=== design 1 ===
**Design 1: routed metal per tile**

(4 px per um) The die is cut into 20 by 15 equal tiles; dark blue is low, red is high, scaled to the fullest tile. Values are wire area over tile area, all layers added.
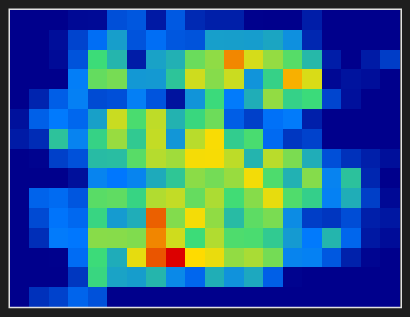

===== config.mk =====
export PLATFORM = sky130hd
export DESIGN_NAME = mem_ss_cal_seq
export DESIGN_NICKNAME = d
export VERILOG_FILES = /design/src/rtl/mem_ss_cal_seq.sv
export SDC_FILE = /design/constraint.sdc
export NUM_CORES = 1
export LEC_CHECK = 0
export ABC_AREA = 1
export CAP_MARGIN = 20
export CORE_ASPECT_RATIO = 0.75
export CORE_MARGIN = 2
export CORE_UTILIZATION = 39
export CTS_CLUSTER_SIZE = 8
export DETAILED_ROUTE_END_ITERATION = 6
export PLACE_DENSITY = 0.56
export SLEW_MARGIN = 25
export SYNTH_ARGS = -nofsm -noshare
export SYNTH_HDL_FRONTEND = slang
export SYNTH_SLANG_ARGS = --single-unit

===== constraint.sdc =====
create_clock -name clk -period 2.5 [get_ports clk]
set_clock_uncertainty 0.05 [all_clocks]
set_input_delay 0.375 -clock clk [delete_from_list [all_inputs] [get_ports clk]]
set_output_delay 0.375 -clock clk [all_outputs]
set_load 0.01 [all_outputs]

===== src/rtl/mem_ss_cal_seq.sv =====
// mem_ss_cal_seq: resets and calibrates EMIF channels one at a time with per-channel retries and timeout.
// Sticky per-channel pass/fail status is held until the next start pulse or reset.
module mem_ss_cal_seq #(
  parameter int          NUM_MEM_DEVICES  = 1,
  parameter logic [31:0] TIMEOUT_CYCLES   = 32'd1_000_000,
  parameter int          MAX_RETRIES      = 2,
  parameter int          RST_PULSE_CYCLES = 16
) (
  input  logic                       clk,
  input  logic                       rst_n,
  input  logic                       start,
  input  logic [NUM_MEM_DEVICES-1:0] emif_cal_success,
  input  logic [NUM_MEM_DEVICES-1:0] emif_cal_fail,
  output logic [NUM_MEM_DEVICES-1:0] emif_rst_n,
  output logic [NUM_MEM_DEVICES-1:0] cal_success,
  output logic [NUM_MEM_DEVICES-1:0] cal_fail,
  output logic                       busy,
  output logic [((NUM_MEM_DEVICES > 1) ? $clog2(NUM_MEM_DEVICES) : 1)-1:0] cur_dev,
  output logic [3:0]                 retry_cnt
);
  localparam int CW = (NUM_MEM_DEVICES > 1) ? $clog2(NUM_MEM_DEVICES) : 1;
  typedef enum logic [2:0] {IDLE, ASSERT_RST, WAIT_CAL, NEXT, DONE} state_t;
  state_t                     r_state, w_nxt;
  logic [31:0]                r_timer;
  logic [CW-1:0]              r_cur_dev;
  logic [3:0]                 r_retry;
  logic [NUM_MEM_DEVICES-1:0] r_rst_n, r_succ, r_fail;
  logic                       r_busy;
  logic                       w_guard_ok, w_ok, w_bad, w_can_retry;
  // Status seen in the first few WAIT_CAL cycles may be left over from before the reset pulse.
  assign w_guard_ok  = r_timer >= 32'd4;
  assign w_ok        = w_guard_ok && emif_cal_success[r_cur_dev];
  assign w_bad       = (w_guard_ok && emif_cal_fail[r_cur_dev]) || r_timer == TIMEOUT_CYCLES - 32'd1;
  assign w_can_retry = r_retry < 4'(MAX_RETRIES);
  always_comb begin
    w_nxt = r_state;
    case (r_state)
      IDLE:       w_nxt = ASSERT_RST;
      ASSERT_RST: w_nxt = (r_timer == 32'(RST_PULSE_CYCLES - 1)) ? WAIT_CAL : ASSERT_RST;
      WAIT_CAL:   w_nxt = w_ok ? NEXT : !w_bad ? WAIT_CAL : w_can_retry ? ASSERT_RST : NEXT;
      NEXT:       w_nxt = (r_cur_dev == CW'(NUM_MEM_DEVICES - 1)) ? DONE : ASSERT_RST;
      DONE:       w_nxt = start ? IDLE : DONE;
      default:    w_nxt = IDLE;
    endcase
  end
  always_ff @(posedge clk) begin
    if (!rst_n) begin
      r_state   <= IDLE;
      r_timer   <= '0;
      r_cur_dev <= '0;
      r_retry   <= '0;
      r_rst_n   <= '0;
      r_succ    <= '0;
      r_fail    <= '0;
      r_busy    <= 1'b0;
    end else begin
      r_state <= w_nxt;
      r_busy  <= w_nxt inside {ASSERT_RST, WAIT_CAL, NEXT};
      r_timer <= (w_nxt == r_state && w_nxt inside {ASSERT_RST, WAIT_CAL}) ? r_timer + 32'd1 : '0;
      case (r_state)
        IDLE: begin
          r_cur_dev <= '0;
          r_retry   <= '0;
        end
        ASSERT_RST: if (w_nxt == WAIT_CAL) r_rst_n[r_cur_dev] <= 1'b1;
        WAIT_CAL: begin
          if (w_ok) r_succ[r_cur_dev] <= 1'b1;
          else if (w_bad) begin
            // A failed device is held in reset whether it is retried or given up on.
            r_rst_n[r_cur_dev] <= 1'b0;
            if (w_can_retry) r_retry <= r_retry + 4'd1;
            else r_fail[r_cur_dev] <= 1'b1;
          end
        end
        NEXT: begin
          r_retry <= '0;
          if (w_nxt == ASSERT_RST) r_cur_dev <= r_cur_dev + 1'b1;
        end
        DONE: if (start) begin
          r_succ    <= '0;
          r_fail    <= '0;
          r_rst_n   <= '0;
          r_cur_dev <= '0;
        end
        default: ;
      endcase
    end
  end
  assign emif_rst_n  = r_rst_n;
  assign cal_success = r_succ;
  assign cal_fail    = r_fail;
  assign busy        = r_busy;
  assign cur_dev     = r_cur_dev;
  assign retry_cnt   = r_retry;
endmodule


=== design 2 ===
[src/rtl/arq_rx_gbn.sv]
// Go-back-N ARQ receiver: in-order delivery through a single output register, cumulative acks with idle refresh.
// Optional statistics counters are enabled by defining ARQ_RX_STATS_EN.
module arq_rx_gbn #(
   parameter int SEQ_W       = 3,
   parameter int DATA_W      = 32,
   parameter int ACK_REFRESH = 16
) (
   input  logic              clk,
   input  logic              rst,
   input  logic              in_valid,
   output logic              in_ready,
   input  logic [SEQ_W-1:0]  in_seq,
   input  logic [DATA_W-1:0] in_data,
   input  logic              input_error,
   output logic              out_valid,
   input  logic              out_ready,
   output logic [DATA_W-1:0] out_data,
   output logic              ack_valid,
   input  logic              ack_ready,
   output logic [SEQ_W-1:0]  ack_seq,
   output logic [15:0]       stat_err,
   output logic [15:0]       stat_dup,
   output logic [15:0]       stat_dlv
);

   localparam int RW = (ACK_REFRESH > 2) ? $clog2(ACK_REFRESH) : 1;
   localparam logic [RW-1:0] REF_LAST = (ACK_REFRESH > 0) ? RW'(ACK_REFRESH - 1) : '0;

   logic [SEQ_W-1:0]  expected_q, expected_d;
   logic [SEQ_W-1:0]  ack_seq_q, ack_seq_d;
   logic              ack_valid_q, ack_valid_d;
   logic              got_any_q, got_any_d;
   logic              out_valid_q, out_valid_d;
   logic [DATA_W-1:0] out_data_q, out_data_d;
   logic [RW-1:0]     refresh_cnt_q, refresh_cnt_d;

   logic accept, is_err, in_order, mismatch, ack_event, refresh_fire;

   assign in_ready  = !out_valid_q || out_ready;
   assign accept    = in_valid && in_ready;
   assign is_err    = accept && input_error;
   assign in_order  = accept && !input_error && (in_seq == expected_q);
   assign mismatch  = accept && !input_error && (in_seq != expected_q);
   // A mismatch re-acks only once something has been delivered; before that there is nothing to ack.
   assign ack_event = in_order || (mismatch && got_any_q);

   always_comb begin
      expected_d = expected_q;
      got_any_d  = got_any_q;
      if (in_order) begin
         expected_d = expected_q + 1'b1;
         got_any_d  = 1'b1;
      end
   end

   always_comb begin
      out_valid_d = out_valid_q;
      out_data_d  = out_data_q;
      if (out_ready) out_valid_d = 1'b0;
      if (in_order) begin
         out_valid_d = 1'b1;
         out_data_d  = in_data;
      end
   end

   always_comb begin
      refresh_fire  = 1'b0;
      refresh_cnt_d = refresh_cnt_q;
      if (ACK_REFRESH > 0) begin
         if (ack_event || ack_valid_q || !got_any_q) begin
            refresh_cnt_d = '0;
         end else if (refresh_cnt_q == REF_LAST) begin
            refresh_cnt_d = '0;
            refresh_fire  = 1'b1;
         end else begin
            refresh_cnt_d = refresh_cnt_q + 1'b1;
         end
      end
   end

   // Set wins over the handshake clear so a newer ack coalesces into the pending one.
   always_comb begin
      ack_valid_d = ack_valid_q;
      ack_seq_d   = ack_seq_q;
      if (ack_valid_q && ack_ready) ack_valid_d = 1'b0;
      if (ack_event || refresh_fire) ack_valid_d = 1'b1;
      if (in_order) ack_seq_d = in_seq;
   end

   always_ff @(posedge clk or posedge rst) begin
      if (rst) begin
         expected_q    <= '0;
         ack_seq_q     <= '1;
         ack_valid_q   <= 1'b0;
         got_any_q     <= 1'b0;
         out_valid_q   <= 1'b0;
         out_data_q    <= '0;
         refresh_cnt_q <= '0;
      end else begin
         expected_q    <= expected_d;
         ack_seq_q     <= ack_seq_d;
         ack_valid_q   <= ack_valid_d;
         got_any_q     <= got_any_d;
         out_valid_q   <= out_valid_d;
         out_data_q    <= out_data_d;
         refresh_cnt_q <= refresh_cnt_d;
      end
   end

   assign out_valid = out_valid_q;
   assign out_data  = out_data_q;
   assign ack_valid = ack_valid_q;
   assign ack_seq   = ack_seq_q;

`ifdef ARQ_RX_STATS_EN
   logic [15:0] stat_err_q, stat_err_d;
   logic [15:0] stat_dup_q, stat_dup_d;
   logic [15:0] stat_dlv_q, stat_dlv_d;

   always_comb begin
      stat_err_d = stat_err_q;
      stat_dup_d = stat_dup_q;
      stat_dlv_d = stat_dlv_q;
      if (is_err && stat_err_q != 16'hFFFF) stat_err_d = stat_err_q + 16'd1;
      if (mismatch && stat_dup_q != 16'hFFFF) stat_dup_d = stat_dup_q + 16'd1;
      if (out_valid_q && out_ready && stat_dlv_q != 16'hFFFF) stat_dlv_d = stat_dlv_q + 16'd1;
   end

   always_ff @(posedge clk or posedge rst) begin
      if (rst) begin
         stat_err_q <= '0;
         stat_dup_q <= '0;
         stat_dlv_q <= '0;
      end else begin
         stat_err_q <= stat_err_d;
         stat_dup_q <= stat_dup_d;
         stat_dlv_q <= stat_dlv_d;
      end
   end

   assign stat_err = stat_err_q;
   assign stat_dup = stat_dup_q;
   assign stat_dlv = stat_dlv_q;
`else
   assign stat_err = '0;
   assign stat_dup = '0;
   assign stat_dlv = '0;
`endif

endmodule

[config.mk]
export PLATFORM = sky130hd
export DESIGN_NAME = arq_rx_gbn
export DESIGN_NICKNAME = d
export VERILOG_FILES = /design/src/rtl/arq_rx_gbn.sv
export SDC_FILE = /design/constraint.sdc
export NUM_CORES = 1
export LEC_CHECK = 0
export ABC_AREA = 1
export CORE_ASPECT_RATIO = 2
export CORE_MARGIN = 4
export CORE_UTILIZATION = 35
export DETAILED_ROUTE_END_ITERATION = 12
export GPL_TIMING_DRIVEN = 0
export PLACE_DENSITY_LB_ADDON = 0.05
export SLEW_MARGIN = 40
export SYNTH_ARGS = -nofsm -noshare
export SYNTH_HDL_FRONTEND = slang
export SYNTH_SLANG_ARGS = --single-unit
[constraint.sdc]
create_clock -name clk -period 1.3 [get_ports clk]
set_input_delay 0.26 -clock clk [delete_from_list [all_inputs] [get_ports clk]]
set_output_delay 0.26 -clock clk [all_outputs]
set_load 0.03 [all_outputs]
=== design 3 ===
`config.mk`:
```
export PLATFORM = sky130hd
export DESIGN_NAME = mem_ctrl_flat
export DESIGN_NICKNAME = d
export VERILOG_FILES = /design/src/rtl/mem_ctrl_if.sv /design/src/rtl/mem_ctrl.sv /design/src/flat_wrapper.sv
export SDC_FILE = /design/constraint.sdc
export NUM_CORES = 1
export LEC_CHECK = 0
export ABC_CLOCK_PERIOD_IN_PS = 6400
export CAP_MARGIN = 15
export CORE_MARGIN = 1
export CORE_UTILIZATION = 40
export DETAILED_ROUTE_END_ITERATION = 16
export PLACE_DENSITY = 0.68
export SLEW_MARGIN = 0
export SYNTH_ARGS = -nofsm -noshare
export SYNTH_HDL_FRONTEND = slang
export SYNTH_SLANG_ARGS = --single-unit
```
`constraint.sdc`:
```
create_clock -name clk -period 6.4 [get_ports clk]
set_input_delay 0.64 -clock clk [delete_from_list [all_inputs] [get_ports clk]]
set_output_delay 0.64 -clock clk [all_outputs]
set_load 0.03 [all_outputs]
```
`src/rtl/mem_ctrl_if.sv`:
```
// mem_ctrl_if: requester (IF/MEM) and RAM-pin bundle for the shared byte-wide memory port.
// master = requesters plus RAM, slave = the controller.
interface mem_ctrl_if #(
   parameter int ADDR_W = 32,
   parameter int DATA_W = 32
);
   logic              if_req, if_flush, if_done;
   logic [ADDR_W-1:0] if_addr;
   logic [DATA_W-1:0] if_data;
   logic              mem_req, mem_we, mem_done;
   logic [1:0]        mem_len;
   logic [ADDR_W-1:0] mem_addr, ram_a;
   logic [DATA_W-1:0] mem_wdata, mem_rdata;
   logic [7:0]        ram_dout, ram_din;
   logic              ram_wr;
   modport master (
      output if_req, if_addr, if_flush, mem_req, mem_we, mem_len, mem_addr, mem_wdata, ram_din,
      input  if_data, if_done, mem_rdata, mem_done, ram_a, ram_dout, ram_wr
   );
   modport slave (
      input  if_req, if_addr, if_flush, mem_req, mem_we, mem_len, mem_addr, mem_wdata, ram_din,
      output if_data, if_done, mem_rdata, mem_done, ram_a, ram_dout, ram_wr
   );
endinterface

```
`src/rtl/mem_ctrl.sv`:
```
// mem_ctrl: arbitrates IF and MEM onto one byte-wide RAM port, splitting 1/2/4-byte
// requests into little-endian byte beats and returning assembled words with done pulses.
module mem_ctrl #(
   parameter int ADDR_W = 32,
   parameter int DATA_W = 32
) (
   input logic     clk,
   input logic     rst,
   input logic     rdy,
   mem_ctrl_if.slave bus
);
   localparam logic [1:0] IDLE = 2'd0, READ = 2'd1, WRITE = 2'd2, DONE = 2'd3;
   localparam logic [1:0] O_NONE = 2'd0, O_IF = 2'd1, O_MEM = 2'd2;

   logic [1:0]        state, owner;
   logic [2:0]        cnt, n, len_n;
   logic [ADDR_W-1:0] base;
   logic [DATA_W-1:0] wdata, rbuf, rnext, if_q, mem_q;
   logic              flush;

   // cnt tracks the beat whose address is on the bus; RAM data lags by one beat
   always_comb begin
      len_n = bus.mem_len == 2'd0 ? 3'd1 : bus.mem_len == 2'd1 ? 3'd2 : 3'd4;
      rnext = rbuf | (DATA_W'(bus.ram_din) << {cnt - 3'd1, 3'b000});
      flush = state == READ && owner == O_IF && bus.if_flush;
   end

   assign bus.ram_a     = (state == READ || state == WRITE) ? base + ADDR_W'(cnt) : '0;
   assign bus.ram_dout  = state == WRITE ? 8'(wdata >> {cnt, 3'b000}) : 8'd0;
   assign bus.ram_wr    = state == WRITE && rdy;
   assign bus.if_done   = state == DONE && owner == O_IF;
   assign bus.mem_done  = state == DONE && owner == O_MEM;
   assign bus.if_data   = if_q;
   assign bus.mem_rdata = mem_q;

   always_ff @(posedge clk or negedge rst) begin
      if (!rst) begin
         state <= IDLE;
         owner <= O_NONE;
         cnt   <= '0;
         n     <= '0;
         base  <= '0;
         wdata <= '0;
         rbuf  <= '0;
         if_q  <= '0;
         mem_q <= '0;
      end else if (rdy) begin
         case (state)
            IDLE: begin
               if (bus.mem_req) begin
                  state <= bus.mem_we ? WRITE : READ;
                  owner <= O_MEM;
                  base  <= bus.mem_addr;
                  n     <= len_n;
                  wdata <= bus.mem_wdata;
                  cnt   <= '0;
                  rbuf  <= '0;
               end else if (bus.if_req) begin
                  state <= READ;
                  owner <= O_IF;
                  base  <= bus.if_addr;
                  n     <= 3'd4;
                  cnt   <= '0;
                  rbuf  <= '0;
               end
            end
            READ: begin
               if (flush) begin
                  state <= IDLE;
                  owner <= O_NONE;
               end else if (cnt == n) begin
                  state <= DONE;
                  if (owner == O_IF) if_q <= rnext;
                  else mem_q <= rnext;
               end else begin
                  cnt <= cnt + 3'd1;
                  if (cnt != 3'd0) rbuf <= rnext;
               end
            end
            WRITE: begin
               if (cnt == n - 3'd1) state <= DONE;
               else cnt <= cnt + 3'd1;
            end
            DONE: begin
               state <= IDLE;
               owner <= O_NONE;
            end
         endcase
      end
   end
endmodule

```
`src/flat_wrapper.sv`:
```
// flat-port wrapper written by rule: the top's interface ports become plain ports
module mem_ctrl_flat 
#(
   parameter int ADDR_W = 32,
   parameter int DATA_W = 32
)
  (clk, rst, rdy, bus_if_req, bus_if_addr, bus_if_flush, bus_mem_req, bus_mem_we, bus_mem_len, bus_mem_addr, bus_mem_wdata, bus_ram_din, bus_if_data, bus_if_done, bus_mem_rdata, bus_mem_done, bus_ram_a, bus_ram_dout, bus_ram_wr);
  mem_ctrl_if #(.ADDR_W(ADDR_W), .DATA_W(DATA_W)) bus_i ();
  input logic clk;
  input logic rst;
  input logic rdy;
  input wire logic [$bits(bus_i.if_req)-1:0] bus_if_req;
  input wire logic [$bits(bus_i.if_addr)-1:0] bus_if_addr;
  input wire logic [$bits(bus_i.if_flush)-1:0] bus_if_flush;
  input wire logic [$bits(bus_i.mem_req)-1:0] bus_mem_req;
  input wire logic [$bits(bus_i.mem_we)-1:0] bus_mem_we;
  input wire logic [$bits(bus_i.mem_len)-1:0] bus_mem_len;
  input wire logic [$bits(bus_i.mem_addr)-1:0] bus_mem_addr;
  input wire logic [$bits(bus_i.mem_wdata)-1:0] bus_mem_wdata;
  input wire logic [$bits(bus_i.ram_din)-1:0] bus_ram_din;
  output wire logic [$bits(bus_i.if_data)-1:0] bus_if_data;
  output wire logic [$bits(bus_i.if_done)-1:0] bus_if_done;
  output wire logic [$bits(bus_i.mem_rdata)-1:0] bus_mem_rdata;
  output wire logic [$bits(bus_i.mem_done)-1:0] bus_mem_done;
  output wire logic [$bits(bus_i.ram_a)-1:0] bus_ram_a;
  output wire logic [$bits(bus_i.ram_dout)-1:0] bus_ram_dout;
  output wire logic [$bits(bus_i.ram_wr)-1:0] bus_ram_wr;
  assign bus_i.if_req = bus_if_req;
  assign bus_i.if_addr = bus_if_addr;
  assign bus_i.if_flush = bus_if_flush;
  assign bus_i.mem_req = bus_mem_req;
  assign bus_i.mem_we = bus_mem_we;
  assign bus_i.mem_len = bus_mem_len;
  assign bus_i.mem_addr = bus_mem_addr;
  assign bus_i.mem_wdata = bus_mem_wdata;
  assign bus_i.ram_din = bus_ram_din;
  assign bus_if_data = bus_i.if_data;
  assign bus_if_done = bus_i.if_done;
  assign bus_mem_rdata = bus_i.mem_rdata;
  assign bus_mem_done = bus_i.mem_done;
  assign bus_ram_a = bus_i.ram_a;
  assign bus_ram_dout = bus_i.ram_dout;
  assign bus_ram_wr = bus_i.ram_wr;
  mem_ctrl #(.ADDR_W(ADDR_W), .DATA_W(DATA_W)) u_core (.clk(clk), .rst(rst), .rdy(rdy), .bus(bus_i));
endmodule
```
**Design 2: metal 3**

(4 px per um)
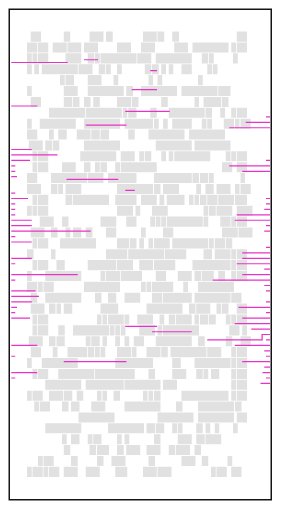
The longest straight run is 19.6 um. The layer holds 6.1% of the routed length. The wires run mostly horizontal. The layer carries 392 um of wire. 74 nets have wire on it.
via count: 2092
M3 GR Usage: 4.03%
drt total wl: 6.38 mm

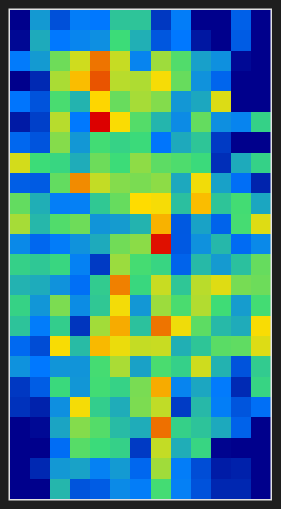
**Above:** design 2 (routed metal per tile).
(4 px per um) The die is cut into 13 by 24 equal tiles; dark blue is low, red is high, scaled to the fullest tile. Values are wire area over tile area, all layers added.
The densest ninth of the die: center. The fullest tile reaches 0.33. The emptiest ninth of the die: upper right. The mean over all tiles is 0.13. 32% of the tiles are over half the peak.
Tot GR Track Use: 16.0%
post-DR wirelength/cell: 12.5 um

==> reports/metrics.csv, design 2 <==
metric,value,unit
status,"finished, violations left",
failing checks,setup timing,
WL met1,2.16,mm
Peak Freq,0.743,GHz
NetSw,3.36,mW
setup TNS,-1070,ps
multi-input gates,200,
Worst Setup Start Kind,primary input,
setup ws final,-46.5,ps
final setup fails,35,
Worst Hold Path Cells,3,
CP Data Required Time,1480,ps
dominant kind of cell by area,non-clock buffers,
filler cell count,576,
Pre-antenna DRT Iters,5,
Routed Antenna Nets,0,
Top power group,combinational cells,
syn_area_per_cell,8.46,sq um
Flop+latch power,2.45,mW
area delta synth->final,71.0,%
DIE WIDTH,65.1,um
Register-to-Register Path Depth,9,
R2R Path Start,out_valid,
largest net degree at the start of global routing,25,
post-synthesis chip area from yosys,2280,sq um
Final Hold Viols,0,
PortBufs,78,
design 2: critical path, stage by stage:
cell and delay, ps:
clkdlybuf4s50_1 440, nor2_4 150, nand2_4 70, nor2_4 120
buf_6 150, nand2_8 80, clkbuf_16 170, nand2_2 50
nand2_1 40
design 2: kinds of logic after synthesis:
group	after synthesis	synth area share, %
adder cells (fa/ha/maj)	2	1.10
XOR/XNOR	2	0.767
AND/OR/NAND/NOR	147	27.0
flip-flops	45	49.5
other	1	0.164
buffers and inverters	73	21.5
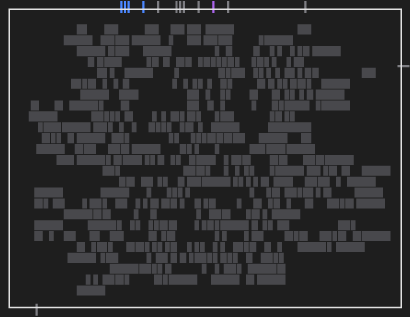
**Above:** design 1 (I/O pins on the die edge).
(4 px per um) Pins as bars across the die edge, other pins in gray.
Key: `retry_cnt` = blue [pins 4, direction output, edge top]; `emif_rst_n` = purple [pins 1, direction output, edge top]
All pins by edge: 12 top, 1 right, 1 bottom.
PortBufs: 13
DIE WIDTH: 97.6 um
Die Span Y: 74.2 um

## Picture notes: 'routed metal per tile' of design 1
23% of the tiles are over half the peak. The mean over all tiles is 0.12. The densest ninth of the die: center.
Tot GR Track Use: 16.9%
via count: 2185
drt total wl: 5.62 mm

==> reports/metrics.csv, design 1 <==
metric,value,unit
status,finished clean,
chip area,7240,sq um
buffers outside the clock class,21,
WP data arrival,2360,ps
WP buf/inv,2,
final worst-path cycle share,88.4,%
count of tool warnings,28,
clock share of power,39.9,%
Hold Slack,401,ps
Max-Cap Viols,0,
Ports,14,
clock buffer count from CTS,5,
met2 usage,23.4,%
Slew @ Worst Pin,390,ps
Final Hold Viols,0,
-- design 1: synth_stat cells (all sizes together) --
cell type   n  share of area [%]
nor3       21                4.5
nand3b      1               0.29
clkinv      1               0.15
buf         3                1.3
dfxtp      44                 34
inv        62                9.1
o21ai       8                1.9
or2         1               0.24
nor3b       1               0.29
ha          3                1.5
nor4        4               0.98
nand4       7                1.7
xor2       18                6.2
xnor2      11                3.8
o211ai      1               0.29
a211oi      2               0.59
nor2       82                 16
nand3      18                4.6
a21oi       6                1.2
nand2      73                 11
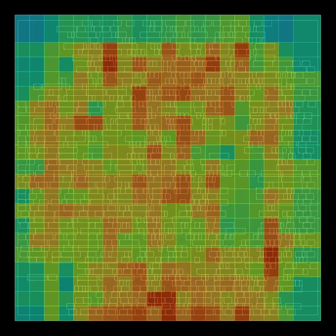
**Above:** design 3 (congestion heat map).
met1 Use GR: 30.9%
Top Usage Layer GRT: met2
met2 usage: 33.3%

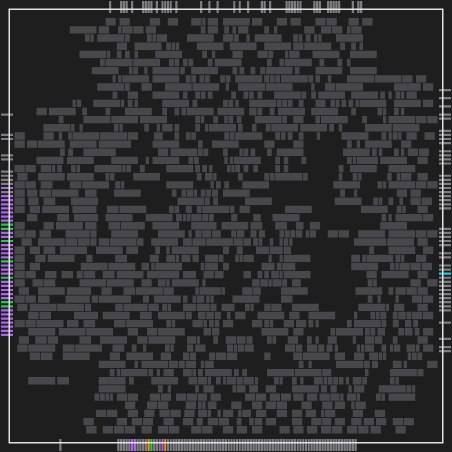
**Above:** design 3 (I/O pins on the die edge).
(3 px per um) Pins as bars across the die edge, other pins in gray.
Key: `bus_ram_dout` = green [pins 8, direction output, edge 7 left, 1 bottom]; `bus_mem_we` = cyan [pins 1, direction input, edge right]; `bus_mem_wdata` = purple [pins 32, direction input, edge 29 left, 3 bottom]; `bus_mem_len` = orange [pins 2, direction input, edge bottom]
All pins by edge: 88 bottom, 46 left, 45 right, 41 top.
Die Span Y: 144 um
PortBufs: 219
DIE WIDTH: 144 um

==> reports/metrics.csv, design 3 <==
metric,value,unit
Synth Area in Adders,1.96,%
most numerous cell in the Yosys netlist,dfrtp_1,
post-CTS setup buffer count,0,
Dominant Register Cell,dfrtp_1,
clock buffer count from CTS,17,
ys async rst share,100,%
"Slowest-stage cell, CP",dfrtp_1,
Crit path depth,9,
status,finished clean,
crit path kind,flop to output port,
share of cells above drive strength 1,8.64,%
chip area,20700,sq um
power density cells,476,nW/um^2
Unique cell types,46,
Internal Power,3.17,mW
[design 3: registers in the layout, summed over array words and instances (netlist names)]
| register | cells |
|---|---|
| u_core.base | 32 |
| u_core.bus.if_data | 32 |
| u_core.bus.mem_rdata | 32 |
| u_core.cnt | 3 |
| u_core.n | 3 |
| u_core.owner | 2 |
| u_core.rbuf | 32 |
| u_core.state | 2 |
| u_core.wdata | 32 |
[design 3: layer usage]
metal	up-vias	global-route usage (%)	part of all wire [%]
met5	-	0	0
met4	0	5.21	0.98
met1	3137	30.9	48
met2	164	33.3	46
li1	3222	-	-
met3	12	3.77	4.8

=== design 4 ===
**Design 4: routed metal per tile**

(4 px per um) The die is cut into 15 by 15 equal tiles; dark blue is low, red is high, scaled to the fullest tile. Values are wire area over tile area, all layers added.
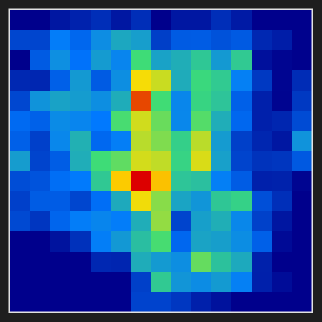

File: src/rtl/seg7_pkg.sv
// Shared segment encodings and the BCD-to-segment mapping for the 7-segment display path.
// Segment bit order is a..g in bits 0..6 with the decimal point in bit 7.
package seg7_pkg;

  localparam int SEG_A  = 0;
  localparam int SEG_B  = 1;
  localparam int SEG_C  = 2;
  localparam int SEG_D  = 3;
  localparam int SEG_E  = 4;
  localparam int SEG_F  = 5;
  localparam int SEG_G  = 6;
  localparam int SEG_DP = 7;

  localparam logic [6:0] SEG_0 = 7'h3F;
  localparam logic [6:0] SEG_1 = 7'h06;
  localparam logic [6:0] SEG_2 = 7'h5B;
  localparam logic [6:0] SEG_3 = 7'h4F;
  localparam logic [6:0] SEG_4 = 7'h66;
  localparam logic [6:0] SEG_5 = 7'h6D;
  localparam logic [6:0] SEG_6 = 7'h7C;
  localparam logic [6:0] SEG_7 = 7'h07;
  localparam logic [6:0] SEG_8 = 7'h7F;
  localparam logic [6:0] SEG_9 = 7'h67;

  localparam logic [7:0] SEG_BLANK = 8'h00;
  localparam logic [7:0] SEG_ALL   = 8'hFF;

  // 4511 behaviour: non-decimal codes A..F show nothing.
  function automatic logic [6:0] bcd_to_seg(input logic [3:0] bcd);
    logic [6:0] code;
    code = 7'h00;
    case (bcd)
      4'd0: code = SEG_0;
      4'd1: code = SEG_1;
      4'd2: code = SEG_2;
      4'd3: code = SEG_3;
      4'd4: code = SEG_4;
      4'd5: code = SEG_5;
      4'd6: code = SEG_6;
      4'd7: code = SEG_7;
      4'd8: code = SEG_8;
      4'd9: code = SEG_9;
      default: code = 7'h00;
    endcase
    return code;
  endfunction

endpackage

File: src/rtl/seg7_decode.sv
// Combinational single-digit decoder with lamp test, blanking and leading-zero blank priority.
// Output is active-high; polarity is applied by the caller at its output register.
module seg7_decode
  import seg7_pkg::*;
(
  input  logic [3:0] bcd,
  input  logic       dp,
  input  logic       lt_n,
  input  logic       bi_n,
  input  logic       blank,
  output logic [7:0] seg
);

  always_comb begin
    seg = SEG_BLANK;
    if (!lt_n) begin
      seg = SEG_ALL;
    end else if (!bi_n || blank) begin
      seg = SEG_BLANK;
    end else begin
      seg[SEG_G:SEG_A] = bcd_to_seg(bcd);
      seg[SEG_DP]      = dp;
    end
  end

endmodule

File: src/rtl/seg7_scan_driver.sv
// Time-multiplexed multi-digit 7-segment driver: input latch, prescaled scan, leading-zero
// blanking and a single output register that keeps seg, dig and scan_idx aligned.
module seg7_scan_driver
  import seg7_pkg::*;
#(
  parameter int DIGITS         = 4,
  parameter int CLK_DIV        = 50000,
  parameter int SEG_ACTIVE_LOW = 0,
  parameter int DIG_ACTIVE_LOW = 1
) (
  input  logic                                      clk,
  input  logic                                      rst,
  input  logic [4*DIGITS-1:0]                       bcd_in,
  input  logic [DIGITS-1:0]                         dp_in,
  input  logic                                      le,
  input  logic                                      lt_n,
  input  logic                                      bi_n,
  input  logic                                      lzb_en,
  output logic [7:0]                                seg,
  output logic [DIGITS-1:0]                         dig,
  output logic [(DIGITS > 1 ? $clog2(DIGITS) : 1)-1:0] scan_idx
);

  localparam int IW = (DIGITS > 1) ? $clog2(DIGITS) : 1;
  localparam int PW = (CLK_DIV > 1) ? $clog2(CLK_DIV) : 1;
  // XOR masks: an all-zero active-high pattern becomes the "off" level after polarity.
  localparam logic [7:0]        SEG_OFF = (SEG_ACTIVE_LOW != 0) ? 8'hFF : 8'h00;
  localparam logic [DIGITS-1:0] DIG_OFF = (DIG_ACTIVE_LOW != 0) ? {DIGITS{1'b1}} : '0;

  logic [PW-1:0]       presc_reg;
  logic                tick;
  logic [IW-1:0]       idx_next;
  logic [4*DIGITS-1:0] bcd_lat_reg;
  logic [DIGITS-1:0]   dp_lat_reg;
  logic [3:0]          digit_lat [DIGITS];
  logic [DIGITS:1]     zero_above;
  logic [DIGITS-1:0]   blank_vec;
  logic [DIGITS-1:0]   dig_onehot;
  logic [7:0]          seg_raw;

  assign tick = (presc_reg == PW'(CLK_DIV - 1));

  always_ff @(posedge clk or posedge rst) begin
    if (rst)       presc_reg <= '0;
    else if (tick) presc_reg <= '0;
    else           presc_reg <= presc_reg + 1'b1;
  end

  always_comb begin
    idx_next = scan_idx;
    if (tick) begin
      if (scan_idx == IW'(DIGITS - 1)) idx_next = '0;
      else                             idx_next = scan_idx + 1'b1;
    end
  end

  always_ff @(posedge clk or posedge rst) begin
    if (rst) begin
      bcd_lat_reg <= '0;
      dp_lat_reg  <= '0;
    end else if (!le) begin
      bcd_lat_reg <= bcd_in;
      dp_lat_reg  <= dp_in;
    end
  end

  // zero_above[i] is set when latched digits DIGITS-1 down to i are all zero.
  assign zero_above[DIGITS] = 1'b1;
  assign blank_vec[0]       = 1'b0;

  generate
    for (genvar gi = 0; gi < DIGITS; gi++) begin : g_digit
      assign digit_lat[gi] = bcd_lat_reg[4*gi +: 4];
      if (gi > 0) begin : g_lzb
        assign zero_above[gi] = zero_above[gi+1] && (digit_lat[gi] == 4'd0);
        assign blank_vec[gi]  = lzb_en && zero_above[gi];
      end
    end
  endgenerate

  assign dig_onehot = DIGITS'(1) << idx_next;

  seg7_decode u_decode (
    .bcd   (digit_lat[idx_next]),
    .dp    (dp_lat_reg[idx_next]),
    .lt_n  (lt_n),
    .bi_n  (bi_n),
    .blank (blank_vec[idx_next]),
    .seg   (seg_raw)
  );

  // Everything is derived from idx_next so the three outputs always describe the same digit.
  always_ff @(posedge clk or posedge rst) begin
    if (rst) begin
      seg      <= SEG_OFF;
      dig      <= DIG_OFF;
      scan_idx <= '0;
    end else begin
      seg      <= seg_raw ^ SEG_OFF;
      dig      <= dig_onehot ^ DIG_OFF;
      scan_idx <= idx_next;
    end
  end

endmodule

File: config.mk
export PLATFORM = sky130hd
export DESIGN_NAME = seg7_scan_driver
export DESIGN_NICKNAME = d
export VERILOG_FILES = /design/src/rtl/seg7_pkg.sv /design/src/rtl/seg7_decode.sv /design/src/rtl/seg7_scan_driver.sv
export SDC_FILE = /design/constraint.sdc
export NUM_CORES = 1
export LEC_CHECK = 0
export CORE_MARGIN = 2
export CORE_UTILIZATION = 48
export DETAILED_ROUTE_END_ITERATION = 10
export HOLD_SLACK_MARGIN = 0.08
export PLACE_DENSITY = 0.81
export SYNTH_ARGS = -nofsm -noshare
export SYNTH_HDL_FRONTEND = slang
export SYNTH_SLANG_ARGS = --single-unit
File: constraint.sdc
create_clock -name clk -period 2.6 [get_ports clk]
set_input_delay 0.39 -clock clk [delete_from_list [all_inputs] [get_ports clk]]
set_output_delay 0.39 -clock clk [all_outputs]
set_load 0.005 [all_outputs]
=== design 5 ===
<file path="src/rtl/vjtag_uart_fifo.sv">
// VirtualJTAG byte-link buffering stage.
// RX and TX byte FIFOs between the JTAG link and user logic.
module vjtag_uart_fifo #(
  parameter int         DEPTH_LOG2       = 4,
  parameter logic [7:0] FILL_BYTE        = 8'h00,
  parameter bit         RX_FLUSH_ON_INIT = 1'b0
) (
  input  logic                  m_clock,
  input  logic                  p_reset_n,
  input  logic                  recv_init,
  input  logic                  recv,
  input  logic [7:0]            recv_data,
  input  logic                  send_init,
  input  logic                  send_ready,
  output logic                  send,
  output logic [7:0]            send_data,
  output logic                  rx_valid,
  output logic [7:0]            rx_data,
  input  logic                  rx_ready,
  input  logic                  tx_valid,
  input  logic [7:0]            tx_data,
  output logic                  tx_ready,
  output logic [DEPTH_LOG2:0]   rx_count,
  output logic [DEPTH_LOG2:0]   tx_count,
  output logic                  rx_overflow,
  output logic                  tx_underflow,
  input  logic                  clr_err
);

  localparam int AW    = DEPTH_LOG2;
  localparam int CW    = DEPTH_LOG2 + 1;
  localparam int DEPTH = 1 << DEPTH_LOG2;
  localparam logic [CW-1:0] FULL_CNT = CW'(DEPTH);

  // RX FIFO state
  logic [7:0]    rx_mem [DEPTH];
  logic [AW-1:0] rx_wr;
  logic [AW-1:0] rx_rd;
  logic [CW-1:0] rx_cnt;
  logic [AW-1:0] rx_waddr;
  logic          rx_flush;
  logic          rx_full;
  logic          rx_pop;
  logic          rx_push;
  logic          rx_ovf_evt;

  // TX FIFO state
  logic [7:0]    tx_mem [DEPTH];
  logic [AW-1:0] tx_wr;
  logic [AW-1:0] tx_rd;
  logic [CW-1:0] tx_cnt;
  logic          tx_full;
  logic          tx_empty;
  logic          tx_pop;
  logic          tx_push;
  logic          tx_unf_evt;

  // send_init carries no data; the link follows it with send_ready
  logic unused_send_init;
  assign unused_send_init = send_init;

  // A flush empties RX before this cycle's byte lands, so a pop is moot
  assign rx_flush   = RX_FLUSH_ON_INIT & recv_init;
  assign rx_full    = (rx_cnt == FULL_CNT);
  assign rx_valid   = (rx_cnt != '0);
  assign rx_pop     = rx_valid & rx_ready & ~rx_flush;
  assign rx_push    = recv & (rx_flush | ~rx_full | rx_pop);
  assign rx_ovf_evt = recv & ~rx_push;
  assign rx_waddr   = rx_flush ? '0 : rx_wr;
  assign rx_data    = rx_mem[rx_rd];
  assign rx_count   = rx_cnt;

  // Emptiness is sampled before this cycle's push
  assign tx_full    = (tx_cnt == FULL_CNT);
  assign tx_empty   = (tx_cnt == '0);
  assign tx_ready   = ~tx_full | send_ready;
  assign tx_push    = tx_valid & tx_ready;
  assign tx_pop     = send_ready & ~tx_empty;
  assign tx_unf_evt = send_ready & tx_empty;
  assign tx_count   = tx_cnt;

  // RX storage write
  always_ff @(posedge m_clock) begin
    if (rx_push)
      rx_mem[rx_waddr] <= recv_data;
  end

  // RX pointers and occupancy
  always_ff @(posedge m_clock or negedge p_reset_n) begin
    if (!p_reset_n) begin
      rx_wr  <= '0;
      rx_rd  <= '0;
      rx_cnt <= '0;
    end else if (rx_flush) begin
      rx_rd  <= '0;
      rx_wr  <= rx_push ? AW'(1) : '0;
      rx_cnt <= rx_push ? CW'(1) : '0;
    end else begin
      if (rx_push)
        rx_wr <= rx_wr + AW'(1);
      if (rx_pop)
        rx_rd <= rx_rd + AW'(1);
      unique case ({rx_push, rx_pop})
        2'b10:   rx_cnt <= rx_cnt + CW'(1);
        2'b01:   rx_cnt <= rx_cnt - CW'(1);
        default: rx_cnt <= rx_cnt;
      endcase
    end
  end

  // TX storage write
  always_ff @(posedge m_clock) begin
    if (tx_push)
      tx_mem[tx_wr] <= tx_data;
  end

  // TX pointers and occupancy
  always_ff @(posedge m_clock or negedge p_reset_n) begin
    if (!p_reset_n) begin
      tx_wr  <= '0;
      tx_rd  <= '0;
      tx_cnt <= '0;
    end else begin
      if (tx_push)
        tx_wr <= tx_wr + AW'(1);
      if (tx_pop)
        tx_rd <= tx_rd + AW'(1);
      unique case ({tx_push, tx_pop})
        2'b10:   tx_cnt <= tx_cnt + CW'(1);
        2'b01:   tx_cnt <= tx_cnt - CW'(1);
        default: tx_cnt <= tx_cnt;
      endcase
    end
  end

  // Answer each send_ready with a one-cycle send; data holds between sends
  always_ff @(posedge m_clock or negedge p_reset_n) begin
    if (!p_reset_n) begin
      send      <= 1'b0;
      send_data <= 8'h00;
    end else begin
      send <= send_ready;
      if (send_ready)
        send_data <= tx_pop ? tx_mem[tx_rd] : FILL_BYTE;
    end
  end

  // Sticky error flags; a new event outranks clr_err
  always_ff @(posedge m_clock or negedge p_reset_n) begin
    if (!p_reset_n) begin
      rx_overflow  <= 1'b0;
      tx_underflow <= 1'b0;
    end else begin
      if (rx_ovf_evt)
        rx_overflow <= 1'b1;
      else if (clr_err)
        rx_overflow <= 1'b0;
      if (tx_unf_evt)
        tx_underflow <= 1'b1;
      else if (clr_err)
        tx_underflow <= 1'b0;
    end
  end

endmodule

</file>
<file path="config.mk">
export PLATFORM = sky130hd
export DESIGN_NAME = vjtag_uart_fifo
export DESIGN_NICKNAME = d
export VERILOG_FILES = /design/src/rtl/vjtag_uart_fifo.sv
export SDC_FILE = /design/constraint.sdc
export NUM_CORES = 1
export LEC_CHECK = 0
export CORE_MARGIN = 2
export CORE_UTILIZATION = 60
export DETAILED_ROUTE_END_ITERATION = 8
export GPL_ROUTABILITY_DRIVEN = 0
export PLACE_DENSITY_LB_ADDON = 0.15
export SYNTH_ARGS = -nofsm -noshare
export SYNTH_HDL_FRONTEND = slang
export SYNTH_SLANG_ARGS = --single-unit
export TNS_END_PERCENT = 30
</file>
<file path="constraint.sdc">
create_clock -name m_clock -period 3.2 [get_ports m_clock]
set_input_delay 0.96 -clock m_clock [delete_from_list [all_inputs] [get_ports m_clock]]
set_output_delay 0.96 -clock m_clock [all_outputs]
set_load 0.005 [all_outputs]
</file>
=== design 6 ===
$ cat src/rtl/hazard_ctrl_if.sv
// -----------------------------------------------------------------------------
// hazard_ctrl_if
// Bundles the signals exchanged between the pipeline (IRbuffers, execute
// stage, data-memory handshake) and the hazard/stall controller.
//
// Signals
//   IRbuffer1_out  32  instruction in the execute stage
//   IRbuffer2_out  32  instruction in the memory/writeback stage
//   br_taken_i      1  execute resolved a taken branch/jump this cycle
//   dmem_ready_i    1  data memory completes the IRbuffer2 access this cycle
//   stall_pc_o      1  hold PC
//   stall_ir1_o     1  hold IRbuffer1
//   stall_ir2_o     1  hold IRbuffer2 (memory wait)
//   bubble_ir2_o    1  load NOP into IRbuffer2 next edge
//   flush_ir1_o     1  load NOP into IRbuffer1 next edge
//
// Modports
//   master : pipeline side, drives instructions/status, receives controls
//   slave  : hazard controller side
// -----------------------------------------------------------------------------
interface hazard_ctrl_if;
  logic [31:0] IRbuffer1_out;
  logic [31:0] IRbuffer2_out;
  logic        br_taken_i;
  logic        dmem_ready_i;
  logic        stall_pc_o;
  logic        stall_ir1_o;
  logic        stall_ir2_o;
  logic        bubble_ir2_o;
  logic        flush_ir1_o;

  modport master (
    output IRbuffer1_out, IRbuffer2_out, br_taken_i, dmem_ready_i,
    input  stall_pc_o, stall_ir1_o, stall_ir2_o, bubble_ir2_o, flush_ir1_o
  );

  modport slave (
    input  IRbuffer1_out, IRbuffer2_out, br_taken_i, dmem_ready_i,
    output stall_pc_o, stall_ir1_o, stall_ir2_o, bubble_ir2_o, flush_ir1_o
  );
endinterface

$ cat src/rtl/hazard_ctrl.sv
// -----------------------------------------------------------------------------
// hazard_ctrl
// Stall/flush controller for the 3-stage pipeline. Resolves the hazards that
// operand bypassing cannot: load-use (stall + bubble), data-memory wait
// (freeze everything upstream of memory) and taken redirects (flush IRbuffer1).
//
// Parameters
//   LOAD_STALL  load-use stall cycles (1..15)
//   FLUSH_CYC   cycles flush_ir1_o is held after a taken redirect (1..3)
//   CNT_W       width of the stall-cycle performance counter
//
// Ports
//   clk          rising-edge clock
//   rst_n        asynchronous active-low reset; forces all outputs to 0
//   hz           hazard_ctrl_if.slave (instructions, handshake, controls)
//   stall_cnt_o  saturating count of cycles with stall_pc_o = 1
//                (only when HAZARD_PERF_EN is defined)
//
// Optional feature macro: HAZARD_PERF_EN (adds stall_cnt_o and its counter).
// -----------------------------------------------------------------------------
module hazard_ctrl #(
  parameter int unsigned LOAD_STALL = 1,
  parameter int unsigned FLUSH_CYC  = 1,
  parameter int unsigned CNT_W      = 32
) (
  input  logic             clk,
  input  logic             rst_n,
  hazard_ctrl_if.slave     hz
`ifdef HAZARD_PERF_EN
  ,
  output logic [CNT_W-1:0] stall_cnt_o
`endif
);

  localparam logic [6:0] OP_R     = 7'b0110011;
  localparam logic [6:0] OP_I     = 7'b0010011;
  localparam logic [6:0] OP_LOAD  = 7'b0000011;
  localparam logic [6:0] OP_STORE = 7'b0100011;
  localparam logic [6:0] OP_B     = 7'b1100011;
  localparam logic [6:0] OP_JALR  = 7'b1100111;

  localparam logic [3:0] LOAD_RELOAD  = 4'(LOAD_STALL - 1);
  localparam logic [3:0] FLUSH_RELOAD = 4'(FLUSH_CYC - 1);

  // Out-of-range parameters are rejected at elaboration.
  if (LOAD_STALL < 1 || LOAD_STALL > 15) begin : g_bad_load_stall
    $error("hazard_ctrl: LOAD_STALL must be 1..15");
  end
  if (FLUSH_CYC < 1 || FLUSH_CYC > 3) begin : g_bad_flush_cyc
    $error("hazard_ctrl: FLUSH_CYC must be 1..3");
  end
  if (CNT_W < 1) begin : g_bad_cnt_w
    $error("hazard_ctrl: CNT_W must be at least 1");
  end

  typedef enum logic [1:0] {RUN, LDSTALL, FLUSH} state_t;

  state_t     state_reg, state_next;
  logic [3:0] cnt_reg, cnt_next;

  // ---------------------------------------------------------------------------
  // Decode. Register fields of instruction formats that do not read that
  // register are forced to x0, and x0 can never match a load destination
  // (rd = 0 is excluded), so unused fields cannot create a false hazard.
  // ---------------------------------------------------------------------------
  logic [6:0] ir1_op, ir2_op;
  logic [4:0] ir1_rs1, ir1_rs2, ir2_rd;
  logic       uses_rs1, uses_rs2;
  logic       ir2_is_load, ir2_is_mem;
  logic       load_use, mem_wait;

  assign ir1_op = hz.IRbuffer1_out[6:0];
  assign ir2_op = hz.IRbuffer2_out[6:0];
  assign ir2_rd = hz.IRbuffer2_out[11:7];

  assign uses_rs1 = (ir1_op == OP_R) || (ir1_op == OP_I) || (ir1_op == OP_LOAD) ||
                    (ir1_op == OP_STORE) || (ir1_op == OP_B) || (ir1_op == OP_JALR);
  assign uses_rs2 = (ir1_op == OP_R) || (ir1_op == OP_STORE) || (ir1_op == OP_B);

  assign ir1_rs1 = uses_rs1 ? hz.IRbuffer1_out[19:15] : 5'd0;
  assign ir1_rs2 = uses_rs2 ? hz.IRbuffer1_out[24:20] : 5'd0;

  assign ir2_is_load = (ir2_op == OP_LOAD);
  assign ir2_is_mem  = ir2_is_load || (ir2_op == OP_STORE);

  assign load_use = ir2_is_load && (ir2_rd != 5'd0) &&
                    ((ir2_rd == ir1_rs1) || (ir2_rd == ir1_rs2));
  assign mem_wait = ir2_is_mem && !hz.dmem_ready_i;

  // Instruction bits that play no part in hazard detection.
  logic unused_bits;
  assign unused_bits = ^{hz.IRbuffer1_out[31:25], hz.IRbuffer1_out[14:7],
                         hz.IRbuffer2_out[31:12]};

  // ---------------------------------------------------------------------------
  // FSM state register
  // ---------------------------------------------------------------------------
  always_ff @(posedge clk or negedge rst_n) begin
    if (!rst_n) begin
      state_reg <= RUN;
      cnt_reg   <= 4'd0;
    end else begin
      state_reg <= state_next;
      cnt_reg   <= cnt_next;
    end
  end

  // ---------------------------------------------------------------------------
  // Next state and (Mealy) outputs. Memory wait outranks everything and
  // freezes state/cnt; a taken branch seen during any stall is simply
  // dropped because the branch re-resolves once IRbuffer1 is released.
  // Outputs are gated by rst_n so they drop as soon as reset is asserted.
  // ---------------------------------------------------------------------------
  logic stall_pc, stall_ir1, stall_ir2, bubble_ir2, flush_ir1;

  always_comb begin
    state_next = state_reg;
    cnt_next   = cnt_reg;
    stall_pc   = 1'b0;
    stall_ir1  = 1'b0;
    stall_ir2  = 1'b0;
    bubble_ir2 = 1'b0;
    flush_ir1  = 1'b0;

    if (!rst_n) begin
      state_next = RUN;
      cnt_next   = 4'd0;
    end else if (mem_wait) begin
      stall_pc  = 1'b1;
      stall_ir1 = 1'b1;
      stall_ir2 = 1'b1;
    end else begin
      case (state_reg)
        RUN: begin
          if (load_use) begin
            stall_pc   = 1'b1;
            stall_ir1  = 1'b1;
            bubble_ir2 = 1'b1;
            if (LOAD_STALL > 1) begin
              state_next = LDSTALL;
              cnt_next   = LOAD_RELOAD;
            end
          end else if (hz.br_taken_i) begin
            flush_ir1 = 1'b1;
            if (FLUSH_CYC > 1) begin
              state_next = FLUSH;
              cnt_next   = FLUSH_RELOAD;
            end
          end
        end
        LDSTALL: begin
          stall_pc   = 1'b1;
          stall_ir1  = 1'b1;
          bubble_ir2 = 1'b1;
          cnt_next   = cnt_reg - 4'd1;
          if (cnt_reg <= 4'd1) begin
            state_next = RUN;
            cnt_next   = 4'd0;
          end
        end
        FLUSH: begin
          flush_ir1 = 1'b1;
          cnt_next  = cnt_reg - 4'd1;
          if (cnt_reg <= 4'd1) begin
            state_next = RUN;
            cnt_next   = 4'd0;
          end
        end
        default: begin
          state_next = RUN;
          cnt_next   = 4'd0;
        end
      endcase
    end
  end

  assign hz.stall_pc_o   = stall_pc;
  assign hz.stall_ir1_o  = stall_ir1;
  assign hz.stall_ir2_o  = stall_ir2;
  assign hz.bubble_ir2_o = bubble_ir2;
  assign hz.flush_ir1_o  = flush_ir1;

`ifdef HAZARD_PERF_EN
  // Saturating count of PC-hold cycles.
  logic [CNT_W-1:0] stall_cnt_reg;

  always_ff @(posedge clk or negedge rst_n) begin
    if (!rst_n) begin
      stall_cnt_reg <= '0;
    end else if (stall_pc && !(&stall_cnt_reg)) begin
      stall_cnt_reg <= stall_cnt_reg + CNT_W'(1);
    end
  end

  assign stall_cnt_o = stall_cnt_reg;
`endif

endmodule
$ cat src/flat_wrapper.sv
// flat-port wrapper written by rule: the top's interface ports become plain ports
module hazard_ctrl_flat 
#(
  parameter int unsigned LOAD_STALL = 1,
  parameter int unsigned FLUSH_CYC  = 1,
  parameter int unsigned CNT_W      = 32
)
  (clk, rst_n, hz_IRbuffer1_out, hz_IRbuffer2_out, hz_br_taken_i, hz_dmem_ready_i, hz_stall_pc_o, hz_stall_ir1_o, hz_stall_ir2_o, hz_bubble_ir2_o, hz_flush_ir1_o);
  hazard_ctrl_if hz_i ();
  input  logic clk;
  input  logic rst_n;
  input wire logic [$bits(hz_i.IRbuffer1_out)-1:0] hz_IRbuffer1_out;
  input wire logic [$bits(hz_i.IRbuffer2_out)-1:0] hz_IRbuffer2_out;
  input wire logic [$bits(hz_i.br_taken_i)-1:0] hz_br_taken_i;
  input wire logic [$bits(hz_i.dmem_ready_i)-1:0] hz_dmem_ready_i;
  output wire logic [$bits(hz_i.stall_pc_o)-1:0] hz_stall_pc_o;
  output wire logic [$bits(hz_i.stall_ir1_o)-1:0] hz_stall_ir1_o;
  output wire logic [$bits(hz_i.stall_ir2_o)-1:0] hz_stall_ir2_o;
  output wire logic [$bits(hz_i.bubble_ir2_o)-1:0] hz_bubble_ir2_o;
  output wire logic [$bits(hz_i.flush_ir1_o)-1:0] hz_flush_ir1_o;
  assign hz_i.IRbuffer1_out = hz_IRbuffer1_out;
  assign hz_i.IRbuffer2_out = hz_IRbuffer2_out;
  assign hz_i.br_taken_i = hz_br_taken_i;
  assign hz_i.dmem_ready_i = hz_dmem_ready_i;
  assign hz_stall_pc_o = hz_i.stall_pc_o;
  assign hz_stall_ir1_o = hz_i.stall_ir1_o;
  assign hz_stall_ir2_o = hz_i.stall_ir2_o;
  assign hz_bubble_ir2_o = hz_i.bubble_ir2_o;
  assign hz_flush_ir1_o = hz_i.flush_ir1_o;
  hazard_ctrl #(.LOAD_STALL(LOAD_STALL), .FLUSH_CYC(FLUSH_CYC), .CNT_W(CNT_W)) u_core (.clk(clk), .rst_n(rst_n), .hz(hz_i));
endmodule
$ cat config.mk
export PLATFORM = sky130hd
export DESIGN_NAME = hazard_ctrl_flat
export DESIGN_NICKNAME = d
export VERILOG_FILES = /design/src/rtl/hazard_ctrl_if.sv /design/src/rtl/hazard_ctrl.sv /design/src/flat_wrapper.sv
export SDC_FILE = /design/constraint.sdc
export NUM_CORES = 1
export LEC_CHECK = 0
export ABC_AREA = 1
export CAP_MARGIN = 20
export CORE_MARGIN = 5
export CORE_UTILIZATION = 25
export DETAILED_ROUTE_END_ITERATION = 16
export PLACE_DENSITY_LB_ADDON = 0.15
export SETUP_SLACK_MARGIN = 0.2
export SLEW_MARGIN = 20
export SYNTH_ARGS = -nofsm -noshare
export SYNTH_HDL_FRONTEND = slang
export SYNTH_SLANG_ARGS = --single-unit
$ cat constraint.sdc
create_clock -name clk -period 3.29 [get_ports clk]
set_input_delay 0.987 -clock clk [delete_from_list [all_inputs] [get_ports clk]]
set_output_delay 0.987 -clock clk [all_outputs]
set_load 0.03 [all_outputs]
**Design 5: metal 3**

(3 px per um)
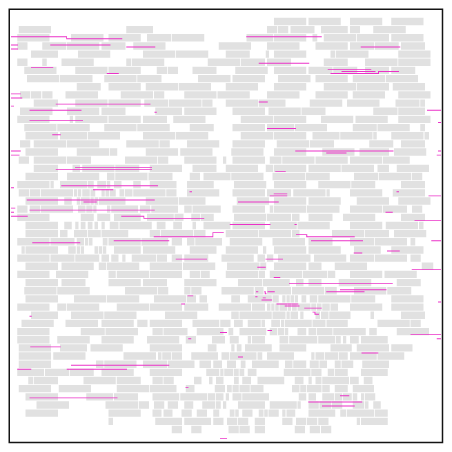
The longest straight run is 42.3 um. The layer carries 975 um of wire. 68 nets have wire on it. The layer holds 4.4% of the routed length. The wires run mostly horizontal.
via count: 5792
drt total wl: 22.1 mm

==> reports/metrics.csv, design 5 <==
metric,value,unit
status,"finished, violations left",
failing checks,setup timing,
Period minus WS final,3340,ps
post-synthesis chip area from yosys,11700,sq um
clock-cell share of area,6.50,%
Seq area share,62.2,%
logic gate share of total power,31.1,%
non-clk buf share,6.97,%
final setup fails,8,
Synth Area in Adders,1.88,%
Sw Ratio,28.9,%
final core utilization,71.7,%
Core Region,19300,sq um
metal3 WL,974,um
Non-Filler Instances,973,
register area,8620,sq um
setup ws final,-142,ps
cell type with the largest total area,edfxtp_1,
-- design 5: power groups by stage --
stage	Combinational, mW	Clock, mW	Sequential [mW]
5_1_grt	4.10	3.40	5.29
3_5_place_dp	3.70	0	5.28
3_3_place_gp	3.58	0	5.23
4_1_cts	3.89	3.27	5.21
6_report	3.80	3.21	5.22
2_1_floorplan	2.53	0	4.99
-- design 5: worst max-delay path, stage by stage, from the launching register on --
cell and delay (ps):
dfrtp_2 400, buf_8 150, buf_12 140, mux4_2 530
mux4_2 490, buf_6 130
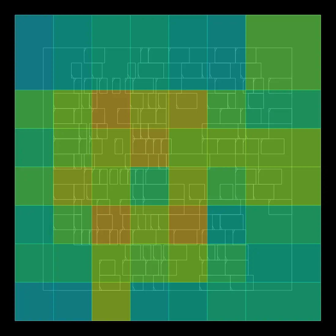
**Above:** design 6 (congestion heat map).
M3 GR Usage: 0.817%
met1 Use GR: 13.6%

==> reports/metrics.csv, design 6 <==
metric,value,unit
Max-area cell share,26.1,%
Crit path depth,8,
Resized cells post-CTS,46,
Worst Hold Class,primary input to output port,
clock buf count,0,
final core utilization,55.8,%
WP buf/inv,2,
DIE WIDTH,54.9,um
Seq area share,0,%
status,"finished, violations left",
Top power group,combinational cells,
logic gate share of total power,100.0,%
Worst Path Max Fanout,2,
clock-cell share of area,0,%
Clock group,0,mW
dominant kind of cell by area,logic gates,
CP cell instances,clkdlybuf4s50_1 > nand2_1 > nor3_2 > nand2_1 > a31oi_4 > nand3_4 > nor2_4 > buf_6,
final setup fails,1,
failing checks,setup timing,
Logic cell area,554,sq um
setup ws final,-7.93,ps
[design 6: kinds of logic (layout without fill, tap and decap cells)]
| logic type | count (synthesis) | after routing |
|---|---|---|
| buffers and inverters | 14 | 57 |
| AOI/OAI and AO/OA | 4 | 4 |
| and+or+nand+nor | 75 | 76 |
[design 6: cell usage after synthesis, drive strengths merged]
| master | count |
|---|---|
| inv | 12 |
| nand3 | 11 |
| a31oi | 1 |
| nor2 | 10 |
| nand3b | 1 |
| a21boi | 1 |
| nand2 | 45 |
| buf | 2 |
| and2 | 1 |
| a21oi | 2 |
| nor3 | 4 |
| nand4 | 3 |
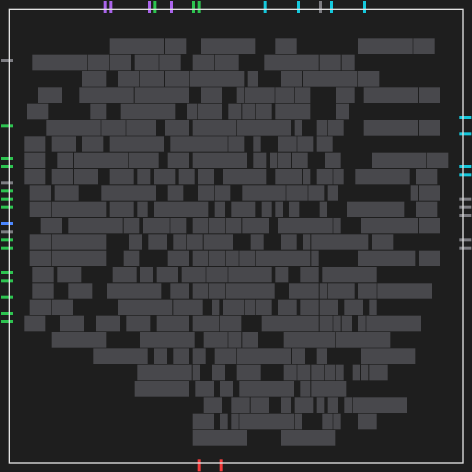
**Above:** design 4 (I/O pins on the die edge).
(6 px per um) Pins as bars across the die edge, other pins in gray.
Key: `scan_idx` = red [pins 2, direction output, edge bottom]; `bi_n` = blue [pins 1, direction input, edge left]; `bcd_in` = green [pins 16, direction input, edge 13 left, 3 top]; `dp_in` = purple [pins 4, direction input, edge top]; `seg` = cyan [pins 8, direction output, edge 4 top, 4 right]
PortBufs: 39
DIE WIDTH: 75.4 um

## Picture notes: 'routed metal per tile' of design 4
The fullest tile reaches 0.56. The emptiest ninth of the die: lower left. The mean over all tiles is 0.13. 11% of the tiles are over half the peak. 18% of the tiles are nearly empty. The densest ninth of the die: center.
Tot GR Track Use: 18.3%
via count: 1762
post-DR wirelength/cell: 14.9 um
drt total wl: 4.86 mm

==> reports/metrics.csv, design 4 <==
metric,value,unit
Worst-path clk slew,80,ps
FP Util,50.8,%
most frequent logic cell in the layout,dfrtp_1,
non-clk buf share,16.6,%
R2R Path Start,presc_reg[11],
"top cells by count, synth","dfrtp_1, mux2_2, nor2_1",
Synth Seq Share,51.4,%
Peak Freq,0.393,GHz
Post-DP Area,2990,sq um
M3 GR Usage,3.97,%
multi-input gates,141,
initial antenna violation count,0,
grt total ovfl,0,
gpl congestion,0.899,
met2 usage,27.1,%
crit path kind,flop to flop,
status,finished clean,
chip area,5680,sq um
Synth Area in Adders,1.53,%
largest net degree at the start of global routing,43,
setup ws final,54.1,ps
root buffer cell,clkbuf_8,
met2 WL post-DR,2.30,mm
VDD IR max,0.000319,V
Setup WS pre-CTS,57.6,ps
share of cells above drive strength 1,29.0,%
most numerous cell in the Yosys netlist,dfrtp_1,
RSZ-0062 raised after global routing,true,
cts hold-fix bufs,0,
Flops,50,
==> design 4: power by group <==
part	switching (mW)	internal (mW)
registers	0.0305	0.821
clock network	0.257	0.214
logic	0.0835	0.130
total	0.371	1.17
==> design 4: path summary, 6_finish.rpt <==
path	to	slack (ps)	cells past startpoint
min in group asynchronous	presc_reg[8]	580	2
setup / recovery	seg[0]	50	8
hold / removal	presc_reg[0]	470	1
setup reg to reg	seg[0]	50	8
max in group asynchronous	bcd_lat_reg[8]	1400	3
hold reg to reg	presc_reg[0]	470	1

=== design 7 ===
**Design 7: I/O pins on the die edge**

(2 px per um) Pins as bars across the die edge, other pins in gray.
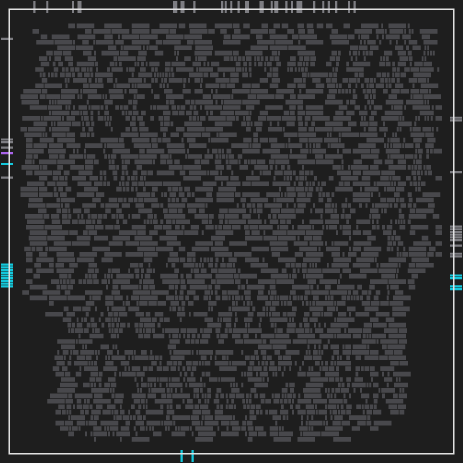

### config.mk
export PLATFORM = sky130hd
export DESIGN_NAME = fir2_parallel_flat
export DESIGN_NICKNAME = d
export VERILOG_FILES = /design/src/rtl/fir2_pkg.sv /design/src/rtl/fir2_parallel_if.sv /design/src/rtl/fir2_subfilter.sv /design/src/rtl/fir2_parallel.sv /design/src/flat_wrapper.sv
export SDC_FILE = /design/constraint.sdc
export NUM_CORES = 1
export LEC_CHECK = 0
export CORE_MARGIN = 5
export CORE_UTILIZATION = 55
export DETAILED_ROUTE_END_ITERATION = 10
export MAX_ROUTING_LAYER = met4
export PLACE_DENSITY_LB_ADDON = 0.1
export SYNTH_ARGS = -nofsm -noshare
export SYNTH_HDL_FRONTEND = slang
export SYNTH_HIERARCHICAL = 1
export SYNTH_SLANG_ARGS = --single-unit
### constraint.sdc
create_clock -name clk -period 6.28 [get_ports clk]
set_input_delay 0.628 -clock clk [delete_from_list [all_inputs] [get_ports clk]]
set_output_delay 0.628 -clock clk [all_outputs]
set_load 0.05 [all_outputs]
### src/rtl/fir2_pkg.sv
// fir2_pkg: widths, default taps and output rounding shared by the fir2_parallel slice.
// Macro FIR_SAT_EN: when defined, outputs saturate; otherwise they wrap to the low 16 bits.
package fir2_pkg;

   localparam int TAPS = 8;
   localparam int DW   = 16;
   localparam int CW   = 16;
   localparam int ACCW = 38;
   localparam int PH   = TAPS / 2;

   // h[0] sits in the least significant 16 bits
   localparam logic [TAPS*CW-1:0] DEF_COEFS = {
      16'h0800, 16'h1000, 16'h1800, 16'h2000,
      16'h2000, 16'h1800, 16'h1000, 16'h0800
   };

   localparam logic signed [ACCW-1:0] RND     = 38'sd16384;
   localparam logic signed [ACCW-1:0] OUT_MAX = 38'sd32767;
   localparam logic signed [ACCW-1:0] OUT_MIN = -38'sd32768;

   // Q1.15 round-half-up, then saturate or wrap to DW bits
   function automatic logic signed [DW-1:0] round_out(input logic signed [ACCW-1:0] acc);
      logic signed [ACCW-1:0] r;
      r = (acc + RND) >>> (CW - 1);
`ifdef FIR_SAT_EN
      if (r > OUT_MAX) begin
         r = OUT_MAX;
      end else if (r < OUT_MIN) begin
         r = OUT_MIN;
      end
      return DW'(r);
`else
      return DW'(r);
`endif
   endfunction

   function automatic logic [PH*CW-1:0] phase_coefs(input logic [TAPS*CW-1:0] c, input int ph);
      logic [PH*CW-1:0] r;
      r = '0;
      for (int j = 0; j < PH; j++) begin
         r[j*CW +: CW] = c[(2*j+ph)*CW +: CW];
      end
      return r;
   endfunction

   // Hs taps are h[2j] + h[2j+1], widened by one bit so the sum cannot overflow
   function automatic logic [PH*(CW+1)-1:0] sum_coefs(input logic [TAPS*CW-1:0] c);
      logic [PH*(CW+1)-1:0] r;
      logic [CW:0] a;
      logic [CW:0] b;
      r = '0;
      for (int j = 0; j < PH; j++) begin
         a = {c[(2*j+1)*CW-1], c[2*j*CW +: CW]};
         b = {c[(2*j+2)*CW-1], c[(2*j+1)*CW +: CW]};
         r[j*(CW+1) +: (CW+1)] = a + b;
      end
      return r;
   endfunction

endpackage

### src/rtl/fir2_parallel_if.sv
// fir2_parallel_if: sample-pair input and filtered-pair output of the two-parallel FIR.
interface fir2_parallel_if;
   import fir2_pkg::*;

   logic signed [DW-1:0] x2k;
   logic signed [DW-1:0] x2k_1;
   logic signed [DW-1:0] y2k;
   logic signed [DW-1:0] y2k_1;

   modport master (output x2k, output x2k_1, input y2k, input y2k_1);
   modport slave  (input x2k, input x2k_1, output y2k, output y2k_1);
endinterface

### src/rtl/fir2_subfilter.sv
// fir2_subfilter: 4-tap direct-form dot product over a pair-rate delay line.
// Tap 0 is the current input; the sum is registered and sign-extended to ACCW.
module fir2_subfilter
   import fir2_pkg::*;
#(
   parameter int W = DW,
   parameter int CWS = CW,
   parameter logic [PH*CWS-1:0] COEF = '0
) (
   input  logic                   clk,
   input  logic                   rst,
   input  logic signed [W-1:0]    i_x,
   output logic signed [ACCW-1:0] o_y
);

   logic signed [W-1:0]    r_dly [PH-1];
   logic signed [W-1:0]    w_tap [PH];
   logic signed [ACCW-1:0] w_prod [PH];
   logic signed [ACCW-1:0] w_sum;
   logic signed [ACCW-1:0] r_y;

   assign w_tap[0] = i_x;

   generate
      for (genvar gi = 1; gi < PH; gi++) begin : g_tap
         assign w_tap[gi] = r_dly[gi-1];
      end
      for (genvar gi = 0; gi < PH; gi++) begin : g_mul
         localparam logic signed [CWS-1:0] C = COEF[gi*CWS +: CWS];
         logic signed [ACCW-1:0] w_xe;
         logic signed [ACCW-1:0] w_ce;
         assign w_xe = ACCW'(w_tap[gi]);
         assign w_ce = ACCW'(C);
         assign w_prod[gi] = w_xe * w_ce;
      end
   endgenerate

   always_comb begin
      w_sum = '0;
      for (int i = 0; i < PH; i++) begin
         w_sum = w_sum + w_prod[i];
      end
   end

   always_ff @(posedge clk or posedge rst) begin
      if (rst) begin
         for (int i = 0; i < PH-1; i++) begin
            r_dly[i] <= '0;
         end
         r_y <= '0;
      end else begin
         r_dly[0] <= i_x;
         for (int i = 1; i < PH-1; i++) begin
            r_dly[i] <= r_dly[i-1];
         end
         r_y <= w_sum;
      end
   end

   assign o_y = r_y;

endmodule

### src/rtl/fir2_parallel.sv
// fir2_parallel: two-parallel 8-tap FIR built from three 4-tap fast-FIR sub-filters.
// Two-cycle latency from input capture; macro FIR_SAT_EN selects saturating output.
module fir2_parallel
   import fir2_pkg::*;
#(
   parameter logic [TAPS*CW-1:0] COEFS = DEF_COEFS
) (
   input logic            clk,
   input logic            rst_n,
   fir2_parallel_if.slave bus
);

   localparam logic [PH*CW-1:0]     H0_C = phase_coefs(COEFS, 0);
   localparam logic [PH*CW-1:0]     H1_C = phase_coefs(COEFS, 1);
   localparam logic [PH*(CW+1)-1:0] HS_C = sum_coefs(COEFS);

   logic signed [DW-1:0]   r_x0;
   logic signed [DW-1:0]   r_x1;
   logic signed [DW:0]     w_s;
   logic signed [ACCW-1:0] w_a;
   logic signed [ACCW-1:0] w_b;
   logic signed [ACCW-1:0] w_c;
   logic signed [ACCW-1:0] r_b_prev;
   logic signed [ACCW-1:0] w_y0_acc;
   logic signed [ACCW-1:0] w_y1_acc;
   logic signed [DW-1:0]   r_y0;
   logic signed [DW-1:0]   r_y1;

   assign w_s = {r_x0[DW-1], r_x0} + {r_x1[DW-1], r_x1};

   fir2_subfilter #(.W(DW), .CWS(CW), .COEF(H0_C)) u_h0 (
      .clk(clk), .rst(rst_n), .i_x(r_x0), .o_y(w_a)
   );
   fir2_subfilter #(.W(DW), .CWS(CW), .COEF(H1_C)) u_h1 (
      .clk(clk), .rst(rst_n), .i_x(r_x1), .o_y(w_b)
   );
   fir2_subfilter #(.W(DW+1), .CWS(CW+1), .COEF(HS_C)) u_hs (
      .clk(clk), .rst(rst_n), .i_x(w_s), .o_y(w_c)
   );

   // Even output needs B from the previous pair; odd output is the Karatsuba-style difference
   assign w_y0_acc = w_a + r_b_prev;
   assign w_y1_acc = w_c - w_a - w_b;

   always_ff @(posedge clk or posedge rst_n) begin
      if (rst_n) begin
         r_x0     <= '0;
         r_x1     <= '0;
         r_b_prev <= '0;
         r_y0     <= '0;
         r_y1     <= '0;
      end else begin
         r_x0     <= bus.x2k;
         r_x1     <= bus.x2k_1;
         r_b_prev <= w_b;
         r_y0     <= round_out(w_y0_acc);
         r_y1     <= round_out(w_y1_acc);
      end
   end

   assign bus.y2k   = r_y0;
   assign bus.y2k_1 = r_y1;

endmodule

### src/flat_wrapper.sv
// flat-port wrapper written by rule: the top's interface ports become plain ports
module fir2_parallel_flat import fir2_pkg::*;
#(
   parameter logic [TAPS*CW-1:0] COEFS = DEF_COEFS
)
  (clk, rst_n, bus_x2k, bus_x2k_1, bus_y2k, bus_y2k_1);
  fir2_parallel_if bus_i ();
  input logic clk;
  input logic rst_n;
  input wire logic [$bits(bus_i.x2k)-1:0] bus_x2k;
  input wire logic [$bits(bus_i.x2k_1)-1:0] bus_x2k_1;
  output wire logic [$bits(bus_i.y2k)-1:0] bus_y2k;
  output wire logic [$bits(bus_i.y2k_1)-1:0] bus_y2k_1;
  assign bus_i.x2k = bus_x2k;
  assign bus_i.x2k_1 = bus_x2k_1;
  assign bus_y2k = bus_i.y2k;
  assign bus_y2k_1 = bus_i.y2k_1;
  fir2_parallel #(.COEFS(COEFS)) u_core (.clk(clk), .rst_n(rst_n), .bus(bus_i));
endmodule
=== design 8 ===
### src/rtl/ysyx_25020047_wb_ctrl.sv
// rtl/ysyx_25020047_wb_ctrl.sv - fetch/execute/memory/writeback sequencing controller
module ysyx_25020047_wb_ctrl #(
  parameter int TIMEOUT = 255
) (
  input  logic        clk,
  input  logic        rst_n,
  output logic        ifu_req,
  input  logic        ifu_valid,
  input  logic [31:0] inst_type,
  input  logic [4:0]  rd,
  output logic        lsu_req,
  input  logic        lsu_valid,
  output logic        gpr_wen,
  output logic        pc_wen,
  output logic [31:0] retired,
  output logic        err,
  output logic [1:0]  err_code,
  output logic [2:0]  state
);

  localparam int CW = (TIMEOUT < 1) ? 1 : $clog2(TIMEOUT + 1);
  localparam logic [CW-1:0] WAIT_MAX = CW'(TIMEOUT);

  typedef enum logic [2:0] {
    S_IDLE  = 3'd0,
    S_FETCH = 3'd1,
    S_EXEC  = 3'd2,
    S_MEM   = 3'd3,
    S_WB    = 3'd4,
    S_ERR   = 3'd5
  } state_e;

  state_e        state_q, state_d;
  logic [CW-1:0] wait_q, wait_d;
  logic [31:0]   retired_q, retired_d;
  logic [1:0]    err_code_q, err_code_d;

  always_ff @(posedge clk or negedge rst_n) begin
    if (!rst_n) begin
      state_q    <= S_IDLE;
      wait_q     <= '0;
      retired_q  <= 32'd0;
      err_code_q <= 2'd0;
    end else begin
      state_q    <= state_d;
      wait_q     <= wait_d;
      retired_q  <= retired_d;
      err_code_q <= err_code_d;
    end
  end

  always_comb begin
    state_d    = state_q;
    wait_d     = wait_q;
    retired_d  = retired_q;
    err_code_d = err_code_q;
    case (state_q)
      S_IDLE: begin
        state_d = S_FETCH;
        wait_d  = '0;
      end
      S_FETCH: begin
        // A valid arriving on the last allowed cycle still wins over the timeout
        if (ifu_valid) begin
          state_d = S_EXEC;
        end else if (wait_q == WAIT_MAX) begin
          state_d    = S_ERR;
          err_code_d = 2'd2;
        end else begin
          wait_d = wait_q + CW'(1);
        end
      end
      S_EXEC: begin
        case (inst_type)
          32'h0000_0020, 32'h0000_0040: begin
            state_d = S_MEM;
            wait_d  = '0;
          end
          32'h0000_0001, 32'h0000_0002, 32'h0000_0008, 32'h0000_0010,
          32'h0000_0200, 32'h0000_0400, 32'h0000_0800: begin
            state_d = S_WB;
          end
          default: begin
            state_d    = S_ERR;
            err_code_d = 2'd1;
          end
        endcase
      end
      S_MEM: begin
        if (lsu_valid) begin
          state_d = S_WB;
        end else if (wait_q == WAIT_MAX) begin
          state_d    = S_ERR;
          err_code_d = 2'd3;
        end else begin
          wait_d = wait_q + CW'(1);
        end
      end
      S_WB: begin
        retired_d = retired_q + 32'd1;
        state_d   = S_FETCH;
        wait_d    = '0;
      end
      S_ERR: begin
        state_d = S_ERR;
      end
      default: begin
        state_d = S_IDLE;
      end
    endcase
  end

  assign ifu_req  = (state_q == S_FETCH);
  assign lsu_req  = (state_q == S_MEM);
  assign pc_wen   = (state_q == S_WB);
  assign gpr_wen  = (state_q == S_WB) && (rd != 5'd0);
  assign err      = (state_q == S_ERR);
  assign err_code = err_code_q;
  assign retired  = retired_q;
  assign state    = state_q;

endmodule

### config.mk
export PLATFORM = sky130hd
export DESIGN_NAME = ysyx_25020047_wb_ctrl
export DESIGN_NICKNAME = d
export VERILOG_FILES = /design/src/rtl/ysyx_25020047_wb_ctrl.sv
export SDC_FILE = /design/constraint.sdc
export NUM_CORES = 1
export LEC_CHECK = 0
export CAP_MARGIN = 20
export CORE_ASPECT_RATIO = 1.1
export CORE_MARGIN = 10
export CORE_UTILIZATION = 23
export CTS_CLUSTER_SIZE = 24
export DETAILED_ROUTE_END_ITERATION = 10
export PLACE_DENSITY = 0.58
export SYNTH_ARGS = -nofsm -noshare
export SYNTH_HDL_FRONTEND = slang
export SYNTH_SLANG_ARGS = --single-unit
### constraint.sdc
create_clock -name clk -period 1.95 [get_ports clk]
set_input_delay 0.2925 -clock clk [delete_from_list [all_inputs] [get_ports clk]]
set_output_delay 0.2925 -clock clk [all_outputs]
set_load 0.02 [all_outputs]
**Design 7: routed metal per tile**

(1.5 px per um) The die is cut into 22 by 22 equal tiles; dark blue is low, red is high, scaled to the fullest tile. Values are wire area over tile area, all layers added.
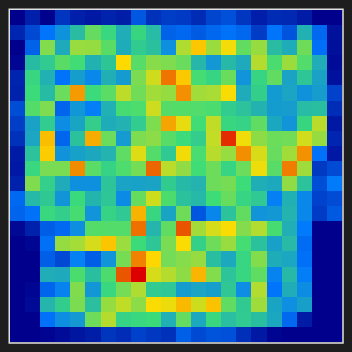
35% of the tiles are over half the peak. The mean over all tiles is 0.18. 8.5% of the tiles are nearly empty. The fullest tile reaches 0.45.
Tot GR Track Use: 23.5%
via count: 17000
drt total wl: 55.4 mm

## Picture notes: 'I/O pins on the die edge' of design 7
Key: `bus_x2k` = cyan [pins 16, direction input, edge 10 left, 4 right, 2 bottom]; `rst_n` = purple [pins 1, direction input, edge left]
All pins by edge: 32 top, 16 right, 16 left, 2 bottom.
DIE WIDTH: 221 um
Die Span Y: 221 um

==> reports/metrics.csv, design 7 <==
metric,value,unit
dominant kind of cell by area,logic gates,
DR vias/cell,5.45,
Post-DP Area,25900,sq um
Setup WS pre-CTS,-44.2,ps
Crit path depth,26,
WP buf/inv,3,
area delta synth->final,10.4,%
Seq area share,27.8,%
status,finished clean,
CTS tree,done,
Hold Slack,376,ps
multi-input gates,1660,
Hold Path Sink,u_core/u_h1/g_mul[2].w_xe[9],
Tap Cells,592,
clock buf count,49,
final setup fails,0,
DRC viols,0,
CP Data Required Time,6730,ps
==> design 7: registers in the layout, summed over array words and instances, names as in the netlist <==
register and cells:
u_core/u_h1/o_y 20, u_core/u_h0/g_mul.w_xe 48, u_core/r_x0 16, u_core/u_hs/o_y 20
u_core/bus.y2k 16, u_core/r_b_prev 31, u_core/u_hs/g_mul.w_xe 51, u_core/u_h1/g_mul.w_xe 48
u_core/u_h0/o_y 20, u_core/bus.y2k_1 16, u_core/r_x1 16
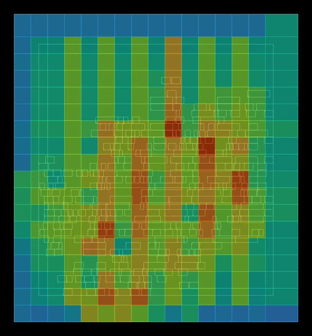
**Above:** design 8 (congestion heat map).
met2 usage: 15.6%
M3 GR Usage: 3.11%

==> reports/metrics.csv, design 8 <==
metric,value,unit
Worst Hold Class,primary input to asynchronous set/reset pin,
status,finished clean,
Period minus WS final,1910,ps
Basic Gates by Area,25.6,%
HPWL Detailed,5.39,mm
gpl congestion,0.767,
RSZ-0062 raised after global routing,false,
Worst Setup Start Kind,primary input,
initial antenna violation count,0,
Max-Cap Viols,0,
first-pass GRT wire length,11.1,mm
Tap Cells,120,
multi-input gates,189,
Post-Syn Area,2380,sq um
"top cells by count, synth","dfrtp_1, nand2_1, xnor2_1",
Synth Seq Share,47.4,%
MUX share of area,0.474,%
# nets final,396,
## design 8: layer usage
layer  share of wire [%]  track usage, %
met1                  41            10.8
met2                  50            15.6
met3                 7.9            3.11
met4                0.57            1.97
met5                   0               0
## design 8: flip-flops by register name, indices dropped and copies added (netlist names)
signal and cells:
err_code 2, retired 32, state 3, wait_q 8
## design 8: worst max-delay path: cells and delay by family
kind	cells	cell delay [ps]
AND-OR/OR-AND	3	790
buffers and inverters	1	90
AND/OR/NAND/NOR	2	920
## design 8: timing repair
action,4_1_cts,5_1_grt
setup endpoints to repair,14,10
gates cloned,1,0
pin swaps,10,8
setup buffers,1,0
gates resized,42,13

=== design 9 ===
## src/rtl/snake_arbiter.sv

```systemverilog
// Snake game arbiter: owns the food cell, detects eat / self-collision / win,
// keeps score and drives snake_body's grow request.
module snake_arbiter #(
  parameter int          COORD_W    = 3,
  parameter int          SCORE_W    = 8,
  parameter int          WIN_LENGTH = 15,
  parameter logic [7:0]  LFSR_SEED  = 8'hA5
) (
  input  logic               clk,
  input  logic               reset,
  input  logic               move_enable,
  input  logic [COORD_W-1:0] head_x,
  input  logic [COORD_W-1:0] head_y,
  input  logic [COORD_W-1:0] body1_x,
  input  logic [COORD_W-1:0] body1_y,
  input  logic [COORD_W-1:0] body2_x,
  input  logic [COORD_W-1:0] body2_y,
  input  logic [3:0]         length,
  output logic               grow,
  output logic [COORD_W-1:0] food_x,
  output logic [COORD_W-1:0] food_y,
  output logic               food_valid,
  output logic               eat_pulse,
  output logic [SCORE_W-1:0] score,
  output logic               game_over,
  output logic               game_won
);

  typedef enum logic [1:0] {PLACE, ACTIVE, OVER} state_t;

  localparam logic [7:0] SEED    = (LFSR_SEED == 8'h00) ? 8'h01 : LFSR_SEED;
  localparam logic [3:0] WIN_LEN = 4'(WIN_LENGTH);

  state_t             state;
  logic [7:0]         lfsr;
  logic               chk;
  logic [COORD_W-1:0] cand_x;
  logic [COORD_W-1:0] cand_y;
  logic               cand_hit;
  logic               self_hit;
  logic               win_hit;
  logic               food_hit;

  always_comb begin
    cand_x   = lfsr[COORD_W-1:0];
    cand_y   = lfsr[2*COORD_W-1:COORD_W];
    cand_hit = (cand_x == head_x  && cand_y == head_y)  ||
               (cand_x == body1_x && cand_y == body1_y) ||
               (cand_x == body2_x && cand_y == body2_y);
    self_hit = (head_x == body1_x && head_y == body1_y) ||
               (head_x == body2_x && head_y == body2_y);
    win_hit  = (length >= WIN_LEN);
    food_hit = (head_x == food_x && head_y == food_y);
  end

  always_ff @(posedge clk) begin
    if (reset) begin
      state      <= PLACE;
      lfsr       <= SEED;
      chk        <= 1'b0;
      grow       <= 1'b0;
      food_x     <= '0;
      food_y     <= '0;
      food_valid <= 1'b0;
      eat_pulse  <= 1'b0;
      score      <= '0;
      game_over  <= 1'b0;
      game_won   <= 1'b0;
    end else begin
      lfsr      <= {lfsr[6:0], lfsr[7] ^ lfsr[5] ^ lfsr[4] ^ lfsr[3]};
      chk       <= move_enable;
      eat_pulse <= 1'b0;
      if (state == OVER) begin
        grow <= 1'b0;
      end else begin
        // grow is consumed by the move that samples it; an eat only arms it when idle
        grow <= grow & ~move_enable;
        if (chk && self_hit) begin
          game_over <= 1'b1;
          grow      <= 1'b0;
          state     <= OVER;
        end else if (chk && win_hit) begin
          game_won <= 1'b1;
          grow     <= 1'b0;
          state    <= OVER;
        end else if (state == ACTIVE) begin
          if (chk && food_hit) begin
            eat_pulse  <= 1'b1;
            score      <= (score == '1) ? score : score + SCORE_W'(1);
            if (!grow) grow <= 1'b1;
            food_valid <= 1'b0;
            state      <= PLACE;
          end
        end else if (!cand_hit) begin
          food_x     <= cand_x;
          food_y     <= cand_y;
          food_valid <= 1'b1;
          state      <= ACTIVE;
        end
      end
    end
  end

endmodule
```

## config.mk

```make
export PLATFORM = sky130hd
export DESIGN_NAME = snake_arbiter
export DESIGN_NICKNAME = d
export VERILOG_FILES = /design/src/rtl/snake_arbiter.sv
export SDC_FILE = /design/constraint.sdc
export NUM_CORES = 1
export LEC_CHECK = 0
export ABC_CLOCK_PERIOD_IN_PS = 2000
export CAP_MARGIN = 10
export CORE_MARGIN = 2
export CORE_UTILIZATION = 29
export CTS_CLUSTER_SIZE = 40
export DETAILED_ROUTE_END_ITERATION = 16
export MAX_ROUTING_LAYER = met4
export PLACE_DENSITY_LB_ADDON = 0.12
export SLEW_MARGIN = 20
export SYNTH_ARGS = -nofsm -noshare
export SYNTH_HDL_FRONTEND = slang
export SYNTH_SLANG_ARGS = --single-unit
```

## constraint.sdc

```tcl
create_clock -name clk -period 2 [get_ports clk]
set_clock_uncertainty 0.2 [all_clocks]
set_input_delay 0.4 -clock clk [delete_from_list [all_inputs] [get_ports clk]]
set_output_delay 0.4 -clock clk [all_outputs]
set_load 0.02 [all_outputs]
```

=== design 10 ===
`config.mk`:
```
export PLATFORM = sky130hd
export DESIGN_NAME = mem_access_unit_flat
export DESIGN_NICKNAME = d
export VERILOG_FILES = /design/src/rtl/mem_access_unit_if.sv /design/src/rtl/mem_access_unit.sv /design/src/flat_wrapper.sv
export SDC_FILE = /design/constraint.sdc
export NUM_CORES = 1
export LEC_CHECK = 0
export CORE_ASPECT_RATIO = 1.2
export CORE_MARGIN = 2
export CORE_UTILIZATION = 50
export CTS_CLUSTER_SIZE = 14
export DETAILED_ROUTE_END_ITERATION = 10
export DONT_BUFFER_PORTS = 1
export PLACE_DENSITY = 0.67
export REMOVE_ABC_BUFFERS = 1
export SYNTH_ARGS = -nofsm -noshare
export SYNTH_HDL_FRONTEND = slang
export SYNTH_SLANG_ARGS = --single-unit
```
`constraint.sdc`:
```
create_clock -name clk -period 1.7 [get_ports clk]
set_input_delay 0.17 -clock clk [delete_from_list [all_inputs] [get_ports clk]]
set_output_delay 0.17 -clock clk [all_outputs]
set_load 0.005 [all_outputs]
```
`src/rtl/mem_access_unit_if.sv`:
```
// Processor-side load/store request and response channel of mem_access_unit.
// The master drives requests and accepts responses; the slave is the unit.
interface mem_access_unit_if;
  localparam int unsigned DATA_W = 32;

  logic              req_valid;
  logic              req_ready;
  logic              req_we;
  logic [DATA_W-1:0] req_addr;
  logic [DATA_W-1:0] req_wdata;
  logic              rsp_valid;
  logic              rsp_ready;
  logic [DATA_W-1:0] rsp_rdata;
  logic              rsp_err;

  modport master (
    output req_valid, req_we, req_addr, req_wdata, rsp_ready,
    input  req_ready, rsp_valid, rsp_rdata, rsp_err
  );

  modport slave (
    input  req_valid, req_we, req_addr, req_wdata, rsp_ready,
    output req_ready, rsp_valid, rsp_rdata, rsp_err
  );
endinterface

```
`src/rtl/mem_access_unit.sv`:
```
// Single-outstanding load/store unit in front of a word-addressed data RAM.
// Requests run IDLE -> ISSUE -> RESP; rejected requests skip ISSUE.
module mem_access_unit #(
  parameter int unsigned DEPTH = 16
) (
  input  logic               clk,
  input  logic               rst,
  mem_access_unit_if.slave   bus,
  output logic [15:0]        acc_cnt,
  output logic               w_en,
  output logic               r_en,
  output logic [31:0]        addr,
  output logic [31:0]        Dato,
  input  logic [31:0]        resRAM
);
  localparam int unsigned DATA_W = 32;
  localparam int unsigned CNT_W  = 16;

  typedef enum logic [1:0] {
    IDLE  = 2'd0,
    ISSUE = 2'd1,
    RESP  = 2'd2
  } state_t;

  state_t              state;
  state_t              state_nx;
  logic                req_ready;
  logic                req_ready_nx;
  logic                rsp_valid;
  logic                rsp_valid_nx;
  logic                rsp_err;
  logic                rsp_err_nx;
  logic [DATA_W-1:0]   rsp_rdata;
  logic [DATA_W-1:0]   rsp_rdata_nx;
  logic [CNT_W-1:0]    acc_cnt_nx;
  logic                w_en_nx;
  logic                r_en_nx;
  logic [DATA_W-1:0]   addr_nx;
  logic [DATA_W-1:0]   dato_nx;
  logic                req_bad_c;

  // Misaligned byte address or word index beyond the attached RAM.
  assign req_bad_c = (bus.req_addr[1:0] != 2'b00) ||
                     (DATA_W'(bus.req_addr[31:2]) >= DATA_W'(DEPTH));

  assign bus.req_ready = req_ready;
  assign bus.rsp_valid = rsp_valid;
  assign bus.rsp_err   = rsp_err;
  assign bus.rsp_rdata = rsp_rdata;

  always_ff @(posedge clk) begin
    if (rst) begin
      state     <= IDLE;
      req_ready <= 1'b1;
      rsp_valid <= 1'b0;
      rsp_err   <= 1'b0;
      rsp_rdata <= '0;
      acc_cnt   <= '0;
      w_en      <= 1'b0;
      r_en      <= 1'b0;
      addr      <= '0;
      Dato      <= '0;
    end else begin
      state     <= state_nx;
      req_ready <= req_ready_nx;
      rsp_valid <= rsp_valid_nx;
      rsp_err   <= rsp_err_nx;
      rsp_rdata <= rsp_rdata_nx;
      acc_cnt   <= acc_cnt_nx;
      w_en      <= w_en_nx;
      r_en      <= r_en_nx;
      addr      <= addr_nx;
      Dato      <= dato_nx;
    end
  end

  // Next state and next value of every registered output.
  always_comb begin
    state_nx     = state;
    rsp_valid_nx = rsp_valid;
    rsp_err_nx   = rsp_err;
    rsp_rdata_nx = rsp_rdata;
    acc_cnt_nx   = acc_cnt;
    w_en_nx      = 1'b0;
    r_en_nx      = 1'b0;
    addr_nx      = addr;
    dato_nx      = Dato;

    case (state)
      IDLE: begin
        if (bus.req_valid) begin
          if (req_bad_c) begin
            state_nx     = RESP;
            rsp_valid_nx = 1'b1;
            rsp_err_nx   = 1'b1;
            rsp_rdata_nx = '0;
          end else begin
            state_nx = ISSUE;
            w_en_nx  = bus.req_we;
            r_en_nx  = ~bus.req_we;
            addr_nx  = DATA_W'(bus.req_addr[31:2]);
            dato_nx  = bus.req_wdata;
          end
        end
      end
      ISSUE: begin
        // resRAM was refreshed on the falling edge inside this cycle.
        state_nx     = RESP;
        rsp_valid_nx = 1'b1;
        rsp_err_nx   = 1'b0;
        rsp_rdata_nx = r_en ? resRAM : '0;
        acc_cnt_nx   = acc_cnt + CNT_W'(1);
      end
      RESP: begin
        if (bus.rsp_ready) begin
          state_nx     = IDLE;
          rsp_valid_nx = 1'b0;
          rsp_err_nx   = 1'b0;
          rsp_rdata_nx = '0;
        end
      end
      default: begin
        state_nx     = IDLE;
        rsp_valid_nx = 1'b0;
        rsp_err_nx   = 1'b0;
        rsp_rdata_nx = '0;
      end
    endcase

    req_ready_nx = (state_nx == IDLE);
  end

  a_no_rw_overlap: assert property (@(posedge clk) !(w_en && r_en));

endmodule

```
`src/flat_wrapper.sv`:
```
// flat-port wrapper written by rule: the top's interface ports become plain ports
module mem_access_unit_flat 
#(
  parameter int unsigned DEPTH = 16
)
  (clk, rst, acc_cnt, w_en, r_en, addr, Dato, resRAM, bus_req_valid, bus_req_we, bus_req_addr, bus_req_wdata, bus_rsp_ready, bus_req_ready, bus_rsp_valid, bus_rsp_rdata, bus_rsp_err);
  mem_access_unit_if bus_i ();
  input  logic clk;
  input  logic rst;
  output logic [15:0] acc_cnt;
  output logic w_en;
  output logic r_en;
  output logic [31:0] addr;
  output logic [31:0] Dato;
  input  logic [31:0] resRAM;
  input wire logic [$bits(bus_i.req_valid)-1:0] bus_req_valid;
  input wire logic [$bits(bus_i.req_we)-1:0] bus_req_we;
  input wire logic [$bits(bus_i.req_addr)-1:0] bus_req_addr;
  input wire logic [$bits(bus_i.req_wdata)-1:0] bus_req_wdata;
  input wire logic [$bits(bus_i.rsp_ready)-1:0] bus_rsp_ready;
  output wire logic [$bits(bus_i.req_ready)-1:0] bus_req_ready;
  output wire logic [$bits(bus_i.rsp_valid)-1:0] bus_rsp_valid;
  output wire logic [$bits(bus_i.rsp_rdata)-1:0] bus_rsp_rdata;
  output wire logic [$bits(bus_i.rsp_err)-1:0] bus_rsp_err;
  assign bus_i.req_valid = bus_req_valid;
  assign bus_i.req_we = bus_req_we;
  assign bus_i.req_addr = bus_req_addr;
  assign bus_i.req_wdata = bus_req_wdata;
  assign bus_i.rsp_ready = bus_rsp_ready;
  assign bus_req_ready = bus_i.req_ready;
  assign bus_rsp_valid = bus_i.rsp_valid;
  assign bus_rsp_rdata = bus_i.rsp_rdata;
  assign bus_rsp_err = bus_i.rsp_err;
  mem_access_unit #(.DEPTH(DEPTH)) u_core (.clk(clk), .rst(rst), .bus(bus_i), .acc_cnt(acc_cnt), .w_en(w_en), .r_en(r_en), .addr(addr), .Dato(Dato), .resRAM(resRAM));
endmodule
```
=== design 11 ===
==> src/rtl/dest_sel_pkg.sv <==
// Shared constants and helpers for the destination-select ring.
// Width helper, size limit and direction encodings.
package dest_sel_pkg;

  localparam int MAX_N = 16;

  localparam logic DIR_UP   = 1'b0;
  localparam logic DIR_DOWN = 1'b1;

  // Ceiling log2 with a floor of one bit.
  function automatic int clog2w(input int n);
    int w;
    w = 1;
    while ((1 << w) < n) w++;
    return w;
  endfunction

endpackage

==> src/rtl/idx_onehot_dec.sv <==
// Binary index to one-hot select decoder.
// Purely combinational; the parent registers the result.
module idx_onehot_dec
  import dest_sel_pkg::*;
#(
  parameter int N = 3,
  parameter int W = clog2w(N)
) (
  input  logic [W-1:0] i_idx,
  output logic [N-1:0] o_sel
);

  // One bit per destination, set where the index matches.
  always_comb begin
    o_sel = '0;
    for (int k = 0; k < N; k++) begin
      if (i_idx == W'(k)) o_sel[k] = 1'b1;
    end
  end

endmodule

==> src/rtl/dest_sel_ring.sv <==
// Destination-select ring: binary index with loadable bound,
// wrap/saturate stepping and registered one-hot select.
module dest_sel_ring
  import dest_sel_pkg::*;
#(
  parameter int N         = 3,
  parameter int RESET_IDX = N - 1,
  parameter int WRAP      = 1,
  parameter int W         = clog2w(N)
) (
  input  logic         CLK,
  input  logic         RST,
  input  logic         LDD,
  input  logic         CLK1,
  input  logic         DIR,
  input  logic         LD_IDX,
  input  logic         LD_LAST,
  input  logic [W-1:0] IDX_I,
  output logic [N-1:0] SEL,
  output logic [W-1:0] IDX_O,
  output logic         WRAPPED,
  output logic         ERR
);

  if (N < 2 || N > MAX_N) begin : g_bad_n
    $error("dest_sel_ring: N must be 2..16");
  end
  if (RESET_IDX < 0 || RESET_IDX >= N) begin : g_bad_rst
    $error("dest_sel_ring: RESET_IDX must be below N");
  end
  if (W < clog2w(N)) begin : g_bad_w
    $error("dest_sel_ring: W too narrow for N");
  end

  localparam logic [W-1:0] L_RST_IDX = W'(RESET_IDX);
  localparam logic [W-1:0] L_MAX     = W'(N - 1);
  localparam logic [W:0]   L_N       = (W + 1)'(N);
  localparam bit           L_WRAP    = (WRAP != 0);

  logic [W-1:0] r_idx;
  logic [W-1:0] r_last;
  logic [N-1:0] r_sel;
  logic         r_wrapped;
  logic         r_err;

  logic [W-1:0] w_idx_nxt;
  logic [W-1:0] w_last_nxt;
  logic         w_wrap_nxt;
  logic         w_err_nxt;
  logic [W-1:0] w_dec_in;
  logic [N-1:0] w_sel_nxt;

  logic w_do_last;
  logic w_do_idx;
  logic w_do_adv;
  logic w_last_bad;
  logic w_idx_bad;
  logic w_at_top;
  logic w_at_bot;

  assign w_do_last  = LD_LAST;
  assign w_do_idx   = LD_IDX & ~LD_LAST;
  assign w_do_adv   = LDD & ~CLK1 & ~LD_IDX & ~LD_LAST;
  assign w_last_bad = ({1'b0, IDX_I} >= L_N);
  assign w_idx_bad  = (IDX_I > r_last);
  assign w_at_top   = (r_idx >= r_last);
  assign w_at_bot   = (r_idx == '0);

  // Next index, bound, wrap pulse and error flag by priority.
  always_comb begin
    w_idx_nxt  = r_idx;
    w_last_nxt = r_last;
    w_wrap_nxt = 1'b0;
    w_err_nxt  = r_err;
    unique case (1'b1)
      w_do_last: begin
        if (w_last_bad) begin
          w_err_nxt = 1'b1;
        end else begin
          w_last_nxt = IDX_I;
          if (r_idx > IDX_I) w_idx_nxt = IDX_I;
        end
      end
      w_do_idx: begin
        if (w_idx_bad) w_err_nxt = 1'b1;
        else           w_idx_nxt = IDX_I;
      end
      w_do_adv: begin
        if (DIR == DIR_UP) begin
          if (w_at_top) begin
            w_wrap_nxt = 1'b1;
            w_idx_nxt  = L_WRAP ? '0 : r_last;
          end else begin
            w_idx_nxt = r_idx + W'(1);
          end
        end else begin
          if (w_at_bot) begin
            w_wrap_nxt = 1'b1;
            w_idx_nxt  = L_WRAP ? r_last : '0;
          end else begin
            w_idx_nxt = r_idx - W'(1);
          end
        end
      end
      default: begin
        w_idx_nxt = r_idx;
      end
    endcase
  end

  assign w_dec_in = RST ? L_RST_IDX : w_idx_nxt;

  idx_onehot_dec #(
    .N (N),
    .W (W)
  ) u_dec (
    .i_idx (w_dec_in),
    .o_sel (w_sel_nxt)
  );

  // State register; reset overrides every strobe.
  always_ff @(posedge CLK) begin
    r_sel <= w_sel_nxt;
    if (RST) begin
      r_idx     <= L_RST_IDX;
      r_last    <= L_MAX;
      r_wrapped <= 1'b0;
      r_err     <= 1'b0;
    end else begin
      r_idx     <= w_idx_nxt;
      r_last    <= w_last_nxt;
      r_wrapped <= w_wrap_nxt;
      r_err     <= w_err_nxt;
    end
  end

  assign SEL     = r_sel;
  assign IDX_O   = r_idx;
  assign WRAPPED = r_wrapped;
  assign ERR     = r_err;

endmodule
==> config.mk <==
export PLATFORM = sky130hd
export DESIGN_NAME = dest_sel_ring
export DESIGN_NICKNAME = d
export VERILOG_FILES = /design/src/rtl/dest_sel_pkg.sv /design/src/rtl/idx_onehot_dec.sv /design/src/rtl/dest_sel_ring.sv
export SDC_FILE = /design/constraint.sdc
export NUM_CORES = 1
export LEC_CHECK = 0
export ABC_AREA = 1
export CAP_MARGIN = 20
export CORE_MARGIN = 3
export CORE_UTILIZATION = 40
export CTS_CLUSTER_DIAMETER = 80
export CTS_CLUSTER_SIZE = 25
export DETAILED_ROUTE_END_ITERATION = 8
export DONT_BUFFER_PORTS = 1
export GPL_TIMING_DRIVEN = 0
export PLACE_DENSITY = 0.5
export SYNTH_ARGS = -nofsm -noshare
export SYNTH_HDL_FRONTEND = slang
export SYNTH_HIERARCHICAL = 1
export SYNTH_SLANG_ARGS = --single-unit
==> constraint.sdc <==
create_clock -name CLK -period 3.65 [get_ports CLK]
set_clock_uncertainty 0.1 [all_clocks]
set_input_delay 0.73 -clock CLK [delete_from_list [all_inputs] [get_ports CLK]]
set_output_delay 0.73 -clock CLK [all_outputs]
set_load 0.01 [all_outputs]
=== design 12 ===
===== src/rtl/carry_look_ahead_adder.sv =====
// Registered WIDTH-bit adder: 4-bit carry-lookahead groups joined by a
// second-level lookahead unit, result captured one clock after in_valid.

module cla_group4 (
    input  logic [3:0] a,
    input  logic [3:0] b,
    input  logic       cin,
    output logic [3:0] sum,
    output logic       grp_g,
    output logic       grp_p
);
    logic [3:0] g;
    logic [3:0] p;
    logic [3:0] c;

    always_comb begin
        g = a & b;
        p = a ^ b;

        // Fully expanded carries so every carry is a two-level sum of products.
        c[0] = cin;
        c[1] = g[0] | (p[0] & cin);
        c[2] = g[1] | (p[1] & g[0]) | (p[1] & p[0] & cin);
        c[3] = g[2] | (p[2] & g[1]) | (p[2] & p[1] & g[0])
             | (p[2] & p[1] & p[0] & cin);

        sum   = p ^ c;
        grp_g = g[3] | (p[3] & g[2]) | (p[3] & p[2] & g[1])
              | (p[3] & p[2] & p[1] & g[0]);
        grp_p = &p;
    end
endmodule

module cla_lookahead #(
    parameter int NG = 1
) (
    input  logic [NG-1:0] grp_g,
    input  logic [NG-1:0] grp_p,
    input  logic          cin,
    output logic [NG:0]   grp_c
);
    logic acc;
    logic prod;

    // Carry into group k is the OR over every source (cin or some G[j]) of
    // that source ANDed with all propagates above it, i.e. the expanded form.
    always_comb begin
        acc      = 1'b0;
        prod     = 1'b0;
        grp_c    = '0;
        grp_c[0] = cin;
        for (int k = 1; k <= NG; k++) begin
            acc = 1'b0;
            for (int j = -1; j < k; j++) begin
                if (j < 0) begin
                    prod = cin;
                end else begin
                    prod = grp_g[j];
                end
                for (int m = j + 1; m < k; m++) begin
                    prod = prod & grp_p[m];
                end
                acc = acc | prod;
            end
            grp_c[k] = acc;
        end
    end
endmodule

module carry_look_ahead_adder #(
    parameter int WIDTH = 4
) (
    input  logic             clk,
    input  logic             rst,
    input  logic             in_valid,
    input  logic [WIDTH-1:0] a,
    input  logic [WIDTH-1:0] b,
    input  logic             cin,
    output logic [WIDTH-1:0] sum,
    output logic             carry,
    output logic             out_valid
);
    localparam int NG = WIDTH / 4;

    generate
        if (WIDTH < 4 || (WIDTH % 4) != 0) begin : g_bad_width
            $error("carry_look_ahead_adder: WIDTH must be a positive multiple of 4");
        end
    endgenerate

    logic [NG-1:0]    grp_g;
    logic [NG-1:0]    grp_p;
    logic [NG:0]      grp_c;
    logic [WIDTH-1:0] raw_sum;

    genvar gi;
    generate
        for (gi = 0; gi < NG; gi++) begin : g_group
            cla_group4 u_group (
                .a     (a[gi*4 +: 4]),
                .b     (b[gi*4 +: 4]),
                .cin   (grp_c[gi]),
                .sum   (raw_sum[gi*4 +: 4]),
                .grp_g (grp_g[gi]),
                .grp_p (grp_p[gi])
            );
        end
    endgenerate

    cla_lookahead #(
        .NG (NG)
    ) u_lookahead (
        .grp_g (grp_g),
        .grp_p (grp_p),
        .cin   (cin),
        .grp_c (grp_c)
    );

    logic [WIDTH-1:0] sum_d;
    logic [WIDTH-1:0] sum_q;
    logic             carry_d;
    logic             carry_q;
    logic             out_valid_d;
    logic             out_valid_q;

    // Idle cycles keep the last result visible but drop out_valid.
    always_comb begin
        sum_d       = sum_q;
        carry_d     = carry_q;
        out_valid_d = 1'b0;
        if (in_valid) begin
            sum_d       = raw_sum;
            carry_d     = grp_c[NG];
            out_valid_d = 1'b1;
        end
    end

    always_ff @(posedge clk) begin
        if (rst) begin
            sum_q       <= '0;
            carry_q     <= 1'b0;
            out_valid_q <= 1'b0;
        end else begin
            sum_q       <= sum_d;
            carry_q     <= carry_d;
            out_valid_q <= out_valid_d;
        end
    end

    assign sum       = sum_q;
    assign carry     = carry_q;
    assign out_valid = out_valid_q;
endmodule


===== config.mk =====
export PLATFORM = sky130hd
export DESIGN_NAME = carry_look_ahead_adder
export DESIGN_NICKNAME = d
export VERILOG_FILES = /design/src/rtl/carry_look_ahead_adder.sv
export SDC_FILE = /design/constraint.sdc
export NUM_CORES = 1
export LEC_CHECK = 0
export ABC_CLOCK_PERIOD_IN_PS = 3900
export CAP_MARGIN = 10
export CORE_AREA = 2 2 39 41
export DETAILED_ROUTE_END_ITERATION = 8
export DIE_AREA = 0 0 41 43
export PLACE_DENSITY_LB_ADDON = 0.3
export SLEW_MARGIN = 30
export SYNTH_ARGS = -nofsm -noshare
export SYNTH_HDL_FRONTEND = slang
export SYNTH_HIERARCHICAL = 1
export SYNTH_SLANG_ARGS = --single-unit

===== constraint.sdc =====
create_clock -name clk -period 3.9 [get_ports clk]
set_input_delay 0.585 -clock clk [delete_from_list [all_inputs] [get_ports clk]]
set_output_delay 0.585 -clock clk [all_outputs]
set_load 0.1 [all_outputs]

**Design 12: congestion heat map**

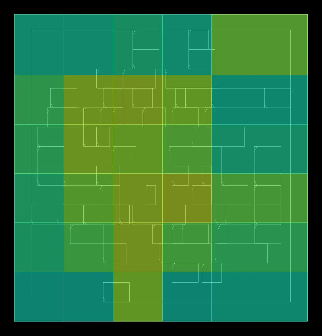
Top Usage Layer GRT: met2
final core utilization: 43.2%
met2 usage: 14.4%
Tot GR Track Use: 9.94%

==> reports/metrics.csv, design 12 <==
metric,value,unit
Top power group,combinational cells,
MUX share of area,12.2,%
# nets final,80,
Clock group,0.0567,mW
clock-cell share of area,3.77,%
dominant kind of cell by area,logic gates,
Non-CTS inverters,4,
LEAKAGE,0.285,nW
max-slew violations,0,
CTS Buffer Depth,2,
Max-Cap Viols,0,
Flop+latch power,0.0701,mW
Synth Seq Share,29.2,%
Ports,18,
DRC viols,0,
Non-Filler Instances,76,
setup ws final,1620,ps
initial antenna violation count,0,
Worst Setup Start Kind,flop,
DR vias/cell,4.54,
Sw Ratio,39.1,%
CTS tree,done,
WL met1,305,um
design area,598,sq um
CP Data Required Time,3310,ps
root buffer cell,clkbuf_4,
status,finished clean,
clock buf count,3,
Post-DP Area,576,sq um
[design 12: cell usage in the layout (no fill, tap or decap), drive strengths merged]
cell type      count
a21oi              2
dfxtp              6
ha                 5
clkbuf             3
nand2              1
a21o               3
xnor2              2
nand4              1
and4               1
inv                4
mux2i              5
xor2               1
fa                 1
nor2b              1
nor2               5
nand3              2
clkdlybuf4s50     17
[design 12: worst paths after layout]
path	endpoint	slack (ps)
worst min-delay path	sum[1]	490
worst max-delay path	sum[3]	1620
worst max register to register	carry	3310
worst min register to register	sum[1]	490
[design 12: state kept, by name, indices dropped and copies added (netlist names)]
name       cells
sum            4
carry          1
out_valid      1
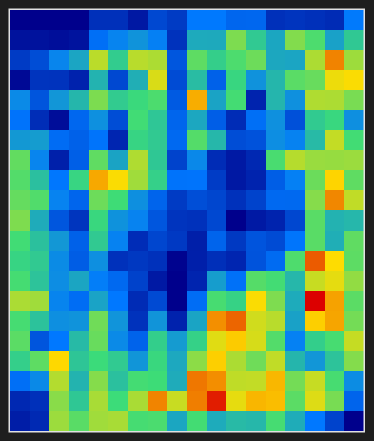
**Above:** design 10 (routed metal per tile).
(4 px per um) The die is cut into 18 by 21 equal tiles; dark blue is low, red is high, scaled to the fullest tile. Values are wire area over tile area, all layers added.
The mean over all tiles is 0.21. 35% of the tiles are over half the peak. The fullest tile reaches 0.55. The emptiest ninth of the die: center.
post-DR wirelength/cell: 19.0 um
Tot GR Track Use: 25.7%

==> reports/metrics.csv, design 10 <==
metric,value,unit
Logic cell area,1700,sq um
Routed Antenna Nets,0,
Layout Skew,8.71,ps
Worst-path clk slew,60,ps
dominant kind of cell by area,sequential cells,
count of tool warnings,26,
"Slowest-stage cell, CP",dfxtp_1,
ys async rst share,0,%
largest net degree at the start of global routing,63,
Pre-antenna DRT Iters,4,
crit path kind,flop to flop,
number of standard cells reported by yosys,415,
design area,5790,sq um
M3 GR Usage,10.6,%
status,finished clean,
area delta synth->final,35.6,%
Worst Hold Class,primary input to flop,
Top Registers,"u_core.Dato x32, u_core.bus.rsp_rdata x32, u_core.addr x30",
Register-to-Register Path Depth,5,
Hold Slack,26.6,ps
ant diodes,0,
Worst Setup Start Kind,flop,
vias in the first global route,3622,
[design 10: cells in the final DEF, fill, tap and decap left out, drive strengths merged, types with 6 or more instances in the layout]
cell,Yosys,routed
xnor2,7,7
dfxtp,117,117
nor2,19,19
and2,26,26
nor4,10,10
buf,21,25
nand4,6,6
a22o,33,33
nand3,41,41
o21ai,40,40
dlygate4sd3,0,72
clkbuf,12,20
a21oi,42,42
[design 10: where the power goes]
group          internal, mW  total [mW]  leakage, nW  switching [mW]
sequential             2.75        2.76        0.943         0.00987
combinational         0.158       0.263        0.963           0.105
clock                  2.45        3.68        0.293            1.22
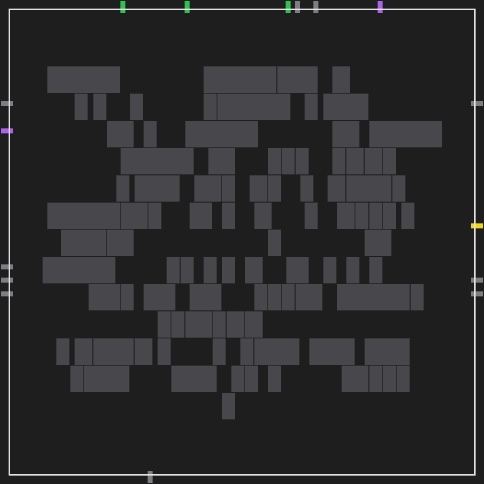
**Above:** design 11 (I/O pins on the die edge).
(10 px per um) Pins as bars across the die edge, other pins in gray.
Key: `SEL` = green [pins 3, direction output, edge top]; `IDX_O` = purple [pins 2, direction output, edge 1 top, 1 left]; `DIR` = yellow [pins 1, direction input, edge right]
All pins by edge: 6 top, 5 left, 4 right, 1 bottom.
DIE WIDTH: 46.4 um
Die Span Y: 46.4 um
PortBufs: 0

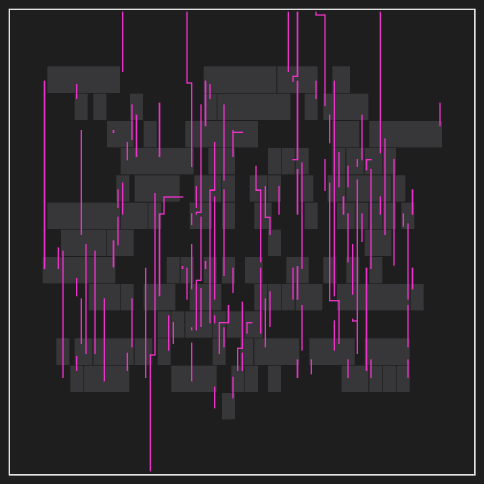
**Above:** design 11 (metal 2).
(10 px per um)
The wires run mostly vertical. The layer carries 579 um of wire. 84 nets have wire on it.
drt total wl: 1.36 mm
met2 usage: 23.6%
via count: 556

==> reports/metrics.csv, design 11 <==
metric,value,unit
VDD IR max,0.000237,V
Hold Slack,439,ps
Clock group,0.0767,mW
final setup fails,0,
Worst-path clk slew,60,ps
Peak Freq,0.524,GHz
Setup WS pre-CTS,1560,ps
"Slowest-stage cell, CP",dfxtp_1,
yosys warning tally,6,
Unique cell types,21,
CTS Buffer Depth,2,
cell type with the largest total area,dfxtp_1,
Period minus WS final,1910,ps
CP cell instances,inv_1 > ha_1 > nand2_1 > nand3b_1 > nand2_1 > nand2_1 > nand3_1 > nor2_1 > nor2_1 > inv_1 > nor2_1,
multi-input gates,65,
crit end category,flop,
status,finished clean,
setup TNS,0,ps
==> design 11: routing by layer <==
metal / routed length, um / track usage, %
met5: 0 / 0
met4: 0 / 1.70
met3: 129 / 7.81
met2: 578 / 23.6
met1: 653 / 20.0
==> design 11: placed cells by master, fill, tap and decap left out, drive strengths merged, types with 3 or more instances in the layout <==
cell type   n
ha          9
nand2      19
clkbuf      3
a21oi       3
inv        19
o21ai       3
nand3       7
dfxtp       9
nor2       14
==> design 11: path summary, 6_finish.rpt <==
path,cells past startpoint,to,slack (ps)
min,1,r_last[0],440
max reg2reg,11,SEL[1],1740
max,11,SEL[1],1740
min reg2reg,2,r_last[0],440
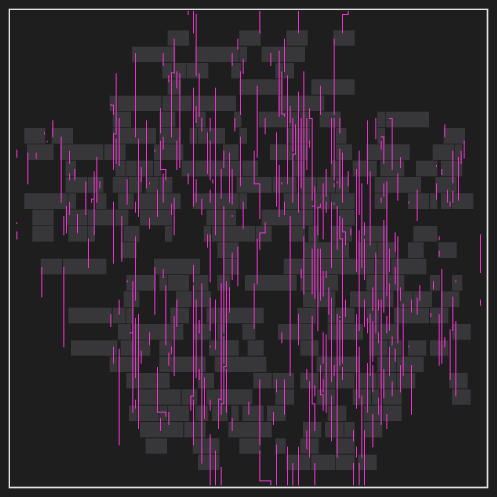
**Above:** design 9 (metal 2).
(6 px per um)
The wires run mostly vertical. The layer holds 44% of the routed length.
met2 usage: 22.3%
drt total wl: 4.26 mm
via count: 1431

==> reports/metrics.csv, design 9 <==
metric,value,unit
status,"finished, violations left",
failing checks,setup timing,
initial antenna violation count,0,
Worst Setup SP,food_y[1],
Seq area share,24.3,%
clock buf count,7,
DIE WIDTH,79.5,um
most numerous cell in the Yosys netlist,dfxtp_1,
top sig layer,met4,
final setup fails,1,
dominant kind of cell by area,logic gates,
non-clk buf share,24.4,%
Relative slew margins,74.0,%
logic share of the area,43.6,%
Worst Hold Path Cells,1,
setup ws final,-1.07,ps
Slew @ Worst Pin,389,ps
[design 9: timing repair]
action | in CTS | in global routing
resized | 37 | 27
endpoints found under the setup margin | 19 | 20
pin swaps | 13 | 12
setup buffers | 4 | 0
hold buffers | 0 | 0
[design 9: state kept, by name (all words and copies together), names as in the netlist]
register    count
grow            1
chk             1
state           2
game_over       1
food_y          3
eat_pulse       1
food_x          3
game_won        1
lfsr            8
food_valid      1
score           8
[design 9: worst max-delay path, cell delays in order, from the launching register on]
cell	delay (ps)
dfxtp_2	340
xor2_2	190
nor4_4	330
nand4b_4	180
nor4_4	430
nand3_1	120
a21oi_1	150

==> layout pictures side by side <==
Metal 3.
Plate I
(6 px per um)
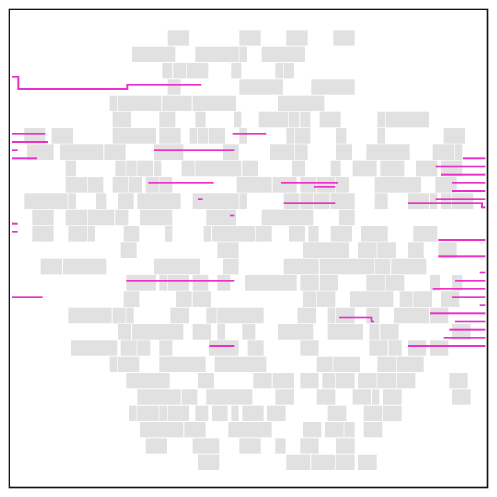
Plate II
(10 px per um)
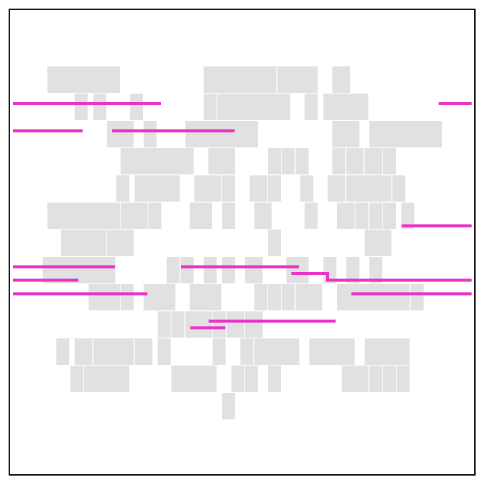
Plate III
(12 px per um)
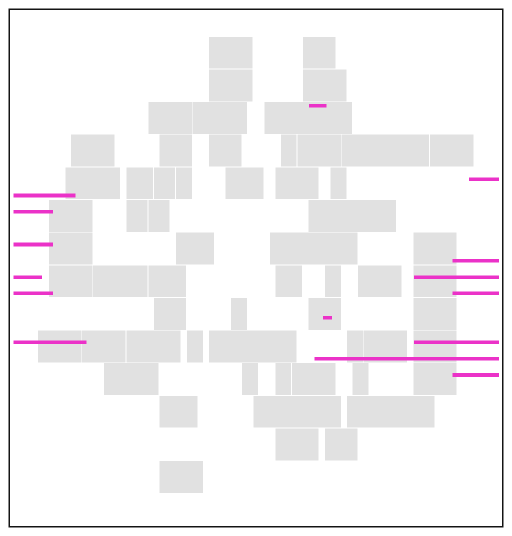
Plate IV
(4 px per um)
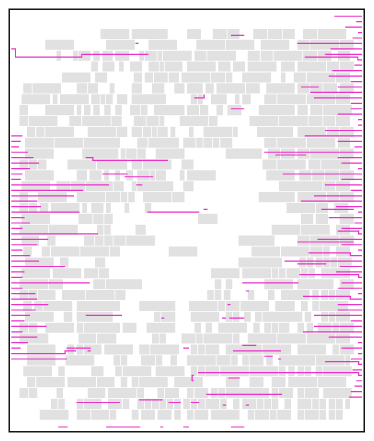
- largest die: Plate IV
Plate III is design 12.
Plate I is design 9.
Plate II is design 11.
Plate IV is design 10.



==> screenshots <==
Routed metal per tile.
image #1
(2 px per um) The die is cut into 29 by 29 equal tiles; dark blue is low, red is high, scaled to the fullest tile. Values are wire area over tile area, all layers added.
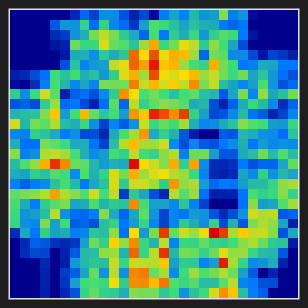
image #2
(8 px per um) The die is cut into 9 by 9 equal tiles; dark blue is low, red is high, scaled to the fullest tile. Values are wire area over tile area, all layers added.
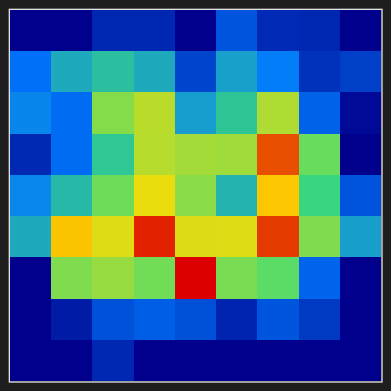
image #3
(3 px per um) The die is cut into 23 by 25 equal tiles; dark blue is low, red is high, scaled to the fullest tile. Values are wire area over tile area, all layers added.
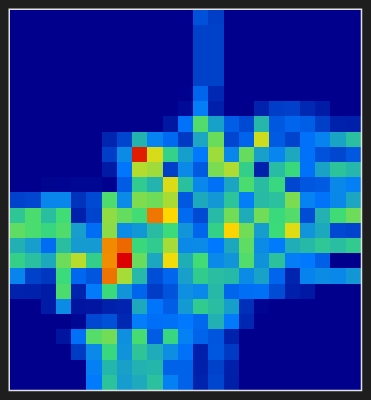
image #4
(8 px per um) The die is cut into 8 by 9 equal tiles; dark blue is low, red is high, scaled to the fullest tile. Values are wire area over tile area, all layers added.
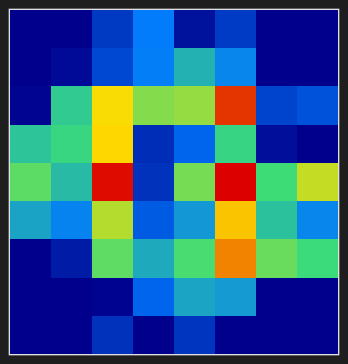
image #5
(6 px per um) The die is cut into 11 by 11 equal tiles; dark blue is low, red is high, scaled to the fullest tile. Values are wire area over tile area, all layers added.
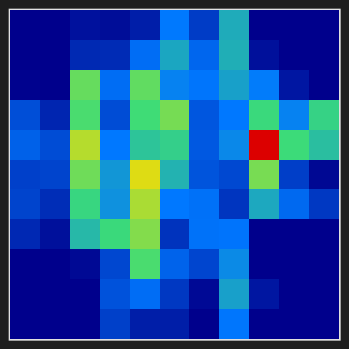
image #6
(4 px per um) The die is cut into 16 by 16 equal tiles; dark blue is low, red is high, scaled to the fullest tile. Values are wire area over tile area, all layers added.
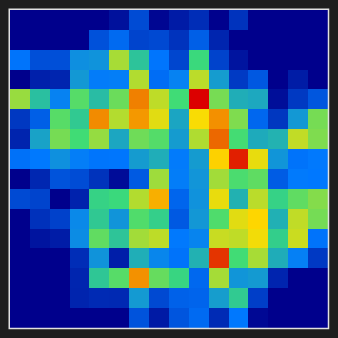
Image #5 comes from design 6.
Image #3 comes from design 8.
Image #1 comes from design 3.
Image #2 comes from design 11.
Image #6 comes from design 9.
Image #4 comes from design 12.


==> gallery <==
Congestion heat map.
picture 1
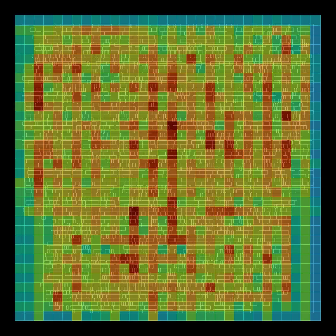
picture 2
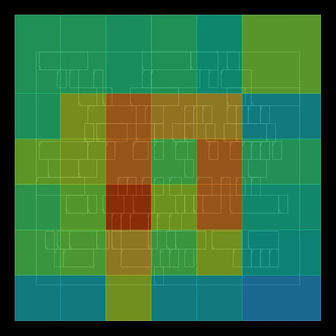
picture 3
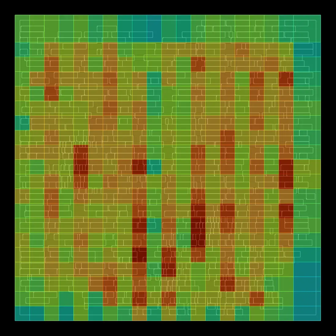
picture 4
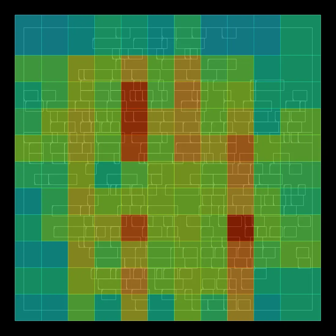
picture 5
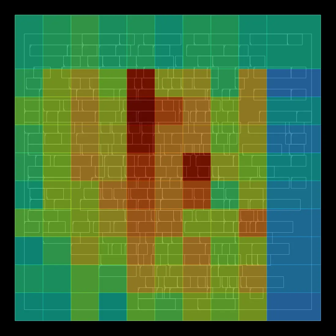
picture 6
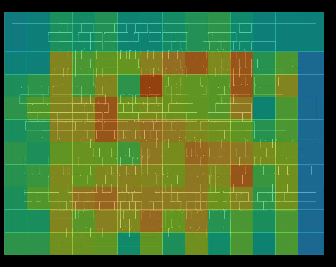
Of these, most wire per cell: picture 3
picture 4: design 9
picture 6: design 1
picture 1: design 7
picture 3: design 5
picture 2: design 11
picture 5: design 4

Power figures rest on the tool's default switching activity, not on a simulated workload.
